# ---- masked_stage2_random_gen ----
**masked_stage2_random_gen: gate-type map**

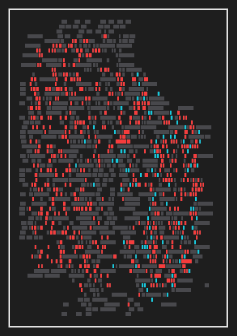

--- src/rtl/masked_stage2_random_gen_pkg.sv ---
// Shared definitions for the stage-2 masked randomness generator.
// Latency: n/a (types, constants and elaboration-time helpers only).
// Backpressure: n/a.
package aes128_package;

  // Randomness source geometry: 64-bit Fibonacci LFSR with taps 63/62/60/59.
  localparam int LFSR_W     = 64;
  localparam int LFSR_TAP_A = 63;
  localparam int LFSR_TAP_B = 62;
  localparam int LFSR_TAP_C = 60;
  localparam int LFSR_TAP_D = 59;

  typedef enum logic [1:0] {
    IDLE   = 2'd0,
    WARMUP = 2'd1,
    RUN    = 2'd2
  } rng_state_t;

  // Masking gadget family of the consuming inverse.
  typedef enum logic {
    HPC3 = 1'b0
  } masking_t;

  // Number of distinct share pairs, i.e. cross-domain terms per AND gadget.
  function automatic int num_quad(input int shares);
    return (shares * (shares - 1)) / 2;
  endfunction

  // Fresh random bits consumed per evaluation of the stage-2 inverse.
  function automatic int stage_2_randoms(input int shares, input masking_t scheme);
    return (scheme == HPC3) ? 14 * num_quad(shares) : 0;
  endfunction

endpackage

--- src/rtl/masked_stage2_random_gen_lfsr.sv ---
// Purpose: STEPS consecutive Fibonacci LFSR steps unrolled into one combinational stage.
// Latency: 0 cycles (pure combinational).
// Backpressure: none; the caller decides when to register the result.
// Ports: state_in  - current 64-bit LFSR state
//        state_out - state after STEPS single-bit steps
module lfsr64_multistep
  import aes128_package::*;
#(
  parameter int STEPS = 14
) (
  input  logic [LFSR_W-1:0] state_in,
  output logic [LFSR_W-1:0] state_out
);

  logic [LFSR_W-1:0] step_s;

  always_comb begin
    step_s = state_in;
    for (int i = 0; i < STEPS; i++) begin
      step_s = {step_s[LFSR_W-2:0],
                step_s[LFSR_TAP_A] ^ step_s[LFSR_TAP_B] ^ step_s[LFSR_TAP_C] ^ step_s[LFSR_TAP_D]};
    end
    state_out = step_s;
  end

endmodule

--- src/rtl/masked_stage2_random_gen.sv ---
// Purpose: seeded LFSR randomness source feeding a masked stage-2 HPC3 inverse.
// Latency: WARMUP_CYCLES+1 cycles from seed handshake to first valid word; one word per cycle after.
// Backpressure: out_random holds while in_ready is low; seeds only accepted in IDLE/RUN.
// Ports: in_clock/in_reset (async, active-low); in_seed/in_seed_valid/out_seed_ready seed channel;
//        out_seed_zero pulses when an all-zero seed is refused; out_random/out_valid/in_ready
//        output channel carrying {left_p, right_p, theta_p, joint_r}.
module masked_stage2_random_gen
  import aes128_package::*;
#(
  parameter int          NUM_SHARES      = 2,
  parameter int          WARMUP_CYCLES   = 16,
  parameter logic [31:0] RESEED_INTERVAL = 32'h0010_0000,
  localparam int         NUM_QUARDATIC   = num_quad(NUM_SHARES),
  localparam int         NUM_RANDOM      = stage_2_randoms(NUM_SHARES, HPC3)
) (
  input  logic                  in_clock,
  input  logic                  in_reset,
  input  logic [63:0]           in_seed,
  input  logic                  in_seed_valid,
  output logic                  out_seed_ready,
  output logic                  out_seed_zero,
  output logic [NUM_RANDOM-1:0] out_random,
  output logic                  out_valid,
  input  logic                  in_ready
);

  // Elaboration-time sanity checks: the word is cut from the LFSR state.
  if (NUM_RANDOM < 1 || NUM_RANDOM > LFSR_W || NUM_RANDOM != 14 * NUM_QUARDATIC) begin : g_bad_width
    $error("masked_stage2_random_gen: NUM_RANDOM out of range 1..64");
  end
  if (WARMUP_CYCLES < 1 || WARMUP_CYCLES > 255) begin : g_bad_warmup
    $error("masked_stage2_random_gen: WARMUP_CYCLES out of range 1..255");
  end

  localparam logic [7:0] WARM_LAST = 8'(WARMUP_CYCLES - 1);

  rng_state_t        state_q, state_d;
  logic [LFSR_W-1:0] lfsr_q, lfsr_d;
  logic [LFSR_W-1:0] lfsr_adv;
  logic [7:0]        warm_cnt_q, warm_cnt_d;
  logic [31:0]       use_cnt_q, use_cnt_d;
  logic              out_valid_q, out_valid_d;
  logic              seed_ready_q, seed_ready_d;
  logic              seed_zero_q, seed_zero_d;

  logic seed_hs;
  logic seed_load;
  logic out_hs;

  lfsr64_multistep #(
    .STEPS (NUM_RANDOM)
  ) u_adv (
    .state_in  (lfsr_q),
    .state_out (lfsr_adv)
  );

  assign seed_hs   = in_seed_valid && seed_ready_q;
  // A zero seed would lock the LFSR at zero forever, so it is refused outright.
  assign seed_load = seed_hs && (in_seed != 64'd0);
  assign out_hs    = in_ready && out_valid_q;

  always_comb begin
    state_d     = state_q;
    lfsr_d      = lfsr_q;
    warm_cnt_d  = warm_cnt_q;
    use_cnt_d   = use_cnt_q;
    seed_zero_d = seed_hs && (in_seed == 64'd0);

    case (state_q)
      IDLE: begin
        if (seed_load) begin
          lfsr_d     = in_seed;
          warm_cnt_d = 8'd0;
          use_cnt_d  = 32'd0;
          state_d    = WARMUP;
        end
      end
      WARMUP: begin
        lfsr_d     = lfsr_adv;
        warm_cnt_d = warm_cnt_q + 8'd1;
        if (warm_cnt_q == WARM_LAST) begin
          state_d = RUN;
        end
      end
      RUN: begin
        if (out_hs) begin
          lfsr_d    = lfsr_adv;
          use_cnt_d = use_cnt_q + 32'd1;
          if (use_cnt_q + 32'd1 == RESEED_INTERVAL) begin
            state_d = IDLE;
          end
        end
        // A reseed overrides both the advance and the interval expiry; the
        // word presented this cycle is still handed to the consumer.
        if (seed_load) begin
          lfsr_d     = in_seed;
          warm_cnt_d = 8'd0;
          use_cnt_d  = 32'd0;
          state_d    = WARMUP;
        end
      end
      default: begin
        state_d = IDLE;
      end
    endcase

    // Handshake outputs are registered off the next state.
    out_valid_d  = (state_d == RUN);
    seed_ready_d = (state_d != WARMUP);
  end

  always_ff @(posedge in_clock or negedge in_reset) begin
    if (!in_reset) begin
      state_q      <= IDLE;
      lfsr_q       <= '0;
      warm_cnt_q   <= 8'd0;
      use_cnt_q    <= 32'd0;
      out_valid_q  <= 1'b0;
      seed_ready_q <= 1'b1;
      seed_zero_q  <= 1'b0;
    end else begin
      state_q      <= state_d;
      lfsr_q       <= lfsr_d;
      warm_cnt_q   <= warm_cnt_d;
      use_cnt_q    <= use_cnt_d;
      out_valid_q  <= out_valid_d;
      seed_ready_q <= seed_ready_d;
      seed_zero_q  <= seed_zero_d;
    end
  end

  assign out_random     = lfsr_q[NUM_RANDOM-1:0];
  assign out_valid      = out_valid_q;
  assign out_seed_ready = seed_ready_q;
  assign out_seed_zero  = seed_zero_q;

endmodule
--- config.mk ---
export PLATFORM = sky130hd
export DESIGN_NAME = masked_stage2_random_gen
export DESIGN_NICKNAME = d
export VERILOG_FILES = /design/src/rtl/masked_stage2_random_gen_pkg.sv /design/src/rtl/masked_stage2_random_gen_lfsr.sv /design/src/rtl/masked_stage2_random_gen.sv
export SDC_FILE = /design/constraint.sdc
export NUM_CORES = 1
export LEC_CHECK = 0
export ABC_AREA = 1
export CORE_ASPECT_RATIO = 1.5
export CORE_MARGIN = 5
export CORE_UTILIZATION = 41
export DETAILED_ROUTE_END_ITERATION = 16
export PLACE_DENSITY = 0.71
export SLEW_MARGIN = 20
export SYNTH_ARGS = -nofsm -noshare
export SYNTH_HDL_FRONTEND = slang
export SYNTH_SLANG_ARGS = --single-unit
--- constraint.sdc ---
create_clock -name in_clock -period 5.8 [get_ports in_clock]
set_clock_uncertainty 0.2 [all_clocks]
set_input_delay 0.87 -clock in_clock [delete_from_list [all_inputs] [get_ports in_clock]]
set_output_delay 0.87 -clock in_clock [all_outputs]
set_load 0.01 [all_outputs]
# ---- rr_code_arbiter ----
[config.mk]
export PLATFORM = sky130hd
export DESIGN_NAME = rr_code_arbiter
export DESIGN_NICKNAME = d
export VERILOG_FILES = /design/src/rtl/rr_code_arbiter_pkg.sv /design/src/rtl/rr_code_arbiter_code_to_onehot.sv /design/src/rtl/rr_code_arbiter.sv
export SDC_FILE = /design/constraint.sdc
export NUM_CORES = 1
export LEC_CHECK = 0
export CAP_MARGIN = 5
export CORE_MARGIN = 8
export CORE_UTILIZATION = 30
export DETAILED_ROUTE_END_ITERATION = 7
export PLACE_DENSITY = 0.45
export SYNTH_ARGS = -nofsm -noshare
export SYNTH_HDL_FRONTEND = slang
export SYNTH_SLANG_ARGS = --single-unit
[constraint.sdc]
create_clock -name clk -period 3.7 [get_ports clk]
set_input_delay 0.74 -clock clk [delete_from_list [all_inputs] [get_ports clk]]
set_output_delay 0.74 -clock clk [all_outputs]
set_load 0.01 [all_outputs]
[src/rtl/rr_code_arbiter_pkg.sv]
// Shared types and constants for the round-robin grant-code arbiter.
//   arb_state_e : arbiter FSM states (idle, granting, break-before-make gap)
//   CodeNone    : grant code value meaning "no requester granted"
package rr_code_arbiter_pkg;

  typedef enum logic [1:0] {
    StIdle,
    StGrant,
    StGap
  } arb_state_e;

  localparam int unsigned CodeNone = 0;

endpackage

[src/rtl/rr_code_arbiter_code_to_onehot.sv]
// Decodes a grant code into one-hot enables for the shared resource.
// Ports:
//   code   in  CODE_W  grant code, 0 = none, 1..N = requester
//   onehot out N       bit i set iff code == i+1; all zero for code 0
module rr_code_arbiter_code_to_onehot #(
  parameter int unsigned CODE_W = 3,
  localparam int unsigned N     = (1 << CODE_W) - 1
) (
  input  logic [CODE_W-1:0] code,
  output logic [N-1:0]      onehot
);

  always_comb begin
    onehot = '0;
    if (code != '0) begin
      onehot = N'(1) << (code - 1'b1);
    end
  end

endmodule

[src/rtl/rr_code_arbiter.sv]
// Round-robin arbiter sharing one grant code among N = 2**CODE_W-1 requesters.
// A grant is held while its owner keeps requesting, up to MAX_HOLD cycles,
// and every hand-over passes through one dead cycle with code 0.
// Ports:
//   clk          in   1       rising-edge clock
//   rst_n        in   1       asynchronous active-low reset
//   req          in   N       level requests; req[i] asks for code i+1
//   grant_code   out  CODE_W  registered grant code, 0 = no grant
//   grant_onehot out  N       decoded grant_code
//   busy         out  1       high while a grant is active
//   timeout      out  1       one-cycle pulse when a grant hits the hold limit
module rr_code_arbiter
  import rr_code_arbiter_pkg::*;
#(
  parameter int unsigned CODE_W   = 3,
  parameter int unsigned MAX_HOLD = 255,
  parameter int unsigned HOLD_W   = 8,
  localparam int unsigned N       = (1 << CODE_W) - 1
) (
  input  logic              clk,
  input  logic              rst_n,
  input  logic [N-1:0]      req,
  output logic [CODE_W-1:0] grant_code,
  output logic [N-1:0]      grant_onehot,
  output logic              busy,
  output logic              timeout
);

  arb_state_e        state_q, state_d;
  logic [CODE_W-1:0] grant_code_q, grant_code_d;
  logic [CODE_W-1:0] last_code_q, last_code_d;
  logic [HOLD_W-1:0] hold_cnt_q, hold_cnt_d;
  logic              timeout_q, timeout_d;
  logic [CODE_W-1:0] pick;
  logic              owner_req;

  // First requesting code after `last`, wrapping N -> 1; `last` itself is
  // searched last so a sole requester can win again.
  function automatic logic [CODE_W-1:0] rr_pick(input logic [N-1:0]      r,
                                                input logic [CODE_W-1:0] last);
    logic [CODE_W-1:0] sel;
    logic              found;
    int unsigned       c;
    sel   = '0;
    found = 1'b0;
    for (int unsigned k = 1; k <= N; k++) begin
      c = 32'(last) + k;
      if (c > N) c = c - N;
      if (!found && r[CODE_W'(c - 1)]) begin
        sel   = CODE_W'(c);
        found = 1'b1;
      end
    end
    return sel;
  endfunction

  rr_code_arbiter_code_to_onehot #(
    .CODE_W(CODE_W)
  ) u_decode (
    .code  (grant_code_q),
    .onehot(grant_onehot)
  );

  // Owner's request, selected through the decoded enables (no code-0 index).
  assign owner_req = |(req & grant_onehot);
  assign pick      = rr_pick(req, last_code_q);

  always_comb begin
    state_d      = state_q;
    grant_code_d = grant_code_q;
    last_code_d  = last_code_q;
    hold_cnt_d   = hold_cnt_q;
    timeout_d    = 1'b0;
    unique case (state_q)
      StIdle, StGap: begin
        if (|req) begin
          state_d      = StGrant;
          grant_code_d = pick;
          last_code_d  = pick;
          hold_cnt_d   = '0;
        end else begin
          state_d      = StIdle;
          grant_code_d = CODE_W'(CodeNone);
        end
      end
      StGrant: begin
        if (!owner_req) begin
          // Normal release wins over a coincident hold limit: no timeout.
          state_d      = StGap;
          grant_code_d = CODE_W'(CodeNone);
          hold_cnt_d   = '0;
        end else if (hold_cnt_q == HOLD_W'(MAX_HOLD - 1)) begin
          state_d      = StGap;
          grant_code_d = CODE_W'(CodeNone);
          hold_cnt_d   = '0;
          timeout_d    = 1'b1;
        end else begin
          hold_cnt_d   = hold_cnt_q + 1'b1;
        end
      end
      default: begin
        state_d      = StIdle;
        grant_code_d = CODE_W'(CodeNone);
      end
    endcase
  end

  always_ff @(posedge clk or negedge rst_n) begin
    if (!rst_n) begin
      state_q      <= StIdle;
      grant_code_q <= CODE_W'(CodeNone);
      last_code_q  <= CODE_W'(N);
      hold_cnt_q   <= '0;
      timeout_q    <= 1'b0;
    end else begin
      state_q      <= state_d;
      grant_code_q <= grant_code_d;
      last_code_q  <= last_code_d;
      hold_cnt_q   <= hold_cnt_d;
      timeout_q    <= timeout_d;
    end
  end

  assign grant_code = grant_code_q;
  assign busy       = (state_q == StGrant);
  assign timeout    = timeout_q;

endmodule


## Gallery

Sequential cells colored by netlist name.
panel A
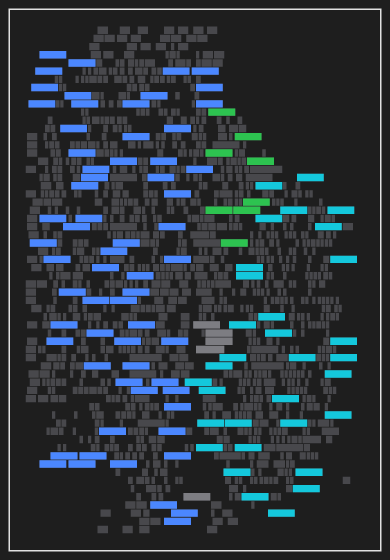
panel B
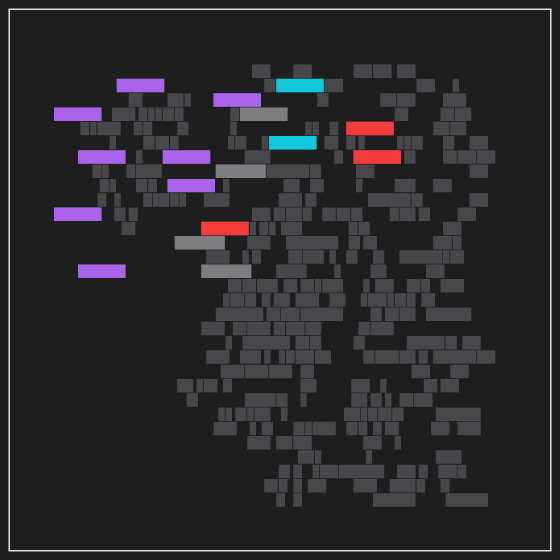
Of these, most sequential cells: panel A
rr_code_arbiter -> panel B
masked_stage2_random_gen -> panel A

Key to panel B:
| color | netlist name | flops |
|---|---|---|
| purple | hold_cnt_q | 8 |
| cyan | state_q | 2 |
| red | grant_code | 3 |

**rr_code_arbiter: gate-type map**

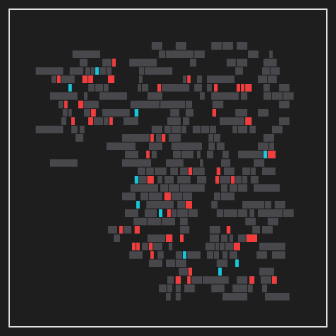
| color | family | cells |
|---|---|---|
| red | NAND gates | 47 |
| cyan | inverters | 10 |
combinational share of cell area: 0.6572
most frequent logic cell in the layout: nand2_1

**rr_code_arbiter: met1 routing**

Supply wires on this layer in gray.
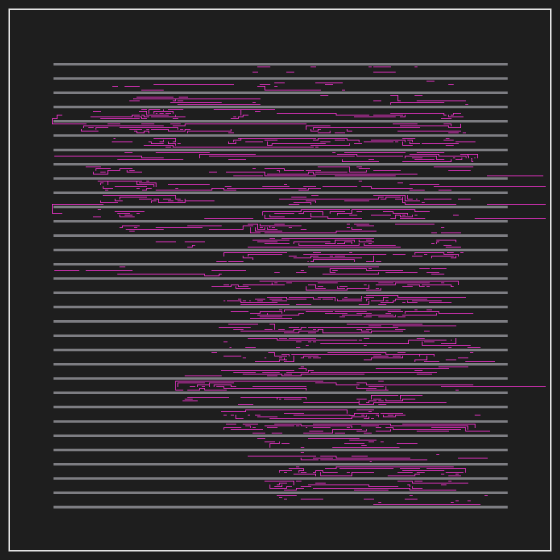
main direction: horizontal
share of all routed wire: 50%
nets with wire on the layer: 296
via count: 2,021
WL final: 6547 microns

==> results_dict.tcl, rr_code_arbiter <==
# collected from the flow reports
set metrics [dict create \
    run_status "finished clean" \
    cp_slowest_cell "dfstp_2" \
    io_buffers 20 \
    comb_area_sq_mm 0.001826 \
    drive_above_1_share 0.1626 \
    dominantRegCellSynth "dfrtp_1" \
    pre_cts_slack_ns 0.05780 \
    grt_pass1_vias 1986 \
    relSlewSlack 0.4640 \
    antenna_found_initial 0 \
    worstPathArrival_ns 3.70 \
    numCtsBuffers 3 \
    synthArstFlopShare 1.000 \
    clkCellAreaFrac 0.01622 \
    ys_area_sq_mm 0.002260 \
    nets 321 \
    path_clk_slew_ns 0.07 \
    routedWlPerCell_microns 16.87 \
    synthTopLogicFamily "simple AND/OR/NAND/NOR gates" \
    largest_class "multi-input combinational cells" \
    min_to "hold_cnt_q[7]" \
    io_pins 21 \
    antenna_cells 0 \
    wl_met3_microns 243 \
    layout.nonclk_buf_frac 0.1140 \
    simple_gate_area_frac 0.2431 \
    rsz0062_at_grt "false" \
    wl_met2_microns 2972 \
    slew_viol_final 0 \
    holdCritStartpoint "hold_cnt_q[7]" \
    regToRegStartpoint "last_code_q[2]" \
    worst_setup_path_end_kind "flop" \
    place_area_sq_mm 0.002655 \
    finalCritPeriodShare 0.9506 \
    rows 31 \
    path_depth 10 \
    track_usage 0.1280 \
    htreeDepth 1 \
    top_cell_area_share 0.1550 \
]
## rr_code_arbiter: metrics by stage
step | util | instances
after floorplan | - | 256
after global placement | 0.3641 | 382
after detailed placement | 0.3641 | 382
after CTS | 0.3703 | 386
after global routing | 0.3809 | 388
final | 0.3809 | 388
## rr_code_arbiter: state kept, by name (all words and copies together) (netlist names)
name         count
hold_cnt_q       8
grant_code       3
last_code_q      3
state_q          2
timeout          1
**masked_stage2_random_gen: power grid**

Pins as bars on the die edge.
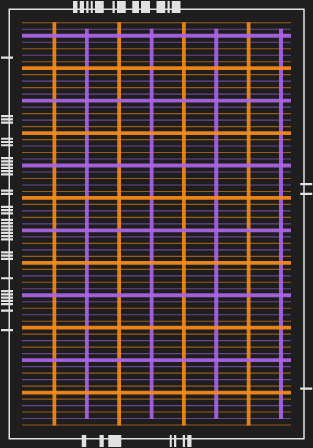
| color | net |
|---|---|
| purple | VDD |
| orange | VSS |
met5 straps: 12
rows: 62
met4 straps: 8
met1 rails: 63
Placeable Area: 0.01901 sq mm
die width: 123.0 microns
Die H: 179.4 microns

About 'gate-type map' of masked_stage2_random_gen:
| color | family | cells |
|---|---|---|
| red | NAND gates | 487 |
| cyan | inverters | 84 |
combinational share of cell area: 0.4900
non-filler cells in the finished layout: 1,444

==> results_dict.tcl, masked_stage2_random_gen <==
# collected from the flow reports
set metrics [dict create \
    hpwl_microns 17760 \
    cp-start-kind "input pin" \
    antenna_cells 0 \
    min_period_ns 3.965 \
    met1_length_microns 9299 \
    drv_cap 0 \
    routedWlPerCell_microns 17.01 \
    synth-edff-count 0 \
    synthArstFlopShare 1.000 \
    rsz0062_at_grt "false" \
    numSynthFlops 109 \
    regToRegStartpoint "state_q[0]" \
    xor_area_frac 0.04448 \
    mostFrequentLayoutCell "nand2_1" \
    top_cell_area_share 0.3444 \
    grt_util_met1 0.2669 \
    rows 62 \
    min-delay-path-class "in2async" \
    htreeDepth 3 \
    fp_nets 1227 \
    track_usage 0.2256 \
    clkCellAreaFrac 0.03955 \
    avgSynthCellArea_sq_um 6.812 \
    wl_met2_microns 12660 \
    synth_cell_types 38 \
    antenna_found_initial 0 \
    postLayoutCoreUtil 0.4777 \
    worstPathArrival_ns 4.05 \
    simple_gate_area_frac 0.3570 \
    area_growth_pct 15.70 \
    grt_pass1_vias 7819 \
    insertion_delay_ns 0.36 \
    run_status "finished clean" \
    area_leaders "dfrtp_1, nand2_1, nand3_1, a21oi_1, nor2_1" \
    largest_reg_flops 64 \
    ys_seq_frac 0.3477 \
    grt_first_pass_wirelength_microns 39850 \
    logic_gates 886 \
    final_area_sq_mm 0.009080 \
]
-- masked_stage2_random_gen: critical path: cells and delay by family --
kind                   cells  cell delay, ns
AND-OR/OR-AND              1            0.15
buffers and inverters      2            0.99
AND/OR/NAND/NOR            8            2.01
-- masked_stage2_random_gen: synth_stat cells, drive strengths merged (22+ instances only) --
cell    number
inv         83
buf         40
dfrtp      108
nor2       116
o211ai      44
nand3      141
nand2      329
xnor2       22
clkbuf      33
a21oi       93
o21ai       42
o22ai       29

# ---- next_workday_walker_flat ----
**next_workday_walker_flat: met1 routing**

Supply wires on this layer in gray.
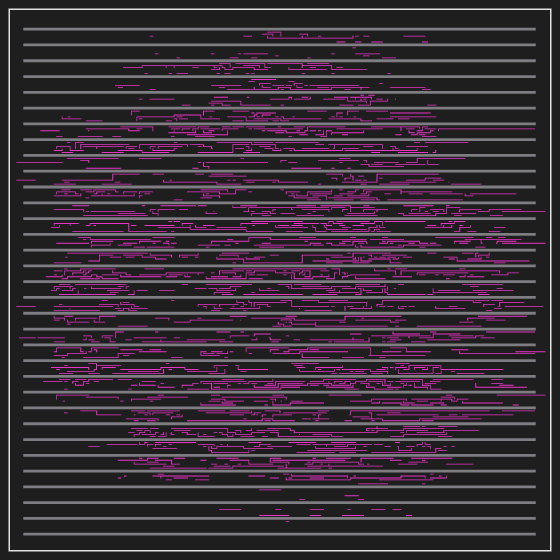

<file path="config.mk">
export PLATFORM = sky130hd
export DESIGN_NAME = next_workday_walker_flat
export DESIGN_NICKNAME = d
export VERILOG_FILES = /design/src/rtl/next_workday_walker_if.sv /design/src/rtl/next_workday_walker.sv /design/src/flat_wrapper.sv
export SDC_FILE = /design/constraint.sdc
export NUM_CORES = 1
export LEC_CHECK = 0
export ABC_CLOCK_PERIOD_IN_PS = 2500
export CORE_MARGIN = 2
export CORE_UTILIZATION = 45
export CTS_BUF_LIST = sky130_fd_sc_hd__clkbuf_16
export DETAILED_ROUTE_END_ITERATION = 12
export PLACE_DENSITY = 0.84
export SLEW_MARGIN = 5
export SYNTH_ARGS = -nofsm -noshare
export SYNTH_HDL_FRONTEND = slang
export SYNTH_SLANG_ARGS = --single-unit
</file>
<file path="constraint.sdc">
create_clock -name clk -period 2.5 [get_ports clk]
set_input_delay 0.625 -clock clk [delete_from_list [all_inputs] [get_ports clk]]
set_output_delay 0.625 -clock clk [all_outputs]
set_load 0.01 [all_outputs]
</file>
<file path="src/rtl/next_workday_walker_if.sv">
// Request/response bundle for next_workday_walker: request fields travel with start,
// and the result fields are valid while done is high.
interface next_workday_walker_if #(
    parameter int unsigned NW = 4
);
    logic          start;
    logic [4:0]    date_in;
    logic [2:0]    week_in;
    logic [NW-1:0] n_in;
    logic [4:0]    dim_in;
    logic [31:0]   hol_mask;
    logic          busy;
    logic          done;
    logic          err;
    logic [4:0]    date_out;
    logic [2:0]    week_out;
    logic [1:0]    month_wrap;

    modport master (
        output start, date_in, week_in, n_in, dim_in, hol_mask,
        input  busy, done, err, date_out, week_out, month_wrap
    );

    modport slave (
        input  start, date_in, week_in, n_in, dim_in, hol_mask,
        output busy, done, err, date_out, week_out, month_wrap
    );
endinterface

</file>
<file path="src/rtl/next_workday_walker.sv">
// Walks forward one calendar day per clock until N working days have passed, skipping
// weekend days and (within the requesting month only) holidays.
module next_workday_walker #(
    parameter int unsigned NW           = 4,
    parameter logic [6:0]  WEEKEND_MASK = 7'b1100000
) (
    input logic                 clk,
    input logic                 rst,
    next_workday_walker_if.slave bus
);
    typedef enum logic [1:0] {StIdle, StWalk, StDone} state_e;

    state_e        state_q, state_d;
    logic [4:0]    date_q, date_d, dim_q, dim_d;
    logic [2:0]    week_q, week_d;
    logic [NW-1:0] n_q, n_d, cnt_q, cnt_d;
    logic [31:0]   hol_q, hol_d;
    logic [1:0]    wrap_q, wrap_d;
    logic          err_q, err_d;
    logic [4:0]    date_out_q, date_out_d;
    logic [2:0]    week_out_q, week_out_d;
    logic [1:0]    mwrap_q, mwrap_d;

    logic          in_bad;
    logic [4:0]    date_nx;
    logic [2:0]    week_nx, week_idx;
    logic [1:0]    wrap_nx;
    logic          working;

    // Candidate next calendar day and whether it counts as a working day.
    always_comb begin
        in_bad = (bus.date_in == 5'd0) || (bus.date_in > bus.dim_in) ||
                 (bus.week_in == 3'd0) || (bus.dim_in < 5'd28) || (WEEKEND_MASK == 7'h7F);
        if (date_q == dim_q) begin
            date_nx = 5'd1;
            wrap_nx = (wrap_q == 2'd3) ? 2'd3 : wrap_q + 2'd1;
        end else begin
            date_nx = date_q + 5'd1;
            wrap_nx = wrap_q;
        end
        week_nx  = (week_q == 3'd7) ? 3'd1 : week_q + 3'd1;
        week_idx = week_nx - 3'd1;
        // The holiday bitmap describes the requesting month only.
        working  = !WEEKEND_MASK[week_idx] && ((wrap_nx != 2'd0) || !hol_q[date_nx]);
    end

    always_comb begin
        state_d    = state_q;
        date_d     = date_q;
        dim_d      = dim_q;
        week_d     = week_q;
        n_d        = n_q;
        cnt_d      = cnt_q;
        hol_d      = hol_q;
        wrap_d     = wrap_q;
        err_d      = err_q;
        date_out_d = date_out_q;
        week_out_d = week_out_q;
        mwrap_d    = mwrap_q;
        case (state_q)
            StIdle: begin
                if (bus.start) begin
                    date_d     = bus.date_in;
                    week_d     = bus.week_in;
                    n_d        = bus.n_in;
                    dim_d      = bus.dim_in;
                    hol_d      = bus.hol_mask;
                    cnt_d      = '0;
                    wrap_d     = 2'd0;
                    err_d      = 1'b0;
                    date_out_d = 5'd0;
                    week_out_d = 3'd0;
                    mwrap_d    = 2'd0;
                    if (in_bad) begin
                        err_d   = 1'b1;
                        state_d = StDone;
                    end else if (bus.n_in == '0) begin
                        date_out_d = bus.date_in;
                        week_out_d = bus.week_in;
                        state_d    = StDone;
                    end else begin
                        state_d = StWalk;
                    end
                end
            end
            StWalk: begin
                date_d = date_nx;
                week_d = week_nx;
                wrap_d = wrap_nx;
                if (working) begin
                    cnt_d = cnt_q + NW'(1);
                    if ((cnt_q + NW'(1)) == n_q) begin
                        date_out_d = date_nx;
                        week_out_d = week_nx;
                        mwrap_d    = wrap_nx;
                        state_d    = StDone;
                    end
                end
            end
            StDone:  state_d = StIdle;
            default: state_d = StIdle;
        endcase
    end

    always_ff @(posedge clk) begin
        if (rst) begin
            state_q    <= StIdle;
            date_q     <= 5'd0;
            dim_q      <= 5'd0;
            week_q     <= 3'd0;
            n_q        <= '0;
            cnt_q      <= '0;
            hol_q      <= 32'd0;
            wrap_q     <= 2'd0;
            err_q      <= 1'b0;
            date_out_q <= 5'd0;
            week_out_q <= 3'd0;
            mwrap_q    <= 2'd0;
        end else begin
            state_q    <= state_d;
            date_q     <= date_d;
            dim_q      <= dim_d;
            week_q     <= week_d;
            n_q        <= n_d;
            cnt_q      <= cnt_d;
            hol_q      <= hol_d;
            wrap_q     <= wrap_d;
            err_q      <= err_d;
            date_out_q <= date_out_d;
            week_out_q <= week_out_d;
            mwrap_q    <= mwrap_d;
        end
    end

    assign bus.busy       = (state_q == StWalk);
    assign bus.done       = (state_q == StDone);
    assign bus.err        = err_q;
    assign bus.date_out   = date_out_q;
    assign bus.week_out   = week_out_q;
    assign bus.month_wrap = mwrap_q;
endmodule

</file>
<file path="src/flat_wrapper.sv">
// flat-port wrapper written by rule: the top's interface ports become plain ports
module next_workday_walker_flat 
#(
    parameter int unsigned NW           = 4,
    parameter logic [6:0]  WEEKEND_MASK = 7'b1100000
)
  (clk, rst, bus_start, bus_date_in, bus_week_in, bus_n_in, bus_dim_in, bus_hol_mask, bus_busy, bus_done, bus_err, bus_date_out, bus_week_out, bus_month_wrap);
  next_workday_walker_if #(.NW(NW)) bus_i ();
  input logic clk;
  input logic rst;
  input wire logic [$bits(bus_i.start)-1:0] bus_start;
  input wire logic [$bits(bus_i.date_in)-1:0] bus_date_in;
  input wire logic [$bits(bus_i.week_in)-1:0] bus_week_in;
  input wire logic [$bits(bus_i.n_in)-1:0] bus_n_in;
  input wire logic [$bits(bus_i.dim_in)-1:0] bus_dim_in;
  input wire logic [$bits(bus_i.hol_mask)-1:0] bus_hol_mask;
  output wire logic [$bits(bus_i.busy)-1:0] bus_busy;
  output wire logic [$bits(bus_i.done)-1:0] bus_done;
  output wire logic [$bits(bus_i.err)-1:0] bus_err;
  output wire logic [$bits(bus_i.date_out)-1:0] bus_date_out;
  output wire logic [$bits(bus_i.week_out)-1:0] bus_week_out;
  output wire logic [$bits(bus_i.month_wrap)-1:0] bus_month_wrap;
  assign bus_i.start = bus_start;
  assign bus_i.date_in = bus_date_in;
  assign bus_i.week_in = bus_week_in;
  assign bus_i.n_in = bus_n_in;
  assign bus_i.dim_in = bus_dim_in;
  assign bus_i.hol_mask = bus_hol_mask;
  assign bus_busy = bus_i.busy;
  assign bus_done = bus_i.done;
  assign bus_err = bus_i.err;
  assign bus_date_out = bus_i.date_out;
  assign bus_week_out = bus_i.week_out;
  assign bus_month_wrap = bus_i.month_wrap;
  next_workday_walker #(.NW(NW), .WEEKEND_MASK(WEEKEND_MASK)) u_core (.clk(clk), .rst(rst), .bus(bus_i));
endmodule
</file>
# ---- gamma_lcg_gen_flat ----
==> config.mk <==
export PLATFORM = sky130hd
export DESIGN_NAME = gamma_lcg_gen_flat
export DESIGN_NICKNAME = d
export VERILOG_FILES = /design/src/rtl/gamma_lcg_gen_if.sv /design/src/rtl/gamma_lcg_gen.sv /design/src/flat_wrapper.sv
export SDC_FILE = /design/constraint.sdc
export NUM_CORES = 1
export LEC_CHECK = 0
export ABC_AREA = 1
export CAP_MARGIN = 30
export CORE_MARGIN = 2
export CORE_UTILIZATION = 44
export DETAILED_ROUTE_END_ITERATION = 6
export PLACE_DENSITY = 0.86
export SYNTH_ARGS = -nofsm -noshare
export SYNTH_HDL_FRONTEND = slang
export SYNTH_SLANG_ARGS = --single-unit
==> constraint.sdc <==
create_clock -name clk -period 1.8 [get_ports clk]
set_input_delay 0.27 -clock clk [delete_from_list [all_inputs] [get_ports clk]]
set_output_delay 0.27 -clock clk [all_outputs]
set_load 0.03 [all_outputs]
==> src/rtl/gamma_lcg_gen_if.sv <==
// -----------------------------------------------------------------------------
// gamma_lcg_gen_if
// Control and stream bundle between the gamma generator and its user.
//
// Signals:
//   seed_i        [7:0]  seed value, sampled while seed_load_i is high
//   seed_load_i          one-cycle request: load seed and start generating
//   halt_i               one-cycle request: stop generating
//   gamma_ready_i        consumer accepts a gamma byte this cycle
//   gamma_o       [7:0]  current gamma byte (LCG state); bit 0 drives b0
//   gamma_valid_o        gamma_o is valid
//   cnt_o         [7:0]  bytes transferred since the last seed load, mod 256
//   wrap_o               one-cycle pulse after cnt_o wraps 255 -> 0
//
// Modports:
//   master : the user side (drives seed/load/halt/ready, observes the stream)
//   slave  : the generator side
// -----------------------------------------------------------------------------
interface gamma_lcg_gen_if;
  logic [7:0] seed_i;
  logic       seed_load_i;
  logic       halt_i;
  logic       gamma_ready_i;
  logic [7:0] gamma_o;
  logic       gamma_valid_o;
  logic [7:0] cnt_o;
  logic       wrap_o;

  modport master (
    output seed_i, seed_load_i, halt_i, gamma_ready_i,
    input  gamma_o, gamma_valid_o, cnt_o, wrap_o
  );

  modport slave (
    input  seed_i, seed_load_i, halt_i, gamma_ready_i,
    output gamma_o, gamma_valid_o, cnt_o, wrap_o
  );
endinterface

==> src/rtl/gamma_lcg_gen.sv <==
// -----------------------------------------------------------------------------
// gamma_lcg_gen
// Keystream (gamma) generator for the gamma coder. Emits one byte per
// valid/ready handshake from x(n+1) = (A_MULT*x(n) + C_INC) mod 256. The byte
// feeds the b inputs of the downstream 8-bit adder.
//
// Parameters:
//   A_MULT : LCG multiplier (A_MULT mod 4 = 1 for full period)
//   C_INC  : LCG increment  (odd for full period)
//
// Ports:
//   clk : clock, all state changes on the rising edge
//   rst : synchronous, active-high reset
//   bus : gamma_lcg_gen_if.slave (seed/load/halt/ready in, gamma/valid/cnt/wrap out)
// -----------------------------------------------------------------------------
module gamma_lcg_gen #(
  parameter logic [7:0] A_MULT = 8'd5,
  parameter logic [7:0] C_INC  = 8'd3
) (
  input  logic           clk,
  input  logic           rst,
  gamma_lcg_gen_if.slave bus
);

  typedef enum logic {
    ST_IDLE = 1'b0,
    ST_RUN  = 1'b1
  } state_t;

  state_t     r_state;
  logic [7:0] r_gamma;
  logic [7:0] r_cnt;
  logic       r_wrap;

  logic        w_xfer;
  logic [15:0] w_prod;
  logic [7:0]  w_next;

  // A byte moves only while we are presenting valid data.
  assign w_xfer = (r_state == ST_RUN) && bus.gamma_ready_i;

  // Full 16-bit product; only the low byte survives the mod-256 reduction,
  // matching the carry-discarding adder downstream.
  assign w_prod = {8'd0, A_MULT} * {8'd0, r_gamma};
  assign w_next = 8'(w_prod + {8'd0, C_INC});

  // Priority: rst > seed_load_i > halt_i > transfer. A transfer coinciding
  // with halt_i still completes; one coinciding with seed_load_i is dropped.
  always_ff @(posedge clk) begin
    // NOTE: all state uses non-blocking assignments so every register samples
    // pre-edge values, independent of statement order in this block.
    if (rst) begin
      r_state <= ST_IDLE;
      r_gamma <= 8'h00;
      r_cnt   <= 8'h00;
      r_wrap  <= 1'b0;
    end else if (bus.seed_load_i) begin
      r_state <= ST_RUN;
      r_gamma <= bus.seed_i;
      r_cnt   <= 8'h00;
      r_wrap  <= 1'b0;
    end else begin
      if (w_xfer) begin
        r_gamma <= w_next;
        r_cnt   <= r_cnt + 8'd1;
        r_wrap  <= (r_cnt == 8'hFF);
      end else begin
        r_wrap  <= 1'b0;
      end
      // Only reseeding leaves IDLE, so halt in IDLE is harmless.
      if (bus.halt_i) begin
        r_state <= ST_IDLE;
      end
    end
  end

  // Outputs come straight from flops; valid is the decoded one-bit state.
  assign bus.gamma_o       = r_gamma;
  assign bus.gamma_valid_o = (r_state == ST_RUN);
  assign bus.cnt_o         = r_cnt;
  assign bus.wrap_o        = r_wrap;

endmodule

==> src/flat_wrapper.sv <==
// flat-port wrapper written by rule: the top's interface ports become plain ports
module gamma_lcg_gen_flat 
#(
  parameter logic [7:0] A_MULT = 8'd5,
  parameter logic [7:0] C_INC  = 8'd3
)
  (clk, rst, bus_seed_i, bus_seed_load_i, bus_halt_i, bus_gamma_ready_i, bus_gamma_o, bus_gamma_valid_o, bus_cnt_o, bus_wrap_o);
  gamma_lcg_gen_if bus_i ();
  input  logic clk;
  input  logic rst;
  input wire logic [$bits(bus_i.seed_i)-1:0] bus_seed_i;
  input wire logic [$bits(bus_i.seed_load_i)-1:0] bus_seed_load_i;
  input wire logic [$bits(bus_i.halt_i)-1:0] bus_halt_i;
  input wire logic [$bits(bus_i.gamma_ready_i)-1:0] bus_gamma_ready_i;
  output wire logic [$bits(bus_i.gamma_o)-1:0] bus_gamma_o;
  output wire logic [$bits(bus_i.gamma_valid_o)-1:0] bus_gamma_valid_o;
  output wire logic [$bits(bus_i.cnt_o)-1:0] bus_cnt_o;
  output wire logic [$bits(bus_i.wrap_o)-1:0] bus_wrap_o;
  assign bus_i.seed_i = bus_seed_i;
  assign bus_i.seed_load_i = bus_seed_load_i;
  assign bus_i.halt_i = bus_halt_i;
  assign bus_i.gamma_ready_i = bus_gamma_ready_i;
  assign bus_gamma_o = bus_i.gamma_o;
  assign bus_gamma_valid_o = bus_i.gamma_valid_o;
  assign bus_cnt_o = bus_i.cnt_o;
  assign bus_wrap_o = bus_i.wrap_o;
  gamma_lcg_gen #(.A_MULT(A_MULT), .C_INC(C_INC)) u_core (.clk(clk), .rst(rst), .bus(bus_i));
endmodule
# ---- diff_window_accumulator ----
**config.mk**
```make
export PLATFORM = sky130hd
export DESIGN_NAME = diff_window_accumulator
export DESIGN_NICKNAME = d
export VERILOG_FILES = /design/src/rtl/diff_window_accumulator.sv
export SDC_FILE = /design/constraint.sdc
export NUM_CORES = 1
export LEC_CHECK = 0
export ABC_AREA = 1
export CORE_MARGIN = 2
export CORE_UTILIZATION = 59
export DETAILED_ROUTE_END_ITERATION = 8
export PLACE_DENSITY_LB_ADDON = 0.25
export SYNTH_ARGS = -nofsm -noshare
export SYNTH_HDL_FRONTEND = slang
export SYNTH_SLANG_ARGS = --single-unit
```
**constraint.sdc**
```tcl
create_clock -name clk -period 5.4 [get_ports clk]
set_input_delay 0.54 -clock clk [delete_from_list [all_inputs] [get_ports clk]]
set_output_delay 0.54 -clock clk [all_outputs]
set_load 0.02 [all_outputs]
```
**src/rtl/diff_window_accumulator.sv**
```systemverilog
// Windowed saturating accumulator for signed difference samples with a valid/ready result port.
// Optional macro ABS_MODE_EN switches to a sum of absolute differences (positive clamp only).
module diff_window_accumulator #(
    parameter int unsigned DIFF_W = 19,
    parameter int unsigned ACC_W  = 32,
    parameter int unsigned WINDOW = 16
) (
    input  logic              clk,
    input  logic              rst,
    input  logic              in_valid,
    input  logic [DIFF_W-1:0] in_diff,
    output logic              in_ready,
    input  logic              clear,
    output logic              out_valid,
    input  logic              out_ready,
    output logic [ACC_W-1:0]  acc_out,
    output logic              sat_flag,
    output logic              busy
);

    localparam int unsigned CNT_W = (WINDOW > 1) ? $clog2(WINDOW) : 1;
    localparam int unsigned SUM_W = ACC_W + 1;
    localparam logic [ACC_W-1:0] ACC_MAX  = {1'b0, {(ACC_W-1){1'b1}}};
    localparam logic [CNT_W-1:0] CNT_LAST = CNT_W'(WINDOW - 1);

    typedef enum logic [1:0] {
        ST_IDLE,
        ST_ACCUM,
        ST_HOLD
    } state_e;

    state_e             state_q, state_d;
    logic [CNT_W-1:0]   cnt_q, cnt_d;
    logic [ACC_W-1:0]   acc_q, acc_d;
    logic               out_valid_q, out_valid_d;
    logic               sat_q, sat_d;
    logic               busy_q, busy_d;

    logic               accept;
    logic [SUM_W-1:0]   term;
    logic [SUM_W-1:0]   sum;
    logic               ovf;
    logic [ACC_W-1:0]   acc_sat;

`ifdef ABS_MODE_EN
    logic [DIFF_W:0] diff_x;
    logic [DIFF_W:0] diff_mag;

    // Magnitude needs DIFF_W+1 bits so the most negative input is exact.
    always_comb begin
        diff_x   = {in_diff[DIFF_W-1], in_diff};
        diff_mag = diff_x[DIFF_W] ? (~diff_x + 1'b1) : diff_x;
        term     = SUM_W'(diff_mag);
    end

    always_comb begin
        sum     = {acc_q[ACC_W-1], acc_q} + term;
        ovf     = sum[SUM_W-1] != sum[SUM_W-2];
        acc_sat = ovf ? ACC_MAX : sum[ACC_W-1:0];
    end
`else
    localparam logic [ACC_W-1:0] ACC_MIN = {1'b1, {(ACC_W-1){1'b0}}};

    always_comb begin
        term    = SUM_W'($signed(in_diff));
        sum     = {acc_q[ACC_W-1], acc_q} + term;
        ovf     = sum[SUM_W-1] != sum[SUM_W-2];
        acc_sat = ovf ? (sum[SUM_W-1] ? ACC_MIN : ACC_MAX) : sum[ACC_W-1:0];
    end
`endif

    assign in_ready = (state_q != ST_HOLD);
    assign accept   = in_valid & in_ready;

    // Next-state logic; clear aborts the window and drops any pending result.
    always_comb begin
        state_d     = state_q;
        cnt_d       = cnt_q;
        acc_d       = acc_q;
        out_valid_d = out_valid_q;
        sat_d       = sat_q;
        if (clear) begin
            state_d     = ST_IDLE;
            cnt_d       = '0;
            acc_d       = '0;
            out_valid_d = 1'b0;
            sat_d       = 1'b0;
        end else begin
            case (state_q)
                ST_IDLE, ST_ACCUM: begin
                    if (accept) begin
                        acc_d = acc_sat;
                        sat_d = sat_q | ovf;
                        if (cnt_q == CNT_LAST) begin
                            state_d     = ST_HOLD;
                            cnt_d       = '0;
                            out_valid_d = 1'b1;
                        end else begin
                            state_d = ST_ACCUM;
                            cnt_d   = cnt_q + CNT_W'(1);
                        end
                    end
                end
                ST_HOLD: begin
                    if (out_valid_q && out_ready) begin
                        state_d     = ST_IDLE;
                        cnt_d       = '0;
                        acc_d       = '0;
                        out_valid_d = 1'b0;
                        sat_d       = 1'b0;
                    end
                end
                default: begin
                    state_d     = ST_IDLE;
                    cnt_d       = '0;
                    acc_d       = '0;
                    out_valid_d = 1'b0;
                    sat_d       = 1'b0;
                end
            endcase
        end
        busy_d = (state_d != ST_IDLE);
    end

    always_ff @(posedge clk) begin
        if (rst) begin
            state_q     <= ST_IDLE;
            cnt_q       <= '0;
            acc_q       <= '0;
            out_valid_q <= 1'b0;
            sat_q       <= 1'b0;
            busy_q      <= 1'b0;
        end else begin
            state_q     <= state_d;
            cnt_q       <= cnt_d;
            acc_q       <= acc_d;
            out_valid_q <= out_valid_d;
            sat_q       <= sat_d;
            busy_q      <= busy_d;
        end
    end

    assign out_valid = out_valid_q;
    assign acc_out   = acc_q;
    assign sat_flag  = sat_q;
    assign busy      = busy_q;

endmodule

```
**next_workday_walker_flat: sequential cells colored by netlist name**

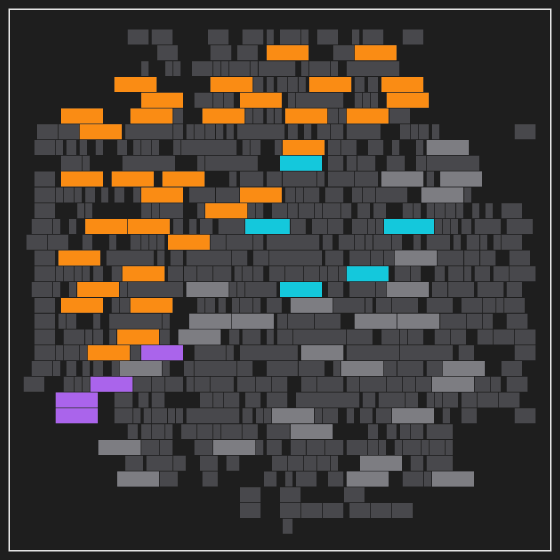
| color | netlist name | flops |
|---|---|---|
| cyan | u_core.date_q | 5 |
| purple | u_core.n_q | 4 |
| orange | u_core.hol_q | 32 |
Final Util: 0.6473
Flop+latch power: 0.00123 W
flop share of the area: 0.2746
register area: 0.001366 sq mm

About 'met1 routing' of next_workday_walker_flat:
longest straight run: 23.9 microns
share of all routed wire: 40%
wire length on this layer: 3,980 microns
main direction: horizontal
nets with wire on the layer: 528
WL final: 9887 microns
GRT met1 Usage: 0.2803

==> results_dict.tcl, next_workday_walker_flat <==
# collected from the flow reports
set metrics [dict create \
    run_status "finished clean" \
    vias 3569 \
    p_leak_nw 1.911 \
    cp-startpoint "u_core.date_q[1]" \
    insertion_delay_ns 0.33 \
    crit_type "reg2reg" \
    slew_viol_final 0 \
    clkbuf_count 9 \
    largest_reg_flops 32 \
    path_depth 12 \
    critPathBufInv 4 \
    die_h_microns 93.07 \
    whs_path_depth 2 \
    antenna_left 0 \
    final_cell_mix "nand2_1, dfxtp_1, clkdlybuf4s50_1" \
]
==> next_workday_walker_flat: through the flow <==
step	worst slack, ns	std cells
2_1_floorplan	0.06359	428
3_3_place_gp	-0.2736	608
3_5_place_dp	-0.4063	608
4_1_cts	-0.005123	628
5_1_grt	-0.05266	629
6_report	0.06367	629
==> next_workday_walker_flat: kinds of logic (layout without fill, tap and decap cells) <==
family                   Yosys count  after routing
AND-OR/OR-AND                    123            123
XOR/XNOR                          11             11
adder cells (fa/ha/maj)            9              9
buffers and inverters             42            141
flip-flops                        68             68
multiplexers                      10             10
AND/OR/NAND/NOR                  165            165
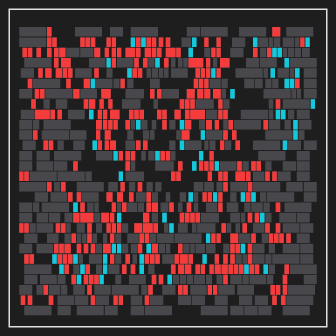
**Above:** diff_window_accumulator (gate-type map).
| color | family | cells | where |
|---|---|---|---|
| cyan | inverters | 65 | widely spread |
| red | NAND gates | 294 | widely spread |
most frequent logic cell in the layout: nand2_1
non-filler cells in the finished layout: 751
combinational share of cell area: 0.5820

**diff_window_accumulator: sequential cells colored by netlist name**

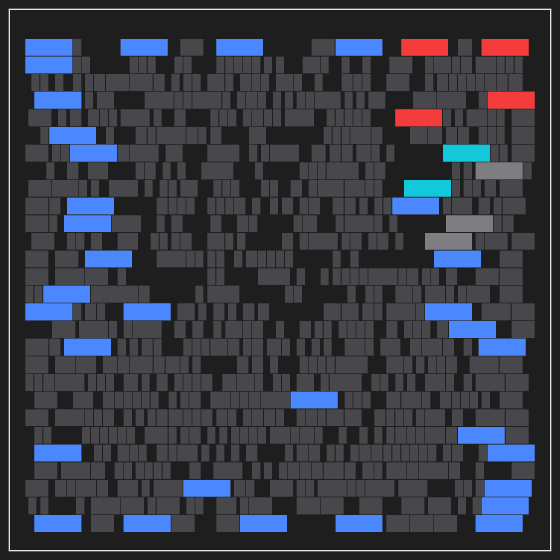
| color | netlist name | flops |
|---|---|---|
| cyan | state_q | 2 |
| blue | acc_out | 32 |
| red | cnt_q | 4 |
flop share of the area: 0.1839
Final Util: 0.7450

==> results_dict.tcl, diff_window_accumulator <==
# collected from the flow reports
set metrics [dict create \
    synth.largest_area_cell "nand2_1" \
    synth.most_common_cell "nand2_1" \
    synth-edff-count 0 \
    cp-start-kind "input pin" \
    synth_cell_types 33 \
    fp_util 0.6188 \
    slew_viol_final 0 \
    path_depth 13 \
    run_status "finished clean" \
    final_hold_viol_count 0 \
    relSlewSlack 0.5411 \
    p_comb_w 0.000347 \
    seq_cell_power_w 0.000335 \
    cp-startpoint "in_diff[18]" \
    setup_viol 0 \
    setup_ws_ns 1.703 \
    seq_power_share 0.367 \
    clockBufferDepth 2 \
    antenna_cells 0 \
    p_clk_frac 0.251 \
    critPathBufInv 2 \
    power_w 0.0009109 \
    numSynthFlops 41 \
    finalCritPeriodShare 0.6847 \
    drive_above_1_share 0.03846 \
    common_cells "nand2_1, inv_1, nor2_1" \
    setup_tns_ns 0 \
    tightest_slew_ns 0.6811 \
    insertion_delay_ns 0.30 \
    min-delay-path-class "reg2reg" \
    place_congestion 0.9825 \
    mux_share 0 \
    worstPathArrival_ns 3.95 \
    regToRegStartpoint "acc_out[0]" \
    worstReg2RegEnd "acc_out[0]" \
    wl_microns 10500 \
    track_usage 0.3018 \
    min_period_ns 3.697 \
]
-- diff_window_accumulator: cell type report --
| type | count | area [sq um] |
|---|---|---|
| Fill cell | 506 | 1528 |
| Inverter | 65 | 244.0 |
| Tap cell | 75 | 93.84 |
| Sequential cell | 41 | 820.8 |
| Multi-Input combinational cell | 501 | 2597 |
| Clock buffer | 7 | 96.34 |
| Clock inverter | 1 | 5.005 |
| Timing Repair Buffer | 61 | 605.6 |
**gamma_lcg_gen_flat: pin placement**

Pins as bars across the die edge, other pins in gray.
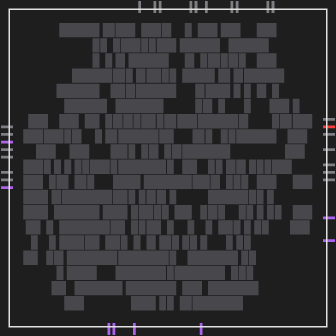
| color | port | pins | direction | edge |
|---|---|---|---|---|
| purple | bus_gamma_o | 8 | output | 4 bottom, 2 left, 2 right |
| red | bus_halt_i | 1 | input | right |
Die H: 56.66 microns
PortBufs: 30
die width: 56.66 microns

==> results_dict.tcl, gamma_lcg_gen_flat <==
# collected from the flow reports
set metrics [dict create \
    warnings 27 \
    grt.busiest_layer "met2" \
    cts_tree "built" \
    ys_area_sq_mm 0.001220 \
    numSynthFlops 18 \
    synthArstFlopShare 0 \
    setup_viol 0 \
    run_status "finished clean" \
    ff2ff_setup_slack_ns 0.008 \
    min_period_ns 1.792 \
    final_cell_mix "nand2_1, clkdlybuf4s50_1, inv_1" \
    met1_length_microns 1357 \
    yosys_cells 180 \
    path_depth 11 \
    vias_per_cell 5.060 \
    path_clk_slew_ns 0.11 \
    antenna_left 0 \
    fp_util 0.4541 \
    synth-edff-count 0 \
    met2_usage 0.3405 \
    pwr-share-comb 0.308 \
    yosys_warnings 0 \
    dp_cells 246 \
    crit_path_cell_trace "ha_4 -> ha_4 -> ha_4 -> nand2_2 -> nor2_1 -> nand2_1 -> nand2_1 -> inv_1 -> nand2_1 -> nand3_1 -> a21oi_1" \
    p_int_w 0.0006911 \
    cts_setup_buffers 1 \
    ys_seq_frac 0.2954 \
    buffers 40 \
    mostFrequentLayoutCell "nand2_1" \
    worstPathArrival_ns 2.05 \
    setup_tns_ns 0 \
    mux_share 0.008205 \
    antenna_cells 0 \
    highest_layer "met4" \
    n_tap_cell 31 \
    p_clk_frac 0.262 \
    syn-instance-count 180 \
    drtPass1Iterations 4 \
    final_hold_viol_count 0 \
    postCtsHoldBufs 0 \
    synth_cell_types 24 \
    final_area_sq_mm 0.001818 \
    worstReg2RegEnd "u_core.bus.gamma_o[7]" \
    numCtsBuffers 3 \
    regToRegStartpoint "u_core.bus.gamma_o[3]" \
]
-- gamma_lcg_gen_flat: how the worst max path moves through the flow --
stage | from | endpoint | slack (ns)
after global routing | u_core.bus.gamma_o[3] | u_core.bus.gamma_o[7] | -0.1
after floorplan | u_core.bus.gamma_o[4] | u_core.bus.gamma_o[7] | 0.0009
after CTS | u_core.bus.gamma_o[3] | u_core.bus.gamma_o[7] | 0.003
after detailed placement | u_core.bus.gamma_o[4] | u_core.bus.gamma_o[7] | -0.05
after global placement | u_core.bus.gamma_o[4] | u_core.bus.gamma_o[7] | -0.02
final | u_core.bus.gamma_o[3] | u_core.bus.gamma_o[7] | 0.008

==> screenshots <==
Clock nets.
Plate I
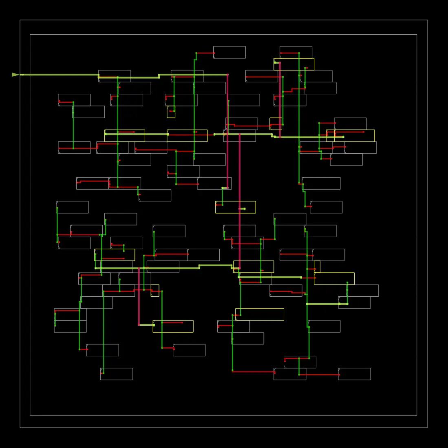
Plate II
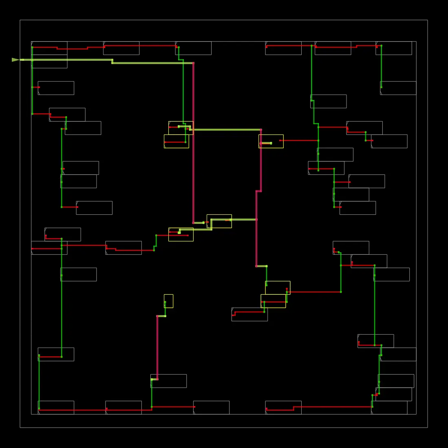
Plate III
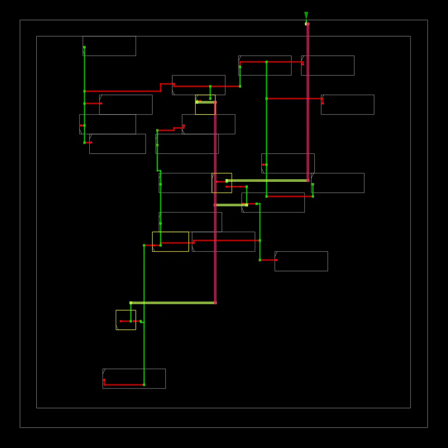
Plate I -> next_workday_walker_flat
Plate III -> gamma_lcg_gen_flat
Plate II -> diff_window_accumulator
Of these, fewest clock buffers: Plate III
Of these, most sequential cells: Plate I


# ---- alu_writeback ----
**alu_writeback: met1 routing**

Supply wires on this layer in gray.
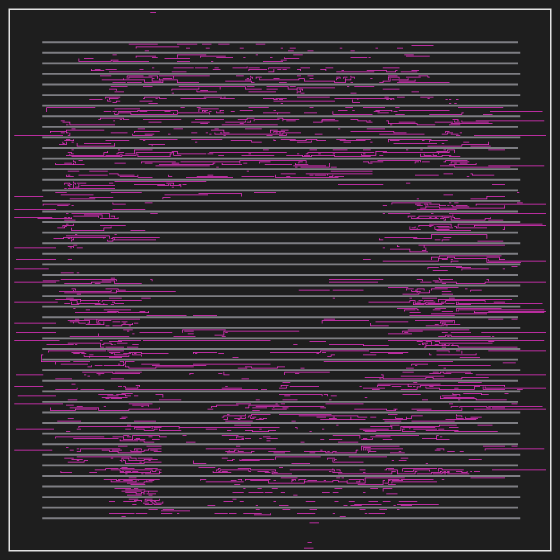

File: config.mk
export PLATFORM = sky130hd
export DESIGN_NAME = alu_writeback
export DESIGN_NICKNAME = d
export VERILOG_FILES = /design/src/rtl/alu_writeback_pkg.sv /design/src/rtl/alu_writeback_cond_check.sv /design/src/rtl/alu_writeback.sv
export SDC_FILE = /design/constraint.sdc
export NUM_CORES = 1
export LEC_CHECK = 0
export CORE_MARGIN = 8
export CORE_UTILIZATION = 30
export DETAILED_ROUTE_END_ITERATION = 8
export SLEW_MARGIN = 0
export SYNTH_ARGS = -nofsm -noshare
export SYNTH_HDL_FRONTEND = slang
export SYNTH_SLANG_ARGS = --single-unit
File: constraint.sdc
create_clock -name clk -period 4.9 [get_ports clk]
set_input_delay 0.49 -clock clk [delete_from_list [all_inputs] [get_ports clk]]
set_output_delay 0.49 -clock clk [all_outputs]
set_load 0.005 [all_outputs]
File: src/rtl/alu_writeback_pkg.sv
// Shared constants for the ALU writeback stage:
// condition codes, FSM state encoding and NZCV bit positions.
package alu_writeback_pkg;

  localparam logic [3:0] COND_EQ = 4'h0;
  localparam logic [3:0] COND_NE = 4'h1;
  localparam logic [3:0] COND_CS = 4'h2;
  localparam logic [3:0] COND_CC = 4'h3;
  localparam logic [3:0] COND_MI = 4'h4;
  localparam logic [3:0] COND_PL = 4'h5;
  localparam logic [3:0] COND_VS = 4'h6;
  localparam logic [3:0] COND_VC = 4'h7;
  localparam logic [3:0] COND_HI = 4'h8;
  localparam logic [3:0] COND_LS = 4'h9;
  localparam logic [3:0] COND_GE = 4'hA;
  localparam logic [3:0] COND_LT = 4'hB;
  localparam logic [3:0] COND_GT = 4'hC;
  localparam logic [3:0] COND_LE = 4'hD;
  localparam logic [3:0] COND_AL = 4'hE;

  typedef enum logic [1:0] {
    IDLE  = 2'd0,
    WB_LO = 2'd1,
    WB_HI = 2'd2,
    DONE  = 2'd3
  } wb_state_t;

  localparam int FLAG_N = 3;
  localparam int FLAG_Z = 2;
  localparam int FLAG_C = 1;
  localparam int FLAG_V = 0;

endpackage

File: src/rtl/alu_writeback_cond_check.sv
// Combinational ARM condition evaluator:
// Cond field against NZCV flags.
module cond_check
  import alu_writeback_pkg::*;
(
  input  logic [3:0] cond,
  input  logic [3:0] flags,
  output logic       cx
);

  logic n, z, c, v;

  assign n = flags[FLAG_N];
  assign z = flags[FLAG_Z];
  assign c = flags[FLAG_C];
  assign v = flags[FLAG_V];

  // Decode the condition field; 1111 behaves like AL
  always_comb begin
    cx = 1'b1;
    unique case (cond)
      COND_EQ: cx = z;
      COND_NE: cx = !z;
      COND_CS: cx = c;
      COND_CC: cx = !c;
      COND_MI: cx = n;
      COND_PL: cx = !n;
      COND_VS: cx = v;
      COND_VC: cx = !v;
      COND_HI: cx = c & !z;
      COND_LS: cx = !c | z;
      COND_GE: cx = (n == v);
      COND_LT: cx = (n != v);
      COND_GT: cx = !z & (n == v);
      COND_LE: cx = z | (n != v);
      COND_AL: cx = 1'b1;
      default: cx = 1'b1;
    endcase
  end

endmodule

File: src/rtl/alu_writeback.sv
// ALU writeback stage: captures ALU results, owns NZCV,
// and sequences one or two register-file writes.
module alu_writeback
  import alu_writeback_pkg::*;
#(
  parameter int WIDTH = 32,
  parameter int RA_W  = 4
) (
  input  logic             clk,
  input  logic             reset,
  input  logic             capture,
  input  logic [WIDTH-1:0] Result,
  input  logic [WIDTH-1:0] ResultHi,
  input  logic [3:0]       ALUFlags,
  input  logic [3:0]       Cond,
  input  logic [1:0]       FlagW,
  input  logic             RegW,
  input  logic             is_long,
  input  logic [RA_W-1:0]  RdLo,
  input  logic [RA_W-1:0]  RdHi,
  output logic [WIDTH-1:0] ALUOut,
  output logic [WIDTH-1:0] ALUOutHi,
  output logic [3:0]       Flags,
  output logic             CondEx,
  output logic             RegWrite,
  output logic [RA_W-1:0]  WA3,
  output logic [WIDTH-1:0] WD3,
  output logic             busy,
  output logic             done
);

  wb_state_t        state;
  logic [RA_W-1:0]  rd_hi_q;
  logic             long_q;
  logic             cx;
  logic [3:0]       flags_nxt;

  cond_check u_cond (
    .cond  (Cond),
    .flags (Flags),
    .cx    (cx)
  );

  // Flags after a passing instruction, per FlagW field
  always_comb begin
    flags_nxt = Flags;
    if (cx && FlagW[1])
      flags_nxt[FLAG_N:FLAG_Z] = ALUFlags[FLAG_N:FLAG_Z];
    if (cx && FlagW[0])
      flags_nxt[FLAG_C:FLAG_V] = ALUFlags[FLAG_C:FLAG_V];
  end

  // FSM with registered write-port and status outputs;
  // WA3 doubles as the latched RdLo for the first write
  always_ff @(posedge clk or posedge reset) begin
    if (reset) begin
      state    <= IDLE;
      ALUOut   <= '0;
      ALUOutHi <= '0;
      Flags    <= '0;
      CondEx   <= 1'b0;
      rd_hi_q  <= '0;
      long_q   <= 1'b0;
      RegWrite <= 1'b0;
      WA3      <= '0;
      WD3      <= '0;
      busy     <= 1'b0;
      done     <= 1'b0;
    end else begin
      RegWrite <= 1'b0;
      WA3      <= '0;
      WD3      <= '0;
      done     <= 1'b0;
      unique case (state)
        IDLE: begin
          if (capture) begin
            ALUOut   <= Result;
            ALUOutHi <= ResultHi;
            rd_hi_q  <= RdHi;
            long_q   <= is_long;
            CondEx   <= cx;
            Flags    <= flags_nxt;
            busy     <= 1'b1;
            if (RegW && cx) begin
              state    <= WB_LO;
              RegWrite <= 1'b1;
              WA3      <= RdLo;
              WD3      <= Result;
            end else begin
              state <= DONE;
              done  <= 1'b1;
            end
          end
        end
        WB_LO: begin
          if (long_q) begin
            state    <= WB_HI;
            RegWrite <= 1'b1;
            WA3      <= rd_hi_q;
            WD3      <= ALUOutHi;
          end else begin
            state <= DONE;
            done  <= 1'b1;
          end
        end
        WB_HI: begin
          state <= DONE;
          done  <= 1'b1;
        end
        DONE: begin
          state <= IDLE;
          busy  <= 1'b0;
        end
        default: begin
          state <= IDLE;
          busy  <= 1'b0;
        end
      endcase
    end
  end

endmodule

# ---- acc_datapath_p_flat ----
## src/rtl/acc_datapath_p_if.sv

```systemverilog
// ----------------------------------------------------------------------------
// acc_datapath_p_if
// Bundle between the instruction decoder / I/O fabric and the accumulator
// datapath. The master is the decoder side: it drives the decoded control
// word and the input port, and it sees PC, the output port and the status
// flags. The slave is the datapath itself.
//
// Signals (direction seen from the slave):
//   PC           out  current program counter (to the program ROM)
//   IPORT        in   input port data, read as reg1
//   IPORT_VALID  in   IPORT holds a fresh value
//   IPORT_ACK    out  IPORT consumed this cycle (combinational)
//   OPORT        out  reg0 contents
//   OPORT_STB    out  one-cycle pulse the cycle after reg0 is written
//   ALU_OP       in   ALU operation
//   INSTR_IMM    in   immediate operand
//   IMM_SEL      in   1: ALU B = INSTR_IMM, 0: ALU B = reg[REG_ID]
//   BR_TARGET    in   jump/branch/call target
//   IS_*         in   one-hot instruction class flags
//   REG_ID       in   register select
//   STALL        out  instruction held, no state change (combinational)
//   STK_ERR      out  sticky return-stack overflow/underflow flag
// ----------------------------------------------------------------------------
interface acc_datapath_p_if #(
    parameter int DATA_LEN   = 4,
    parameter int PC_LEN     = 8,
    parameter int REG_ID_LEN = 3,
    parameter int ALU_OP_LEN = 3
);
    logic [PC_LEN-1:0]     PC;
    logic [DATA_LEN-1:0]   IPORT;
    logic                  IPORT_VALID;
    logic                  IPORT_ACK;
    logic [DATA_LEN-1:0]   OPORT;
    logic                  OPORT_STB;
    logic [ALU_OP_LEN-1:0] ALU_OP;
    logic [DATA_LEN-1:0]   INSTR_IMM;
    logic                  IMM_SEL;
    logic [PC_LEN-1:0]     BR_TARGET;
    logic                  IS_BRANCH;
    logic                  IS_BRN;
    logic                  IS_BRZ;
    logic                  IS_BRP;
    logic                  IS_LD;
    logic                  IS_ST;
    logic                  IS_CALL;
    logic                  IS_RET;
    logic [REG_ID_LEN-1:0] REG_ID;
    logic                  STALL;
    logic                  STK_ERR;

    modport master (
        input  PC, IPORT_ACK, OPORT, OPORT_STB, STALL, STK_ERR,
        output IPORT, IPORT_VALID, ALU_OP, INSTR_IMM, IMM_SEL, BR_TARGET,
               IS_BRANCH, IS_BRN, IS_BRZ, IS_BRP, IS_LD, IS_ST, IS_CALL,
               IS_RET, REG_ID
    );

    modport slave (
        output PC, IPORT_ACK, OPORT, OPORT_STB, STALL, STK_ERR,
        input  IPORT, IPORT_VALID, ALU_OP, INSTR_IMM, IMM_SEL, BR_TARGET,
               IS_BRANCH, IS_BRN, IS_BRZ, IS_BRP, IS_LD, IS_ST, IS_CALL,
               IS_RET, REG_ID
    );
endinterface

```

## src/rtl/acc_datapath_p.sv

```systemverilog
// ----------------------------------------------------------------------------
// acc_datapath_p
// Parametrised FlexiCore accumulator datapath: accumulator A, register file,
// ALU, program counter, handshaked input port (reg1), strobed output port
// (reg0) and a circular hardware return-address stack for CALL/RET.
// One instruction per cycle; an instruction reading reg1 while IPORT_VALID
// is low stalls with no state change until the decoder re-presents it.
//
// Ports:
//   CLK   in  clock, rising edge
//   RSTN  in  asynchronous active-low reset
//   bus   slave side of acc_datapath_p_if (control word, ports, status)
//
// ALU_OP encoding:
//   0 A+B   1 A-B   2 A&B   3 A|B   4 A^B   5 ~A   6 B   7 A<<1
// ----------------------------------------------------------------------------
module acc_datapath_p #(
    parameter int DATA_LEN   = 4,
    parameter int PC_LEN     = 8,
    parameter int NUM_REGS   = 8,
    parameter int REG_ID_LEN = 3,
    parameter int RAS_DEPTH  = 4,
    parameter int ALU_OP_LEN = 3
) (
    input  logic             CLK,
    input  logic             RSTN,
    acc_datapath_p_if.slave  bus
);
    localparam int IDX_W = $clog2(NUM_REGS);
    localparam int PTR_W = (RAS_DEPTH > 1) ? $clog2(RAS_DEPTH) : 1;
    localparam int CNT_W = $clog2(RAS_DEPTH + 1);
    localparam logic [PTR_W-1:0] PTR_MAX  = PTR_W'(RAS_DEPTH - 1);
    localparam logic [CNT_W-1:0] CNT_FULL = CNT_W'(RAS_DEPTH);

    function automatic logic [DATA_LEN-1:0] alu(
        input logic [DATA_LEN-1:0]   a,
        input logic [DATA_LEN-1:0]   b,
        input logic [ALU_OP_LEN-1:0] op
    );
        logic [DATA_LEN-1:0] r;
        case (int'(op))
            0:       r = a + b;
            1:       r = a - b;
            2:       r = a & b;
            3:       r = a | b;
            4:       r = a ^ b;
            5:       r = ~a;
            6:       r = b;
            7:       r = a << 1;
            default: r = a;
        endcase
        return r;
    endfunction

    logic [PC_LEN-1:0]   pc_q, pc_d;
    logic [DATA_LEN-1:0] a_q, a_d;
    logic [DATA_LEN-1:0] regs_q [NUM_REGS];
    logic [DATA_LEN-1:0] regs_d [NUM_REGS];
    logic [PC_LEN-1:0]   ras_q  [RAS_DEPTH];
    logic [PC_LEN-1:0]   ras_d  [RAS_DEPTH];
    logic [PTR_W-1:0]    ptr_q, ptr_d;      // next free slot
    logic [CNT_W-1:0]    cnt_q, cnt_d;      // live entries, saturates at RAS_DEPTH
    logic                stb_q, stb_d;
    logic                err_q, err_d;

    // Priority decode: RET > CALL > BRANCH > BRN/BRZ/BRP > ST > LD > ALU.
    logic any_cond, do_ret, do_call, do_jmp, do_cond, do_st, do_ld, do_alu;
    assign any_cond = bus.IS_BRN | bus.IS_BRZ | bus.IS_BRP;
    assign do_ret   = bus.IS_RET;
    assign do_call  = ~bus.IS_RET & bus.IS_CALL;
    assign do_jmp   = ~(bus.IS_RET | bus.IS_CALL) & bus.IS_BRANCH;
    assign do_cond  = ~(bus.IS_RET | bus.IS_CALL | bus.IS_BRANCH) & any_cond;
    assign do_st    = ~(bus.IS_RET | bus.IS_CALL | bus.IS_BRANCH | any_cond) & bus.IS_ST;
    assign do_ld    = ~(bus.IS_RET | bus.IS_CALL | bus.IS_BRANCH | any_cond | bus.IS_ST)
                      & bus.IS_LD;
    assign do_alu   = ~(bus.IS_RET | bus.IS_CALL | bus.IS_BRANCH | any_cond | bus.IS_ST
                        | bus.IS_LD);

    logic                rid_is_port, rid_valid;
    logic [IDX_W-1:0]    rid_idx;
    logic [DATA_LEN-1:0] rd_data, alu_b;
    assign rid_is_port = (bus.REG_ID == REG_ID_LEN'(1));
    assign rid_valid   = (int'(bus.REG_ID) < NUM_REGS);
    assign rid_idx     = IDX_W'(bus.REG_ID);

    // reg1 is the input port itself; ids past the file read as zero.
    always_comb begin
        rd_data = '0;
        if (rid_is_port)
            rd_data = bus.IPORT;
        else if (rid_valid)
            rd_data = regs_q[rid_idx];
    end

    assign alu_b = bus.IMM_SEL ? bus.INSTR_IMM : rd_data;

    logic rd_port, stall, ack;
    assign rd_port = (do_ld | (do_alu & ~bus.IMM_SEL)) & rid_is_port;
    assign stall   = rd_port & ~bus.IPORT_VALID & RSTN;
    assign ack     = rd_port &  bus.IPORT_VALID & RSTN;

    logic a_neg, a_zero, a_pos, taken;
    assign a_neg  = a_q[DATA_LEN-1];
    assign a_zero = ~|a_q;
    assign a_pos  = ~a_neg & ~a_zero;
    assign taken  = (bus.IS_BRN & a_neg) | (bus.IS_BRZ & a_zero) | (bus.IS_BRP & a_pos);

    logic [PC_LEN-1:0] pc_inc;
    logic [PTR_W-1:0]  ptr_next, ptr_prev;
    assign pc_inc   = pc_q + PC_LEN'(1);
    assign ptr_next = (ptr_q == PTR_MAX) ? '0 : ptr_q + PTR_W'(1);
    assign ptr_prev = (ptr_q == '0) ? PTR_MAX : ptr_q - PTR_W'(1);

    always_comb begin
        pc_d   = pc_q;
        a_d    = a_q;
        regs_d = regs_q;
        ras_d  = ras_q;
        ptr_d  = ptr_q;
        cnt_d  = cnt_q;
        stb_d  = 1'b0;
        err_d  = err_q;
        if (stall) begin
            pc_d = pc_q;
        end else if (do_ret) begin
            if (cnt_q != '0) begin
                pc_d  = ras_q[ptr_prev];
                ptr_d = ptr_prev;
                cnt_d = cnt_q - CNT_W'(1);
            end else begin
                pc_d  = pc_inc;
                err_d = 1'b1;
            end
        end else if (do_call) begin
            // A full stack keeps its depth; the write lands on the oldest slot.
            ras_d[ptr_q] = pc_inc;
            ptr_d        = ptr_next;
            if (cnt_q == CNT_FULL)
                err_d = 1'b1;
            else
                cnt_d = cnt_q + CNT_W'(1);
            pc_d = bus.BR_TARGET;
        end else if (do_jmp) begin
            pc_d = bus.BR_TARGET;
        end else if (do_cond) begin
            pc_d = taken ? bus.BR_TARGET : pc_inc;
        end else if (do_st) begin
            if (!rid_is_port && rid_valid)
                regs_d[rid_idx] = a_q;
            stb_d = (bus.REG_ID == '0);
            pc_d  = pc_inc;
        end else if (do_ld) begin
            a_d  = rd_data;
            pc_d = pc_inc;
        end else begin
            a_d  = alu(a_q, alu_b, bus.ALU_OP);
            pc_d = pc_inc;
        end
    end

    always_ff @(posedge CLK or negedge RSTN) begin
        if (!RSTN) begin
            pc_q  <= '0;
            a_q   <= '0;
            ptr_q <= '0;
            cnt_q <= '0;
            stb_q <= 1'b0;
            err_q <= 1'b0;
            for (int i = 0; i < NUM_REGS; i++)  regs_q[i] <= '0;
            for (int i = 0; i < RAS_DEPTH; i++) ras_q[i]  <= '0;
        end else begin
            pc_q   <= pc_d;
            a_q    <= a_d;
            regs_q <= regs_d;
            ras_q  <= ras_d;
            ptr_q  <= ptr_d;
            cnt_q  <= cnt_d;
            stb_q  <= stb_d;
            err_q  <= err_d;
        end
    end

    assign bus.PC        = pc_q;
    assign bus.OPORT     = regs_q[0];
    assign bus.OPORT_STB = stb_q;
    assign bus.STK_ERR   = err_q;
    assign bus.STALL     = stall;
    assign bus.IPORT_ACK = ack;
endmodule

```

## src/flat_wrapper.sv

```systemverilog
// flat-port wrapper written by rule: the top's interface ports become plain ports
module acc_datapath_p_flat 
#(
    parameter int DATA_LEN   = 4,
    parameter int PC_LEN     = 8,
    parameter int NUM_REGS   = 8,
    parameter int REG_ID_LEN = 3,
    parameter int RAS_DEPTH  = 4,
    parameter int ALU_OP_LEN = 3
)
  (CLK, RSTN, bus_PC, bus_IPORT_ACK, bus_OPORT, bus_OPORT_STB, bus_STALL, bus_STK_ERR, bus_IPORT, bus_IPORT_VALID, bus_ALU_OP, bus_INSTR_IMM, bus_IMM_SEL, bus_BR_TARGET, bus_IS_BRANCH, bus_IS_BRN, bus_IS_BRZ, bus_IS_BRP, bus_IS_LD, bus_IS_ST, bus_IS_CALL, bus_IS_RET, bus_REG_ID);
  acc_datapath_p_if #(.DATA_LEN(DATA_LEN), .PC_LEN(PC_LEN), .REG_ID_LEN(REG_ID_LEN), .ALU_OP_LEN(ALU_OP_LEN)) bus_i ();
  input  logic CLK;
  input  logic RSTN;
  output wire logic [$bits(bus_i.PC)-1:0] bus_PC;
  output wire logic [$bits(bus_i.IPORT_ACK)-1:0] bus_IPORT_ACK;
  output wire logic [$bits(bus_i.OPORT)-1:0] bus_OPORT;
  output wire logic [$bits(bus_i.OPORT_STB)-1:0] bus_OPORT_STB;
  output wire logic [$bits(bus_i.STALL)-1:0] bus_STALL;
  output wire logic [$bits(bus_i.STK_ERR)-1:0] bus_STK_ERR;
  input wire logic [$bits(bus_i.IPORT)-1:0] bus_IPORT;
  input wire logic [$bits(bus_i.IPORT_VALID)-1:0] bus_IPORT_VALID;
  input wire logic [$bits(bus_i.ALU_OP)-1:0] bus_ALU_OP;
  input wire logic [$bits(bus_i.INSTR_IMM)-1:0] bus_INSTR_IMM;
  input wire logic [$bits(bus_i.IMM_SEL)-1:0] bus_IMM_SEL;
  input wire logic [$bits(bus_i.BR_TARGET)-1:0] bus_BR_TARGET;
  input wire logic [$bits(bus_i.IS_BRANCH)-1:0] bus_IS_BRANCH;
  input wire logic [$bits(bus_i.IS_BRN)-1:0] bus_IS_BRN;
  input wire logic [$bits(bus_i.IS_BRZ)-1:0] bus_IS_BRZ;
  input wire logic [$bits(bus_i.IS_BRP)-1:0] bus_IS_BRP;
  input wire logic [$bits(bus_i.IS_LD)-1:0] bus_IS_LD;
  input wire logic [$bits(bus_i.IS_ST)-1:0] bus_IS_ST;
  input wire logic [$bits(bus_i.IS_CALL)-1:0] bus_IS_CALL;
  input wire logic [$bits(bus_i.IS_RET)-1:0] bus_IS_RET;
  input wire logic [$bits(bus_i.REG_ID)-1:0] bus_REG_ID;
  assign bus_PC = bus_i.PC;
  assign bus_IPORT_ACK = bus_i.IPORT_ACK;
  assign bus_OPORT = bus_i.OPORT;
  assign bus_OPORT_STB = bus_i.OPORT_STB;
  assign bus_STALL = bus_i.STALL;
  assign bus_STK_ERR = bus_i.STK_ERR;
  assign bus_i.IPORT = bus_IPORT;
  assign bus_i.IPORT_VALID = bus_IPORT_VALID;
  assign bus_i.ALU_OP = bus_ALU_OP;
  assign bus_i.INSTR_IMM = bus_INSTR_IMM;
  assign bus_i.IMM_SEL = bus_IMM_SEL;
  assign bus_i.BR_TARGET = bus_BR_TARGET;
  assign bus_i.IS_BRANCH = bus_IS_BRANCH;
  assign bus_i.IS_BRN = bus_IS_BRN;
  assign bus_i.IS_BRZ = bus_IS_BRZ;
  assign bus_i.IS_BRP = bus_IS_BRP;
  assign bus_i.IS_LD = bus_IS_LD;
  assign bus_i.IS_ST = bus_IS_ST;
  assign bus_i.IS_CALL = bus_IS_CALL;
  assign bus_i.IS_RET = bus_IS_RET;
  assign bus_i.REG_ID = bus_REG_ID;
  acc_datapath_p #(.DATA_LEN(DATA_LEN), .PC_LEN(PC_LEN), .NUM_REGS(NUM_REGS), .REG_ID_LEN(REG_ID_LEN), .RAS_DEPTH(RAS_DEPTH), .ALU_OP_LEN(ALU_OP_LEN)) u_core (.CLK(CLK), .RSTN(RSTN), .bus(bus_i));
endmodule
```

## config.mk

```make
export PLATFORM = sky130hd
export DESIGN_NAME = acc_datapath_p_flat
export DESIGN_NICKNAME = d
export VERILOG_FILES = /design/src/rtl/acc_datapath_p_if.sv /design/src/rtl/acc_datapath_p.sv /design/src/flat_wrapper.sv
export SDC_FILE = /design/constraint.sdc
export NUM_CORES = 1
export LEC_CHECK = 0
export CORE_ASPECT_RATIO = 0.6
export CORE_MARGIN = 3
export CORE_UTILIZATION = 55
export CTS_BUF_LIST = sky130_fd_sc_hd__clkbuf_2 sky130_fd_sc_hd__clkbuf_4 sky130_fd_sc_hd__clkbuf_8
export CTS_CLUSTER_SIZE = 12
export DETAILED_ROUTE_END_ITERATION = 16
export PLACE_DENSITY_LB_ADDON = 0.1
export SYNTH_ARGS = -nofsm -noshare
export SYNTH_HDL_FRONTEND = slang
export SYNTH_SLANG_ARGS = --single-unit
```

## constraint.sdc

```tcl
create_clock -name CLK -period 8.3 [get_ports CLK]
set_clock_uncertainty 0.1 [all_clocks]
set_input_delay 1.66 -clock CLK [delete_from_list [all_inputs] [get_ports CLK]]
set_output_delay 1.66 -clock CLK [all_outputs]
set_load 0.02 [all_outputs]
```

**acc_datapath_p_flat: power grid**

Pins as bars on the die edge.
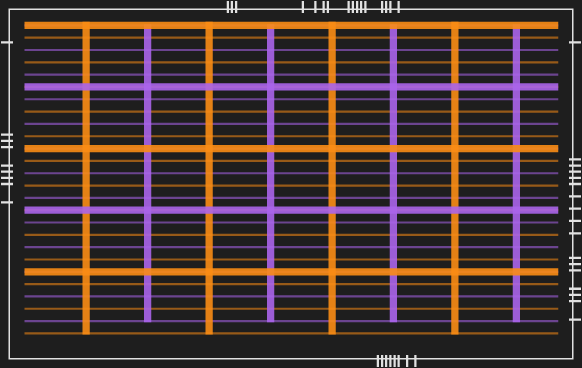
| color | net |
|---|---|
| purple | VDD |
| orange | VSS |
signal pins: 50
rows: 25
met1 rails: 26
met5 straps: 5
die width: 124.0 microns
Worst IR Drop VDD: 201.2 uV
Placeable Area: 0.008008 sq mm
Die H: 76.83 microns

**acc_datapath_p_flat: sequential cells colored by netlist name**

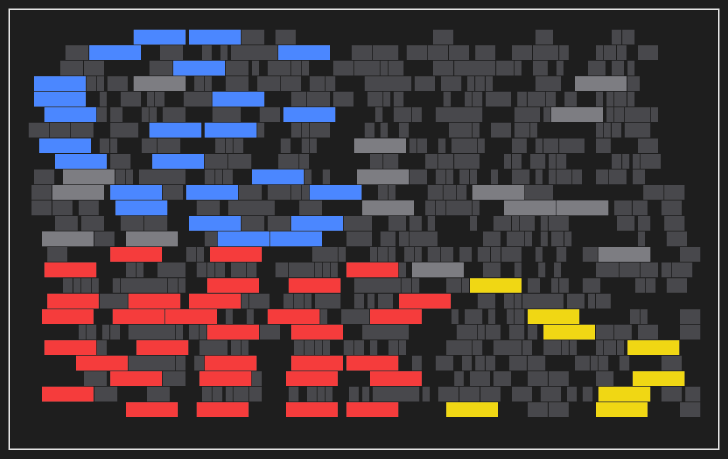
| color | netlist name | flops |
|---|---|---|
| yellow | u_core.bus.PC | 8 |
| blue | u_core.regs_q | 24 |
| red | u_core.ras_q | 32 |
not colored: 15
Flop+latch power: 0.000601 W
register area: 0.001977 sq mm

==> results_dict.tcl, acc_datapath_p_flat <==
# collected from the flow reports
set metrics [dict create \
    run_status "finished clean" \
    final_area_sq_mm 0.005294 \
    setup_tns_ns 0 \
    worstReg2RegEnd "u_core.a_q[3]" \
    syn-instance-count 471 \
    highest_layer "met4" \
    place_area_sq_mm 0.005110 \
    synth-edff-count 0 \
    antenna_found_initial 0 \
    synth_cell_types 62 \
    grt_util_met1 0.4182 \
    p_clk_frac 0.187 \
    postLayoutCoreUtil 0.6611 \
    top_register "u_core.ras_q" \
    antenna_left 0 \
    yosys_warnings 0 \
    worst_setup_path_end_kind "primary output" \
    ys_seq_frac 0.4299 \
    synth.most_common_cell "dfrtp_1" \
    p_leak_nw 2.328 \
    comb_share 0.4571 \
    hold_slack_ns 0.3784 \
    switchingPower_w 0.0005594 \
]
-- acc_datapath_p_flat: critical path, cell delays in order --
cell	delay, ns
clkdlybuf4s50_1	1.08
o2111ai_1	0.31
nor3_1	0.25
buf_4	0.22
clkdlybuf4s50_1	0.62
-- acc_datapath_p_flat: kinds of logic (layout without fill, tap and decap cells) --
family	Yosys count	count (layout)	synth area share
AOI/OAI and AO/OA	127	127	0.1709
xor gates and xnor gates	10	10	0.01905
adders and majority gates	19	19	0.05497
buffers and inverters	47	86	0.04381
DFF	79	79	0.4299
muxes	51	51	0.1486
other	0	1	0
and+or+nand+nor	138	138	0.1328
**alu_writeback: gate-type map**

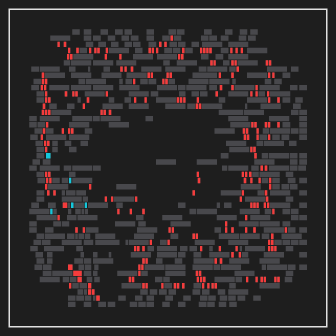
| color | family | cells |
|---|---|---|
| cyan | inverters | 5 |
| red | NAND gates | 217 |
most frequent logic cell in the layout: nand2_1
non-filler cells in the finished layout: 836

**alu_writeback: power grid**

Pins as bars on the die edge.
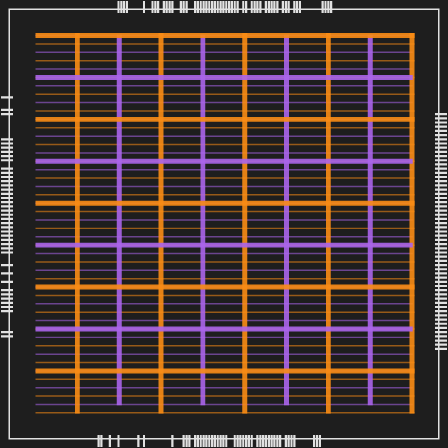
| color | net |
|---|---|
| purple | VDD |
| orange | VSS |
met5 straps: 9
met1 rails: 46
die width: 138.8 microns
Placeable Area: 0.01498 sq mm
Worst IR Drop VDD: 317.0 uV
Die H: 138.8 microns

Notes on 'met1 routing' of alu_writeback above:
wire length on this layer: 5,940 microns
main direction: horizontal
via count: 3,846
WL final: 13,860 microns

==> results_dict.tcl, alu_writeback <==
# collected from the flow reports
set metrics [dict create \
    final_area_sq_mm 0.007206 \
    fin_skew_ns 0.005198 \
    clkCellAreaFrac 0.08005 \
    crit_family "AND-OR/OR-AND gates" \
    worstReg2RegEnd "WD3[4]" \
    setup_tns_ns 0 \
    min_to "ALUOut[14]" \
    powerClk_w 0.00121 \
    antenna_found_initial 0 \
    yosys_cells 443 \
    synth.most_common_cell "nand2_1" \
    finalCritPeriodShare 0.5434 \
    crit_required_ns 5.23 \
    crit_type "in2reg" \
    routedWlPerCell_microns 16.58 \
    whs_path_depth 2 \
    hold_slack_ns 0.4716 \
    switchingPower_w 0.001263 \
    seq_cells 115 \
    p_int_w 0.002910 \
    run_status "finished clean" \
    layout.nonclk_buf_frac 0.2737 \
    place_area_sq_mm 0.006629 \
]
## alu_writeback: metal layers
layer	up-vias	part of all wire
met5	-	0
met4	0	0.013
met3	20	0.076
met2	130	0.48
met1	1870	0.43
li1	1826	-
## alu_writeback: cells by family (layout without fill, tap and decap cells)
logic type	after synthesis	after routing	share of synthesized area
AND/OR/NAND/NOR	230	230	0.1998
flip-flops	115	115	0.6357
AND-OR/OR-AND	53	53	0.09812
buffers and inverters	30	235	0.03068
multiplexers	8	8	0.01879
adder cells (fa/ha/maj)	4	4	0.01106
XOR/XNOR	3	3	0.005805

# ---- serial_frame_tx ----
$ cat src/rtl/serial_frame_pkg.sv
// Shared types and line levels for the serial frame transmitter.
package serial_frame_pkg;

   typedef enum logic [2:0] {
      IDLE   = 3'd0,
      START  = 3'd1,
      DATA   = 3'd2,
      PARITY = 3'd3,
      GAP    = 3'd4
   } tx_state_e;

   localparam logic IDLE_LEVEL  = 1'b0;
   localparam logic START_LEVEL = 1'b1;

endpackage

$ cat src/rtl/serial_frame_tx_bit_tick_gen.sv
// Bit-time divider: tick is high on the last clock cycle of every bit time.
module bit_tick_gen #(
   parameter int CLKS_PER_BIT = 1
) (
   input  logic clock,
   input  logic reset,
   input  logic clear,
   output logic tick
);

   localparam int TW = $clog2(CLKS_PER_BIT + 1);
   localparam logic [TW-1:0] LAST = TW'(CLKS_PER_BIT - 1);

   logic [TW-1:0] cnt_q;
   logic [TW-1:0] cnt_d;

   always_comb begin
      cnt_d = cnt_q;
      if (clear || (cnt_q == LAST)) begin
         cnt_d = '0;
      end else begin
         cnt_d = cnt_q + 1'b1;
      end
   end

   always_ff @(posedge clock or posedge reset) begin
      if (reset) begin
         cnt_q <= '0;
      end else begin
         cnt_q <= cnt_d;
      end
   end

   assign tick = (cnt_q == LAST);

endmodule

$ cat src/rtl/serial_frame_tx.sv
// Parallel-to-serial frame transmitter: start bit, LSB-first data, optional
// even parity, idle-low gap, all on a registered single-bit line.
module serial_frame_tx
   import serial_frame_pkg::*;
#(
   parameter int DATA_W       = 8,
   parameter int CLKS_PER_BIT = 1,
   parameter int PARITY_EN    = 1,
   parameter int GAP_BITS     = 1,
   parameter int CNT_W        = 16
) (
   input  logic              clock,
   input  logic              reset,
   input  logic [DATA_W-1:0] tx_data,
   input  logic              tx_valid,
   output logic              tx_ready,
   output logic              ser_out,
   output logic              ser_frame,
   output logic              busy,
   output logic [CNT_W-1:0]  frames_sent,
   output logic [2:0]        state_dbg_o
);

   localparam int BIT_W = $clog2(DATA_W + 1);
   localparam int GAP_W = $clog2(GAP_BITS + 1);
   localparam logic [BIT_W-1:0] LAST_BIT = BIT_W'(DATA_W - 1);
   localparam logic [GAP_W-1:0] LAST_GAP = GAP_W'(GAP_BITS - 1);

   if (CLKS_PER_BIT < 1) begin : g_bad_clks
      $error("serial_frame_tx: CLKS_PER_BIT must be >= 1");
   end
   if (GAP_BITS < 1) begin : g_bad_gap
      $error("serial_frame_tx: GAP_BITS must be >= 1");
   end
   if ((DATA_W < 1) || (DATA_W > 32)) begin : g_bad_width
      $error("serial_frame_tx: DATA_W must be in 1..32");
   end

   tx_state_e         state_q, state_d;
   logic [DATA_W-1:0] shift_q, shift_d;
   logic              parity_q, parity_d;
   logic [BIT_W-1:0]  bit_cnt_q, bit_cnt_d;
   logic [GAP_W-1:0]  gap_cnt_q, gap_cnt_d;
   logic [CNT_W-1:0]  frames_q, frames_d;
   logic              ser_out_q, ser_out_d;
   logic              ser_frame_q, ser_frame_d;
   logic              bit_tick;
   logic              accept;

   // Handshake: a word transfers on a rising edge where tx_valid && tx_ready;
   // tx_ready depends only on state (and reset), never on tx_valid, and a
   // producer that sees tx_ready low must hold its word.
   assign tx_ready = (state_q == IDLE) && !reset;
   assign accept   = tx_valid && tx_ready;

   bit_tick_gen #(
      .CLKS_PER_BIT(CLKS_PER_BIT)
   ) u_bit_tick (
      .clock(clock),
      .reset(reset),
      .clear(state_q == IDLE),
      .tick (bit_tick)
   );

   always_comb begin
      state_d   = state_q;
      shift_d   = shift_q;
      parity_d  = parity_q;
      bit_cnt_d = bit_cnt_q;
      gap_cnt_d = gap_cnt_q;
      frames_d  = frames_q;

      unique case (state_q)
         IDLE: begin
            if (accept) begin
               state_d  = START;
               shift_d  = tx_data;
               parity_d = ^tx_data;
            end
         end
         START: begin
            if (bit_tick) begin
               state_d   = DATA;
               bit_cnt_d = '0;
            end
         end
         DATA: begin
            if (bit_tick) begin
               shift_d = shift_q >> 1;
               if (bit_cnt_q == LAST_BIT) begin
                  state_d   = (PARITY_EN != 0) ? PARITY : GAP;
                  gap_cnt_d = '0;
               end else begin
                  bit_cnt_d = bit_cnt_q + 1'b1;
               end
            end
         end
         PARITY: begin
            if (bit_tick) begin
               state_d   = GAP;
               gap_cnt_d = '0;
            end
         end
         GAP: begin
            if (bit_tick) begin
               if (gap_cnt_q == LAST_GAP) begin
                  state_d  = IDLE;
                  frames_d = frames_q + 1'b1;
               end else begin
                  gap_cnt_d = gap_cnt_q + 1'b1;
               end
            end
         end
         default: state_d = IDLE;
      endcase

      // Line levels are derived from the state being entered, so the output
      // flops present each bit exactly while the FSM sits in that bit time.
      ser_out_d   = IDLE_LEVEL;
      ser_frame_d = 1'b0;
      unique case (state_d)
         START: begin
            ser_out_d   = START_LEVEL;
            ser_frame_d = 1'b1;
         end
         DATA: begin
            ser_out_d   = shift_d[0];
            ser_frame_d = 1'b1;
         end
         PARITY: begin
            ser_out_d   = parity_d;
            ser_frame_d = 1'b1;
         end
         default: begin
            ser_out_d   = IDLE_LEVEL;
            ser_frame_d = 1'b0;
         end
      endcase
   end

   always_ff @(posedge clock or posedge reset) begin
      if (reset) begin
         state_q     <= IDLE;
         shift_q     <= '0;
         parity_q    <= 1'b0;
         bit_cnt_q   <= '0;
         gap_cnt_q   <= '0;
         frames_q    <= '0;
         ser_out_q   <= IDLE_LEVEL;
         ser_frame_q <= 1'b0;
      end else begin
         state_q     <= state_d;
         shift_q     <= shift_d;
         parity_q    <= parity_d;
         bit_cnt_q   <= bit_cnt_d;
         gap_cnt_q   <= gap_cnt_d;
         frames_q    <= frames_d;
         ser_out_q   <= ser_out_d;
         ser_frame_q <= ser_frame_d;
      end
   end

   assign ser_out     = ser_out_q;
   assign ser_frame   = ser_frame_q;
   assign busy        = (state_q != IDLE);
   assign frames_sent = frames_q;
   assign state_dbg_o = state_q;

endmodule

$ cat config.mk
export PLATFORM = sky130hd
export DESIGN_NAME = serial_frame_tx
export DESIGN_NICKNAME = d
export VERILOG_FILES = /design/src/rtl/serial_frame_pkg.sv /design/src/rtl/serial_frame_tx_bit_tick_gen.sv /design/src/rtl/serial_frame_tx.sv
export SDC_FILE = /design/constraint.sdc
export NUM_CORES = 1
export LEC_CHECK = 0
export CAP_MARGIN = 0
export CORE_ASPECT_RATIO = 0.6
export CORE_MARGIN = 2
export CORE_UTILIZATION = 38
export CTS_CLUSTER_DIAMETER = 150
export DETAILED_ROUTE_END_ITERATION = 16
export SLEW_MARGIN = 30
export SYNTH_ARGS = -nofsm -noshare
export SYNTH_HDL_FRONTEND = slang
export SYNTH_SLANG_ARGS = --single-unit
$ cat constraint.sdc
create_clock -name clock -period 2.3 [get_ports clock]
set_input_delay 0.575 -clock clock [delete_from_list [all_inputs] [get_ports clock]]
set_output_delay 0.575 -clock clock [all_outputs]
set_load 0.1 [all_outputs]
# ---- reg_file_param ----
===== src/rtl/reg_file_param.sv =====
// Parametrised multi-port integer register file with a hardware clear
// sequencer and an optional same-cycle write-to-read bypass.
module reg_file_param #(
    parameter int XLEN     = 32,
    parameter int NREGS    = 32,
    parameter int NRP      = 2,
    parameter int ZERO_REG = 1,
    parameter int BYPASS   = 1,
    localparam int AW      = (NREGS > 2) ? $clog2(NREGS) : 1
) (
    input  logic                clk,
    input  logic                rst_n,
    input  logic                clr_req,
    output logic                busy,
    input  logic                we,
    input  logic [AW-1:0]       waddr,
    input  logic [XLEN-1:0]     wdata,
    output logic                wr_ack,
    input  logic [NRP*AW-1:0]   raddr,
    output logic [NRP*XLEN-1:0] rdata
);

    localparam logic [0:0] IDLE  = 1'b0;
    localparam logic [0:0] CLEAR = 1'b1;

    // Address bound carries one extra bit so NREGS itself is representable.
    localparam logic [AW:0]   NR   = (AW+1)'(NREGS);
    localparam logic [AW-1:0] LAST = AW'(NREGS - 1);

    logic [0:0]      state;
    logic [AW-1:0]   clr_idx;
    logic [XLEN-1:0] mem [NREGS];

    logic wa_ok;
    logic wa_zero;

    assign busy    = (state == CLEAR);
    assign wa_ok   = ({1'b0, waddr} < NR);
    assign wa_zero = (ZERO_REG != 0) && (waddr == '0);
    assign wr_ack  = we & ~busy & wa_ok & ~wa_zero;

    always_ff @(posedge clk or negedge rst_n) begin
        if (!rst_n) begin
            state   <= CLEAR;
            clr_idx <= '0;
        end else begin
            unique case (state)
                CLEAR: begin
                    clr_idx <= clr_idx + AW'(1);
                    if (clr_idx == LAST) state <= IDLE;
                end
                IDLE: begin
                    if (clr_req) begin
                        state   <= CLEAR;
                        clr_idx <= '0;
                    end
                end
                default: state <= IDLE;
            endcase
        end
    end

    // The array itself has no reset; the sequencer zeroes it after reset.
    always_ff @(posedge clk) begin
        if (busy && rst_n) begin
            mem[clr_idx] <= '0;
        end else if (wr_ack) begin
            mem[waddr] <= wdata;
        end
    end

    for (genvar i = 0; i < NRP; i++) begin : g_rd
        logic [AW-1:0]   ra;
        logic [XLEN-1:0] rd;

        assign ra = raddr[i*AW +: AW];

        always_comb begin
            rd = '0;
            if (busy) begin
                rd = '0;
            end else if ({1'b0, ra} >= NR) begin
                rd = '0;
            end else if ((ZERO_REG != 0) && (ra == '0)) begin
                rd = '0;
            end else if ((BYPASS != 0) && wr_ack && (waddr == ra)) begin
                rd = wdata;
            end else begin
                rd = mem[ra];
            end
        end

        assign rdata[i*XLEN +: XLEN] = rd;
    end

endmodule


===== config.mk =====
export PLATFORM = sky130hd
export DESIGN_NAME = reg_file_param
export DESIGN_NICKNAME = d
export VERILOG_FILES = /design/src/rtl/reg_file_param.sv
export SDC_FILE = /design/constraint.sdc
export NUM_CORES = 1
export LEC_CHECK = 0
export CAP_MARGIN = 20
export CORE_ASPECT_RATIO = 2
export CORE_UTILIZATION = 65
export CTS_CLUSTER_SIZE = 8
export DETAILED_ROUTE_END_ITERATION = 10
export MAX_ROUTING_LAYER = met4
export PLACE_DENSITY = 0.83
export SLEW_MARGIN = 25
export SYNTH_ARGS = -nofsm -noshare
export SYNTH_HDL_FRONTEND = slang
export SYNTH_SLANG_ARGS = --single-unit

===== constraint.sdc =====
create_clock -name clk -period 6.9 [get_ports clk]
set_input_delay 1.035 -clock clk [delete_from_list [all_inputs] [get_ports clk]]
set_output_delay 1.035 -clock clk [all_outputs]
set_load 0.01 [all_outputs]

# ---- muldiv_unit ----
### config.mk
export PLATFORM = sky130hd
export DESIGN_NAME = muldiv_unit
export DESIGN_NICKNAME = d
export VERILOG_FILES = /design/src/rtl/muldiv_unit.sv
export SDC_FILE = /design/constraint.sdc
export NUM_CORES = 1
export LEC_CHECK = 0
export CORE_UTILIZATION = 45
export DETAILED_ROUTE_END_ITERATION = 7
export GPL_ROUTABILITY_DRIVEN = 0
export GPL_TIMING_DRIVEN = 0
export PLACE_DENSITY = 0.67
export REMOVE_ABC_BUFFERS = 1
export SYNTH_ARGS = -nofsm -noshare
export SYNTH_HDL_FRONTEND = slang
export SYNTH_SLANG_ARGS = --single-unit
### constraint.sdc
create_clock -name clk -period 3.6 [get_ports clk]
set_input_delay 0.72 -clock clk [delete_from_list [all_inputs] [get_ports clk]]
set_output_delay 0.72 -clock clk [all_outputs]
set_load 0.005 [all_outputs]
### src/rtl/muldiv_unit.sv
// Iterative RV32M multiply/divide unit: 32 shift-add or restoring-divide steps
// between a start pulse and a registered result with a one-cycle done pulse.
module muldiv_unit #(
    parameter int XLEN = 32
) (
    input  logic            clk,
    input  logic            rst_n,
    input  logic            start,
    input  logic [2:0]      op,
    input  logic [XLEN-1:0] a,
    input  logic [XLEN-1:0] b,
    output logic            busy,
    output logic            done,
    output logic [XLEN-1:0] result
);
    typedef enum logic [1:0] {
        S_IDLE = 2'd0,
        S_CALC = 2'd1,
        S_FIX  = 2'd2,
        S_DONE = 2'd3
    } state_t;

    state_t      r_state;
    state_t      w_next;
    logic [2:0]  r_op;
    logic [31:0] r_a;
    logic [31:0] r_mag_b;
    logic [31:0] r_hi;
    logic [31:0] r_lo;
    logic [4:0]  r_count;
    logic        r_a_neg;
    logic        r_b_neg;
    logic        r_b_zero;
    logic        r_ovf;
    logic        r_busy;
    logic        r_done;
    logic [31:0] r_result;

    logic        w_a_signed;
    logic        w_b_signed;
    logic        w_busy_nxt;
    logic        w_done_nxt;
    logic [32:0] w_sum;
    logic [32:0] w_shift;
    logic [31:0] w_diff;
    logic [31:0] w_hi_nxt;
    logic [31:0] w_lo_nxt;
    logic [63:0] w_prod;
    logic [63:0] w_prod_s;
    logic [31:0] w_quo;
    logic [31:0] w_rem;
    logic [31:0] w_fix;

    assign busy   = r_busy;
    assign done   = r_done;
    assign result = r_result;

    // Operand signedness for the incoming op
    always_comb begin
        w_a_signed = 1'b0;
        w_b_signed = 1'b0;
        case (op)
            3'b001, 3'b100, 3'b110: begin w_a_signed = 1'b1; w_b_signed = 1'b1; end
            3'b010:                 begin w_a_signed = 1'b1; w_b_signed = 1'b0; end
            default:                begin w_a_signed = 1'b0; w_b_signed = 1'b0; end
        endcase
    end

    // One iteration: shift-add for multiply, restoring step for divide
    always_comb begin
        w_sum   = {1'b0, r_hi} + (r_lo[0] ? {1'b0, r_mag_b} : 33'd0);
        w_shift = {r_hi, r_lo[31]};
        w_diff  = w_shift[31:0] - r_mag_b;
        if (r_op[2]) begin
            if (w_shift >= {1'b0, r_mag_b}) begin
                w_hi_nxt = w_diff;
                w_lo_nxt = {r_lo[30:0], 1'b1};
            end else begin
                w_hi_nxt = w_shift[31:0];
                w_lo_nxt = {r_lo[30:0], 1'b0};
            end
        end else begin
            w_hi_nxt = w_sum[32:1];
            w_lo_nxt = {w_sum[0], r_lo[31:1]};
        end
    end

    // Sign correction and RV32M special cases
    always_comb begin
        w_prod   = {r_hi, r_lo};
        w_prod_s = (r_a_neg ^ r_b_neg) ? (64'd0 - w_prod) : w_prod;
        w_quo    = (r_a_neg ^ r_b_neg) ? (32'd0 - r_lo) : r_lo;
        w_rem    = r_a_neg ? (32'd0 - r_hi) : r_hi;
        case (r_op)
            3'b000:                 w_fix = w_prod_s[31:0];
            3'b001, 3'b010, 3'b011: w_fix = w_prod_s[63:32];
            3'b100, 3'b101:         w_fix = r_b_zero ? 32'hFFFF_FFFF : (r_ovf ? 32'h8000_0000 : w_quo);
            3'b110, 3'b111:         w_fix = r_b_zero ? r_a : (r_ovf ? 32'd0 : w_rem);
            default:                w_fix = 32'd0;
        endcase
    end

    // State register
    always_ff @(posedge clk or negedge rst_n) begin
        if (!rst_n) r_state <= S_IDLE;
        else        r_state <= w_next;
    end

    // Next-state logic
    always_comb begin
        w_next = r_state;
        case (r_state)
            S_IDLE:  w_next = start ? S_CALC : S_IDLE;
            S_CALC:  w_next = (r_count == 5'd31) ? S_FIX : S_CALC;
            S_FIX:   w_next = S_DONE;
            S_DONE:  w_next = S_IDLE;
            default: w_next = S_IDLE;
        endcase
    end

    // Output decode, registered alongside the state
    always_comb begin
        w_busy_nxt = (w_next != S_IDLE);
        w_done_nxt = (w_next == S_DONE);
    end

    // Datapath and registered outputs
    always_ff @(posedge clk or negedge rst_n) begin
        if (!rst_n) begin
            r_op     <= 3'd0;
            r_a      <= 32'd0;
            r_mag_b  <= 32'd0;
            r_hi     <= 32'd0;
            r_lo     <= 32'd0;
            r_count  <= 5'd0;
            r_a_neg  <= 1'b0;
            r_b_neg  <= 1'b0;
            r_b_zero <= 1'b0;
            r_ovf    <= 1'b0;
            r_busy   <= 1'b0;
            r_done   <= 1'b0;
            r_result <= 32'd0;
        end else begin
            r_busy <= w_busy_nxt;
            r_done <= w_done_nxt;
            case (r_state)
                S_IDLE: begin
                    if (start) begin
                        r_op     <= op;
                        r_a      <= a;
                        r_a_neg  <= w_a_signed & a[31];
                        r_b_neg  <= w_b_signed & b[31];
                        r_lo     <= (w_a_signed & a[31]) ? (32'd0 - a) : a;
                        r_mag_b  <= (w_b_signed & b[31]) ? (32'd0 - b) : b;
                        r_hi     <= 32'd0;
                        r_count  <= 5'd0;
                        r_b_zero <= (b == 32'd0);
                        r_ovf    <= w_b_signed & (a == 32'h8000_0000) & (b == 32'hFFFF_FFFF);
                    end
                end
                S_CALC: begin
                    r_hi    <= w_hi_nxt;
                    r_lo    <= w_lo_nxt;
                    r_count <= r_count + 5'd1;
                end
                S_FIX:   r_result <= w_fix;
                default: r_count  <= r_count;
            endcase
        end
    end
endmodule

# ---- msb_scan_ctrl ----
$ cat src/rtl/msb_scan_ctrl.sv
// Byte-serial most-significant-set-bit finder with valid/ready handshakes.
// Scans the operand from the top byte downward, one byte per cycle, reusing a single 8-bit priority stage.
module msb_scan_ctrl #(
    parameter int unsigned N = 32
) (
    input  logic         clk,
    input  logic         rst_n,
    input  logic         in_valid,
    output logic         in_ready,
    input  logic [N-1:0] in_data,
    output logic         out_valid,
    input  logic         out_ready,
    output logic [7:0]   out_pos,
    output logic         out_found,
    output logic         busy,
    input  logic         abort
);

    localparam int unsigned NB    = N / 8;
    localparam int unsigned IDX_W = (NB > 1) ? $clog2(NB) : 1;

    localparam logic [1:0] S_IDLE = 2'd0;
    localparam logic [1:0] S_SCAN = 2'd1;
    localparam logic [1:0] S_DONE = 2'd2;

    logic [1:0]       state_q, state_d;
    logic [N-1:0]     operand_q, operand_d;
    logic [IDX_W-1:0] idx_q, idx_d;
    logic [7:0]       pos_q, pos_d;
    logic             found_q, found_d;
    logic             out_valid_q, out_valid_d;
    logic             busy_q, busy_d;
    logic             in_ready_q, in_ready_d;

    logic [7:0]       byte_c;
    logic [3:0]       bit_pos_c;
    logic [7:0]       hit_pos_c;

    // Select the byte currently under examination
    always_comb begin
        byte_c = '0;
        for (int b = 0; b < int'(NB); b++) begin
            if (idx_q == IDX_W'(b)) begin
                byte_c = operand_q[b*8 +: 8];
            end
        end
    end

    // Shared 8-bit priority stage: 1-based highest set bit, 0 when the byte is empty
    always_comb begin
        bit_pos_c = 4'd0;
        for (int i = 0; i < 8; i++) begin
            if (byte_c[i]) begin
                bit_pos_c = 4'(i + 1);
            end
        end
    end

    assign hit_pos_c = 8'({idx_q, 3'b000}) + 8'(bit_pos_c);

    always_comb begin
        state_d   = state_q;
        operand_d = operand_q;
        idx_d     = idx_q;
        pos_d     = pos_q;
        found_d   = found_q;

        case (state_q)
            S_IDLE: begin
                if (in_valid && in_ready_q) begin
                    operand_d = in_data;
                    idx_d     = IDX_W'(NB - 1);
                    state_d   = S_SCAN;
                end
            end
            S_SCAN: begin
                if (abort) begin
                    state_d   = S_IDLE;
                    operand_d = '0;
                    idx_d     = '0;
                    pos_d     = '0;
                    found_d   = 1'b0;
                end else if (byte_c != 8'd0) begin
                    pos_d   = hit_pos_c;
                    found_d = 1'b1;
                    state_d = S_DONE;
                end else if (idx_q == '0) begin
                    pos_d   = '0;
                    found_d = 1'b0;
                    state_d = S_DONE;
                end else begin
                    idx_d = idx_q - IDX_W'(1);
                end
            end
            S_DONE: begin
                // Abort takes priority over a coincident result handshake
                if (abort) begin
                    state_d   = S_IDLE;
                    operand_d = '0;
                    idx_d     = '0;
                    pos_d     = '0;
                    found_d   = 1'b0;
                end else if (out_valid_q && out_ready) begin
                    state_d = S_IDLE;
                end
            end
            default: begin
                state_d = S_IDLE;
            end
        endcase

        out_valid_d = (state_d == S_DONE);
        busy_d      = (state_d != S_IDLE);
        in_ready_d  = (state_d == S_IDLE);
    end

    always_ff @(posedge clk) begin
        if (!rst_n) begin
            state_q     <= S_IDLE;
            operand_q   <= '0;
            idx_q       <= '0;
            pos_q       <= '0;
            found_q     <= 1'b0;
            out_valid_q <= 1'b0;
            busy_q      <= 1'b0;
            in_ready_q  <= 1'b1;
        end else begin
            state_q     <= state_d;
            operand_q   <= operand_d;
            idx_q       <= idx_d;
            pos_q       <= pos_d;
            found_q     <= found_d;
            out_valid_q <= out_valid_d;
            busy_q      <= busy_d;
            in_ready_q  <= in_ready_d;
        end
    end

    assign in_ready  = in_ready_q;
    assign out_valid = out_valid_q;
    assign out_pos   = pos_q;
    assign out_found = found_q;
    assign busy      = busy_q;

endmodule

$ cat config.mk
export PLATFORM = sky130hd
export DESIGN_NAME = msb_scan_ctrl
export DESIGN_NICKNAME = d
export VERILOG_FILES = /design/src/rtl/msb_scan_ctrl.sv
export SDC_FILE = /design/constraint.sdc
export NUM_CORES = 1
export LEC_CHECK = 0
export CAP_MARGIN = 20
export CORE_MARGIN = 2
export CORE_UTILIZATION = 50
export CTS_BUF_LIST = sky130_fd_sc_hd__clkbuf_16
export CTS_CLUSTER_SIZE = 28
export DETAILED_ROUTE_END_ITERATION = 8
export PLACE_DENSITY = 0.78
export SKIP_LAST_GASP = 1
export SLEW_MARGIN = 20
export SYNTH_ARGS = -nofsm -noshare
export SYNTH_HDL_FRONTEND = slang
export SYNTH_SLANG_ARGS = --single-unit
$ cat constraint.sdc
create_clock -name clk -period 2.9 [get_ports clk]
set_clock_uncertainty 0.1 [all_clocks]
set_input_delay 0.29 -clock clk [delete_from_list [all_inputs] [get_ports clk]]
set_output_delay 0.29 -clock clk [all_outputs]
set_load 0.005 [all_outputs]

==> layout pictures side by side <==
Gate-type map.
picture 1
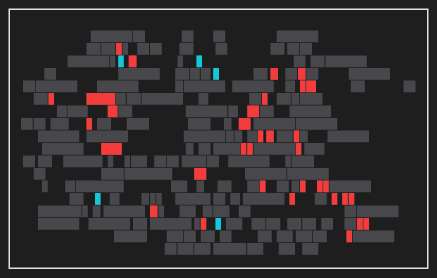
picture 2
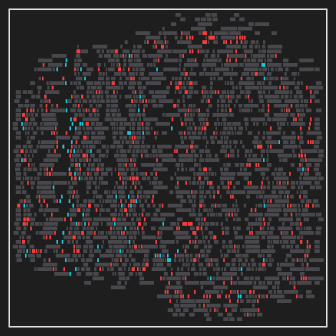
picture 3
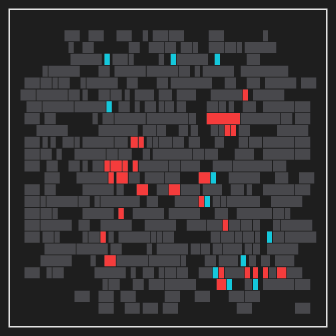
| from | picture |
|---|---|
| msb_scan_ctrl | picture 3 |
| muldiv_unit | picture 2 |
| serial_frame_tx | picture 1 |

Key to picture 2:
| color | family | cells |
|---|---|---|
| red | NAND gates | 380 |
| cyan | inverters | 79 |

**serial_frame_tx: clock nets**

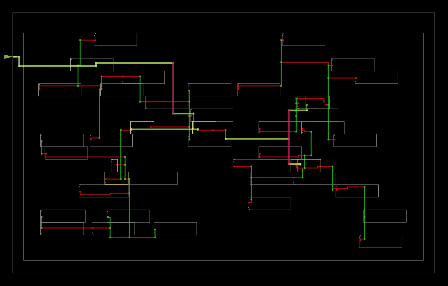
P_clk: 0.000428 W
Worst-Skew Late Latency: 0.28 ns
Layout Skew: 0.003179 ns
Sink Count: 35

==> results_dict.tcl, serial_frame_tx <==
# collected from the flow reports
set metrics [dict create \
    run_status "finished clean" \
    numCtsBuffers 5 \
    vias_per_cell 4.910 \
    inv_count 5 \
    largest_reg_flops 16 \
    power.group.top "combinational cells" \
    hpwl_microns 2561 \
    cts.root.buffer_cell "clkbuf_8" \
    die_h_microns 56.05 \
    whs_path_depth 1 \
    crit_required_ns 1.73 \
    antenna_found_initial 0 \
    seq_share 0.4091 \
    synth.largest_area_cell "dfrtp_1" \
    buffers 37 \
    dieArea_sq_mm 0.005086 \
    io_pins 34 \
    path_clk_slew_ns 0.07 \
    flop_area_sq_um 884.6 \
    peakVddDrop_uv 871.8 \
    numSynthFlops 35 \
    largest_class "flip-flops and latches" \
    p_clk_frac 0.172 \
    layout.nonclk_buf_frac 0.1516 \
    fp_nets 169 \
    hold_slack_ns 0.4715 \
    slew_viol_final 0 \
    setup_ws_ns 0.08353 \
    area_growth_pct 26.04 \
    clkCellAreaFrac 0.03762 \
    wl_met2_microns 1539 \
    rsz0062_at_grt "false" \
    p_sw_frac 0.4624 \
    final_hold_viol_count 0 \
    synth_cell_types 38 \
    postCtsHoldBufs 0 \
    place_area_sq_mm 0.002081 \
    dieWidth_microns 90.74 \
    met1_length_microns 1743 \
    regToRegStartpoint "state_dbg_o[0]" \
    relSlewSlack 0.6333 \
    seq_power_share 0.374 \
    top_cell_area_share 0.5106 \
]
==> serial_frame_tx: worst max-delay path: stages <==
cell,delay [ns]
clkdlybuf4s50_1,0.46
nor4_4,0.37
buf_12,0.23
==> serial_frame_tx: logic make-up after synthesis <==
family          Yosys count  share of synthesized area
xor+xnor                 23                     0.1174
compound gates           21                    0.08972
other cells               1                   0.002186
buf+inv                  10                    0.03793
fa+ha+maj                 2                    0.01459
flops                    35                     0.5106
mux                       1                   0.006564
simple gates             63                     0.2210
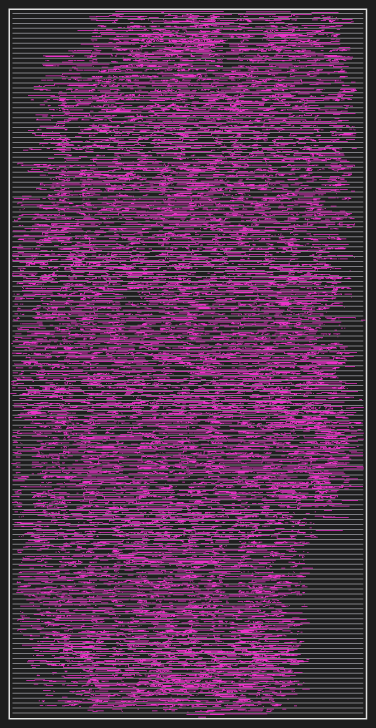
**Above:** reg_file_param (met1 routing).
Supply wires on this layer in gray.
wire length on this layer: 44.0 mm
longest straight run: 88.8 microns
main direction: horizontal
nets with wire on the layer: 2,675
share of all routed wire: 28%
via count: 31,010
GRT met1 Usage: 0.4860
WL final: 157,700 microns

**reg_file_param: sequential cells colored by netlist name**

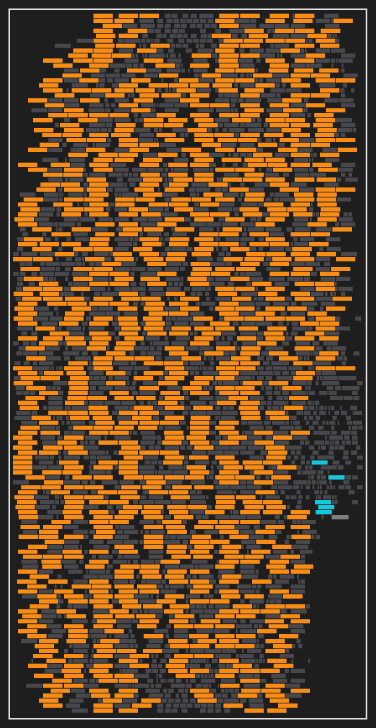
| color | netlist name | flops |
|---|---|---|
| orange | mem | 1,024 |
| cyan | clr_idx | 5 |
Final Util: 0.7484
register area: 0.03090 sq mm
Flop+latch power: 0.00753 W
flop share of the area: 0.5599

==> results_dict.tcl, reg_file_param <==
# collected from the flow reports
set metrics [dict create \
    crit_path_cell_trace "clkdlybuf4s50_1 -> or3_4 -> o31ai_1 -> o311ai_4 -> buf_4 -> a211oi_1 -> a221o_1 -> clkdlybuf4s50_1" \
    dieArea_sq_mm 0.07572 \
    path_clk_slew_ns 0.06 \
    place_area_sq_mm 0.05117 \
    comb_share 0.3055 \
    avgSynthCellArea_sq_um 18.68 \
    slew_viol_final 0 \
    insertion_delay_ns 0.72 \
    antenna_left 0 \
    antenna_found_initial 4 \
    layout.nonclk_buf_frac 0.04142 \
    relSlewSlack 0.1731 \
    grt_pass1_vias 32660 \
    fp_nets 2647 \
    final_cells 3692 \
    grt.busiest_layer "met2" \
    worstPathArrival_ns 5.03 \
    synthTopLogicFamily "multiplexers" \
    clockBufferDepth 3 \
    setup_ws_ns 0.8329 \
    cp_slowest_cell "a211oi_1" \
    run_status "finished clean" \
    rows 141 \
    ys_area_sq_mm 0.04846 \
    numCtsBuffers 146 \
    fin_skew_ns 0.02328 \
    p_leak_nw 17.92 \
    hold_slack_ns 0.5870 \
]
## reg_file_param: power by group through the flow
stage                     Clock [W]  Combinational, W  Sequential [W]
after CTS                   0.00641           0.00214         0.00752
final                       0.00644           0.00222         0.00753
after global placement            0           0.00205         0.00757
after global routing        0.00662           0.00225         0.00754
after detailed placement          0           0.00211         0.00762
after floorplan                   0           0.00123         0.00756
## reg_file_param: flip-flops by register name, indices dropped and copies added, names as in the netlist
name	cells
clr_idx	5
busy	1
mem	1024
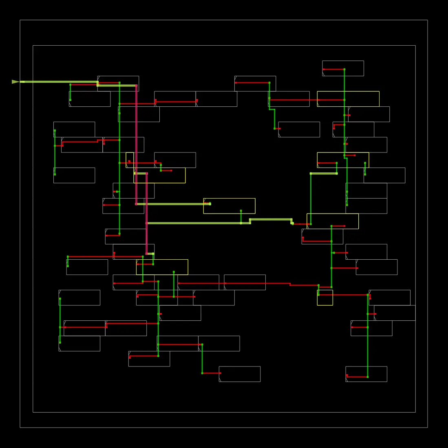
**Above:** msb_scan_ctrl (clock nets).
P_clk: 0.000627 W
clock buf count: 5

==> results_dict.tcl, msb_scan_ctrl <==
# collected from the flow reports
set metrics [dict create \
    run_status "finished clean" \
    max_freq_ghz 0.3672 \
    peakVddDrop_uv 412.0 \
    track_usage 0.2064 \
    synth-edff-count 0 \
    cts_setup_buffers 0 \
    r2r_cells 7 \
    dominantRegCellSynth "dfxtp_1" \
    seq_cell_power_w 0.000825 \
    seq_share 0.3089 \
    p_int_w 0.001574 \
    layout.nonclk_buf_frac 0.1662 \
    io_buffers 46 \
    dieWidth_microns 72.54 \
    met2_usage 0.3545 \
    hold_slack_ns 0.3562 \
]
msb_scan_ctrl: flip-flops by register name (all words and copies together) (netlist names):
register and flops:
busy 1, idx_q 2, in_ready 1, operand_q 32, out_found 1, out_pos 6, out_valid 1, state_q 2
msb_scan_ctrl: worst max-delay path: stages (launching register included):
cell and delay [ns]:
dfxtp_1 0.43, ha_1 0.60, and2b_1 0.26, o22ai_1 0.14, a221oi_4 0.33, nand4_4 0.21
o32a_4 0.36, o21a_1 0.18
**muldiv_unit: met1 routing**

Supply wires on this layer in gray.
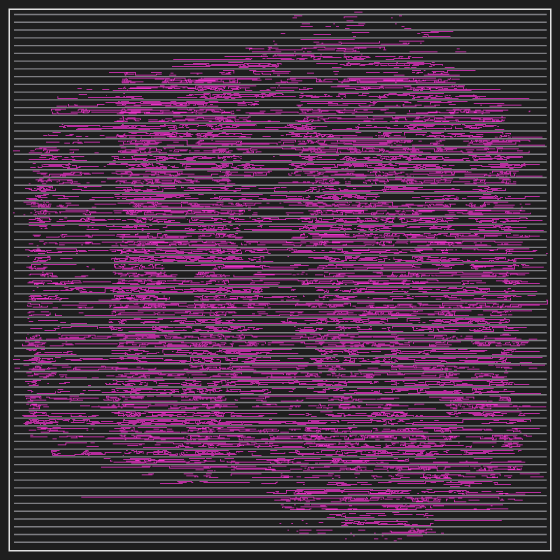
longest straight run: 73.0 microns
nets with wire on the layer: 2,044
wire length on this layer: 22.2 mm
share of all routed wire: 44%
via count: 15,800
GRT met1 Usage: 0.3864
WL final: 50,880 microns

**muldiv_unit: clock nets**

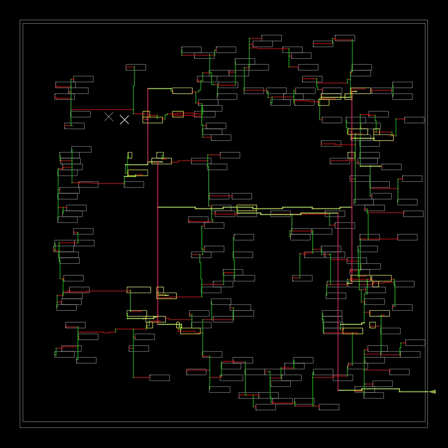
Flop Count: 176
clock buf count: 20
Worst-Skew Late Latency: 0.46 ns
Sink Count: 176
Layout Skew: 0.01295 ns

==> results_dict.tcl, muldiv_unit <==
# collected from the flow reports
set metrics [dict create \
    run_status "finished, violations left" \
    violations "design-rule violations" \
    cp_slowest_cell "dfrtp_1" \
    seq_share 0.2448 \
    layout.nonclk_buf_frac 0.07673 \
    routedWlPerCell_microns 20.00 \
    rsz0062_at_grt "true" \
    adder_share 0.05883 \
    final_area_sq_mm 0.01803 \
    drc_errors 4 \
    nets 2220 \
    crit_family "simple AND/OR/NAND/NOR gates" \
    final_cells 2544 \
    vias_per_cell 6.209 \
    min-delay-path-class "in2async" \
    regToRegStartpoint "r_hi[22]" \
    buffers 127 \
    warnings 29 \
    crit_required_ns 3.91 \
    wl_met3_microns 3744 \
    ys_sh_aoi 0.2617 \
    inv_count 79 \
    met2_usage 0.4564 \
    drive_above_1_share 0.07085 \
    final_hold_viol_count 0 \
    fp_util 0.4569 \
    grt.busiest_layer "met2" \
]
## muldiv_unit: power by group
group | switching [W] | internal [W]
registers | 0.00154 | 0.00282
logic | 0.00797 | 0.00551
clock network | 0.000861 | 0.000990
total | 0.0104 | 0.00932
## muldiv_unit: cells by family (layout without fill, tap and decap cells)
group | count (synthesis) | count (layout)
buf+inv | 213 | 237
compound gates | 646 | 646
fa+ha+maj | 73 | 73
simple gates | 723 | 725
mux | 52 | 52
flops | 176 | 176
xor+xnor | 180 | 180


## Gallery

Clock nets.
shot_01.png
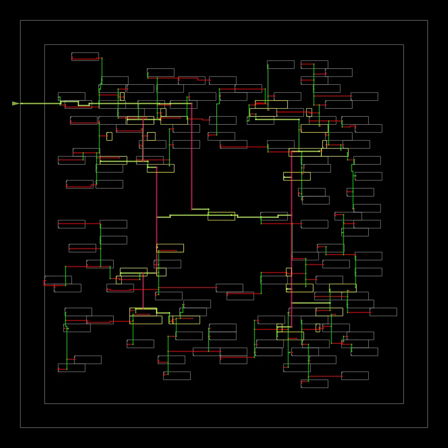
shot_02.png
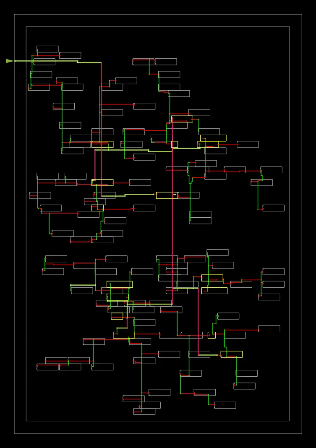
shot_03.png
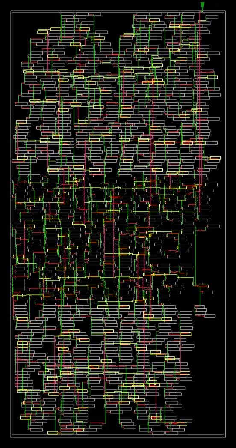
shot_04.png
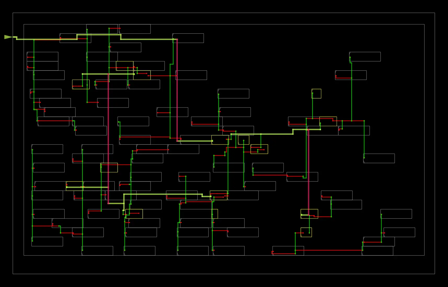
- alu_writeback = shot_01.png
- reg_file_param = shot_03.png
- masked_stage2_random_gen = shot_02.png
- acc_datapath_p_flat = shot_04.png
- fewest sequential cells: shot_04.png
- most clock buffers: shot_03.png


## Gallery

Power grid.
Pins as bars on the die edge.
(a)
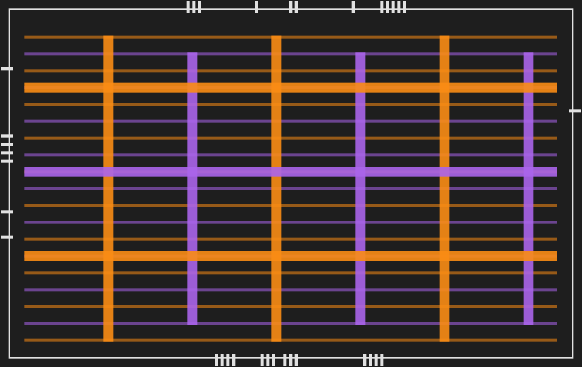
(b)
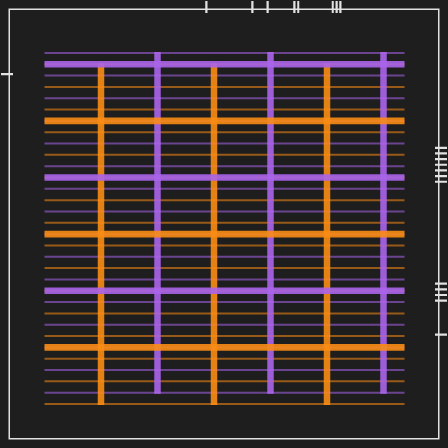
(c)
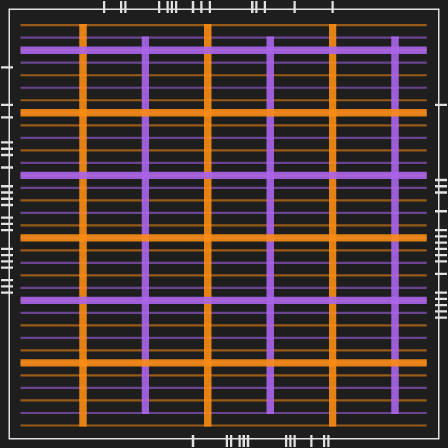
(d)
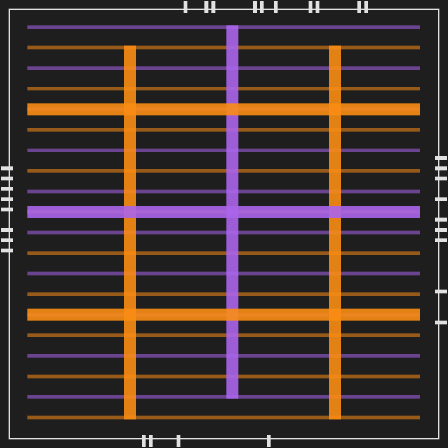
(e)
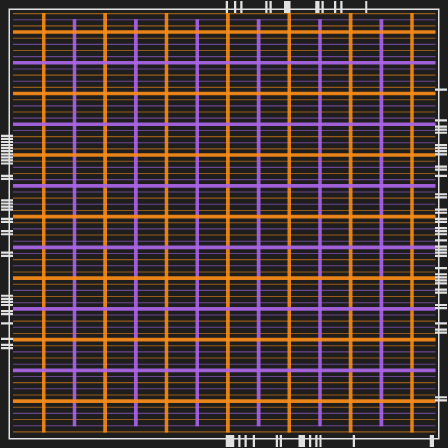
(f)
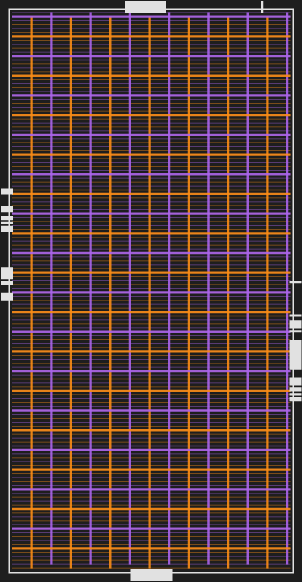
gamma_lcg_gen_flat: (d)
next_workday_walker_flat: (c)
muldiv_unit: (e)
rr_code_arbiter: (b)
serial_frame_tx: (a)
reg_file_param: (f)
Of these, smallest die: (d)
Of these, fewest pins: (b)

Power is estimated from default activity; no workload was simulated.
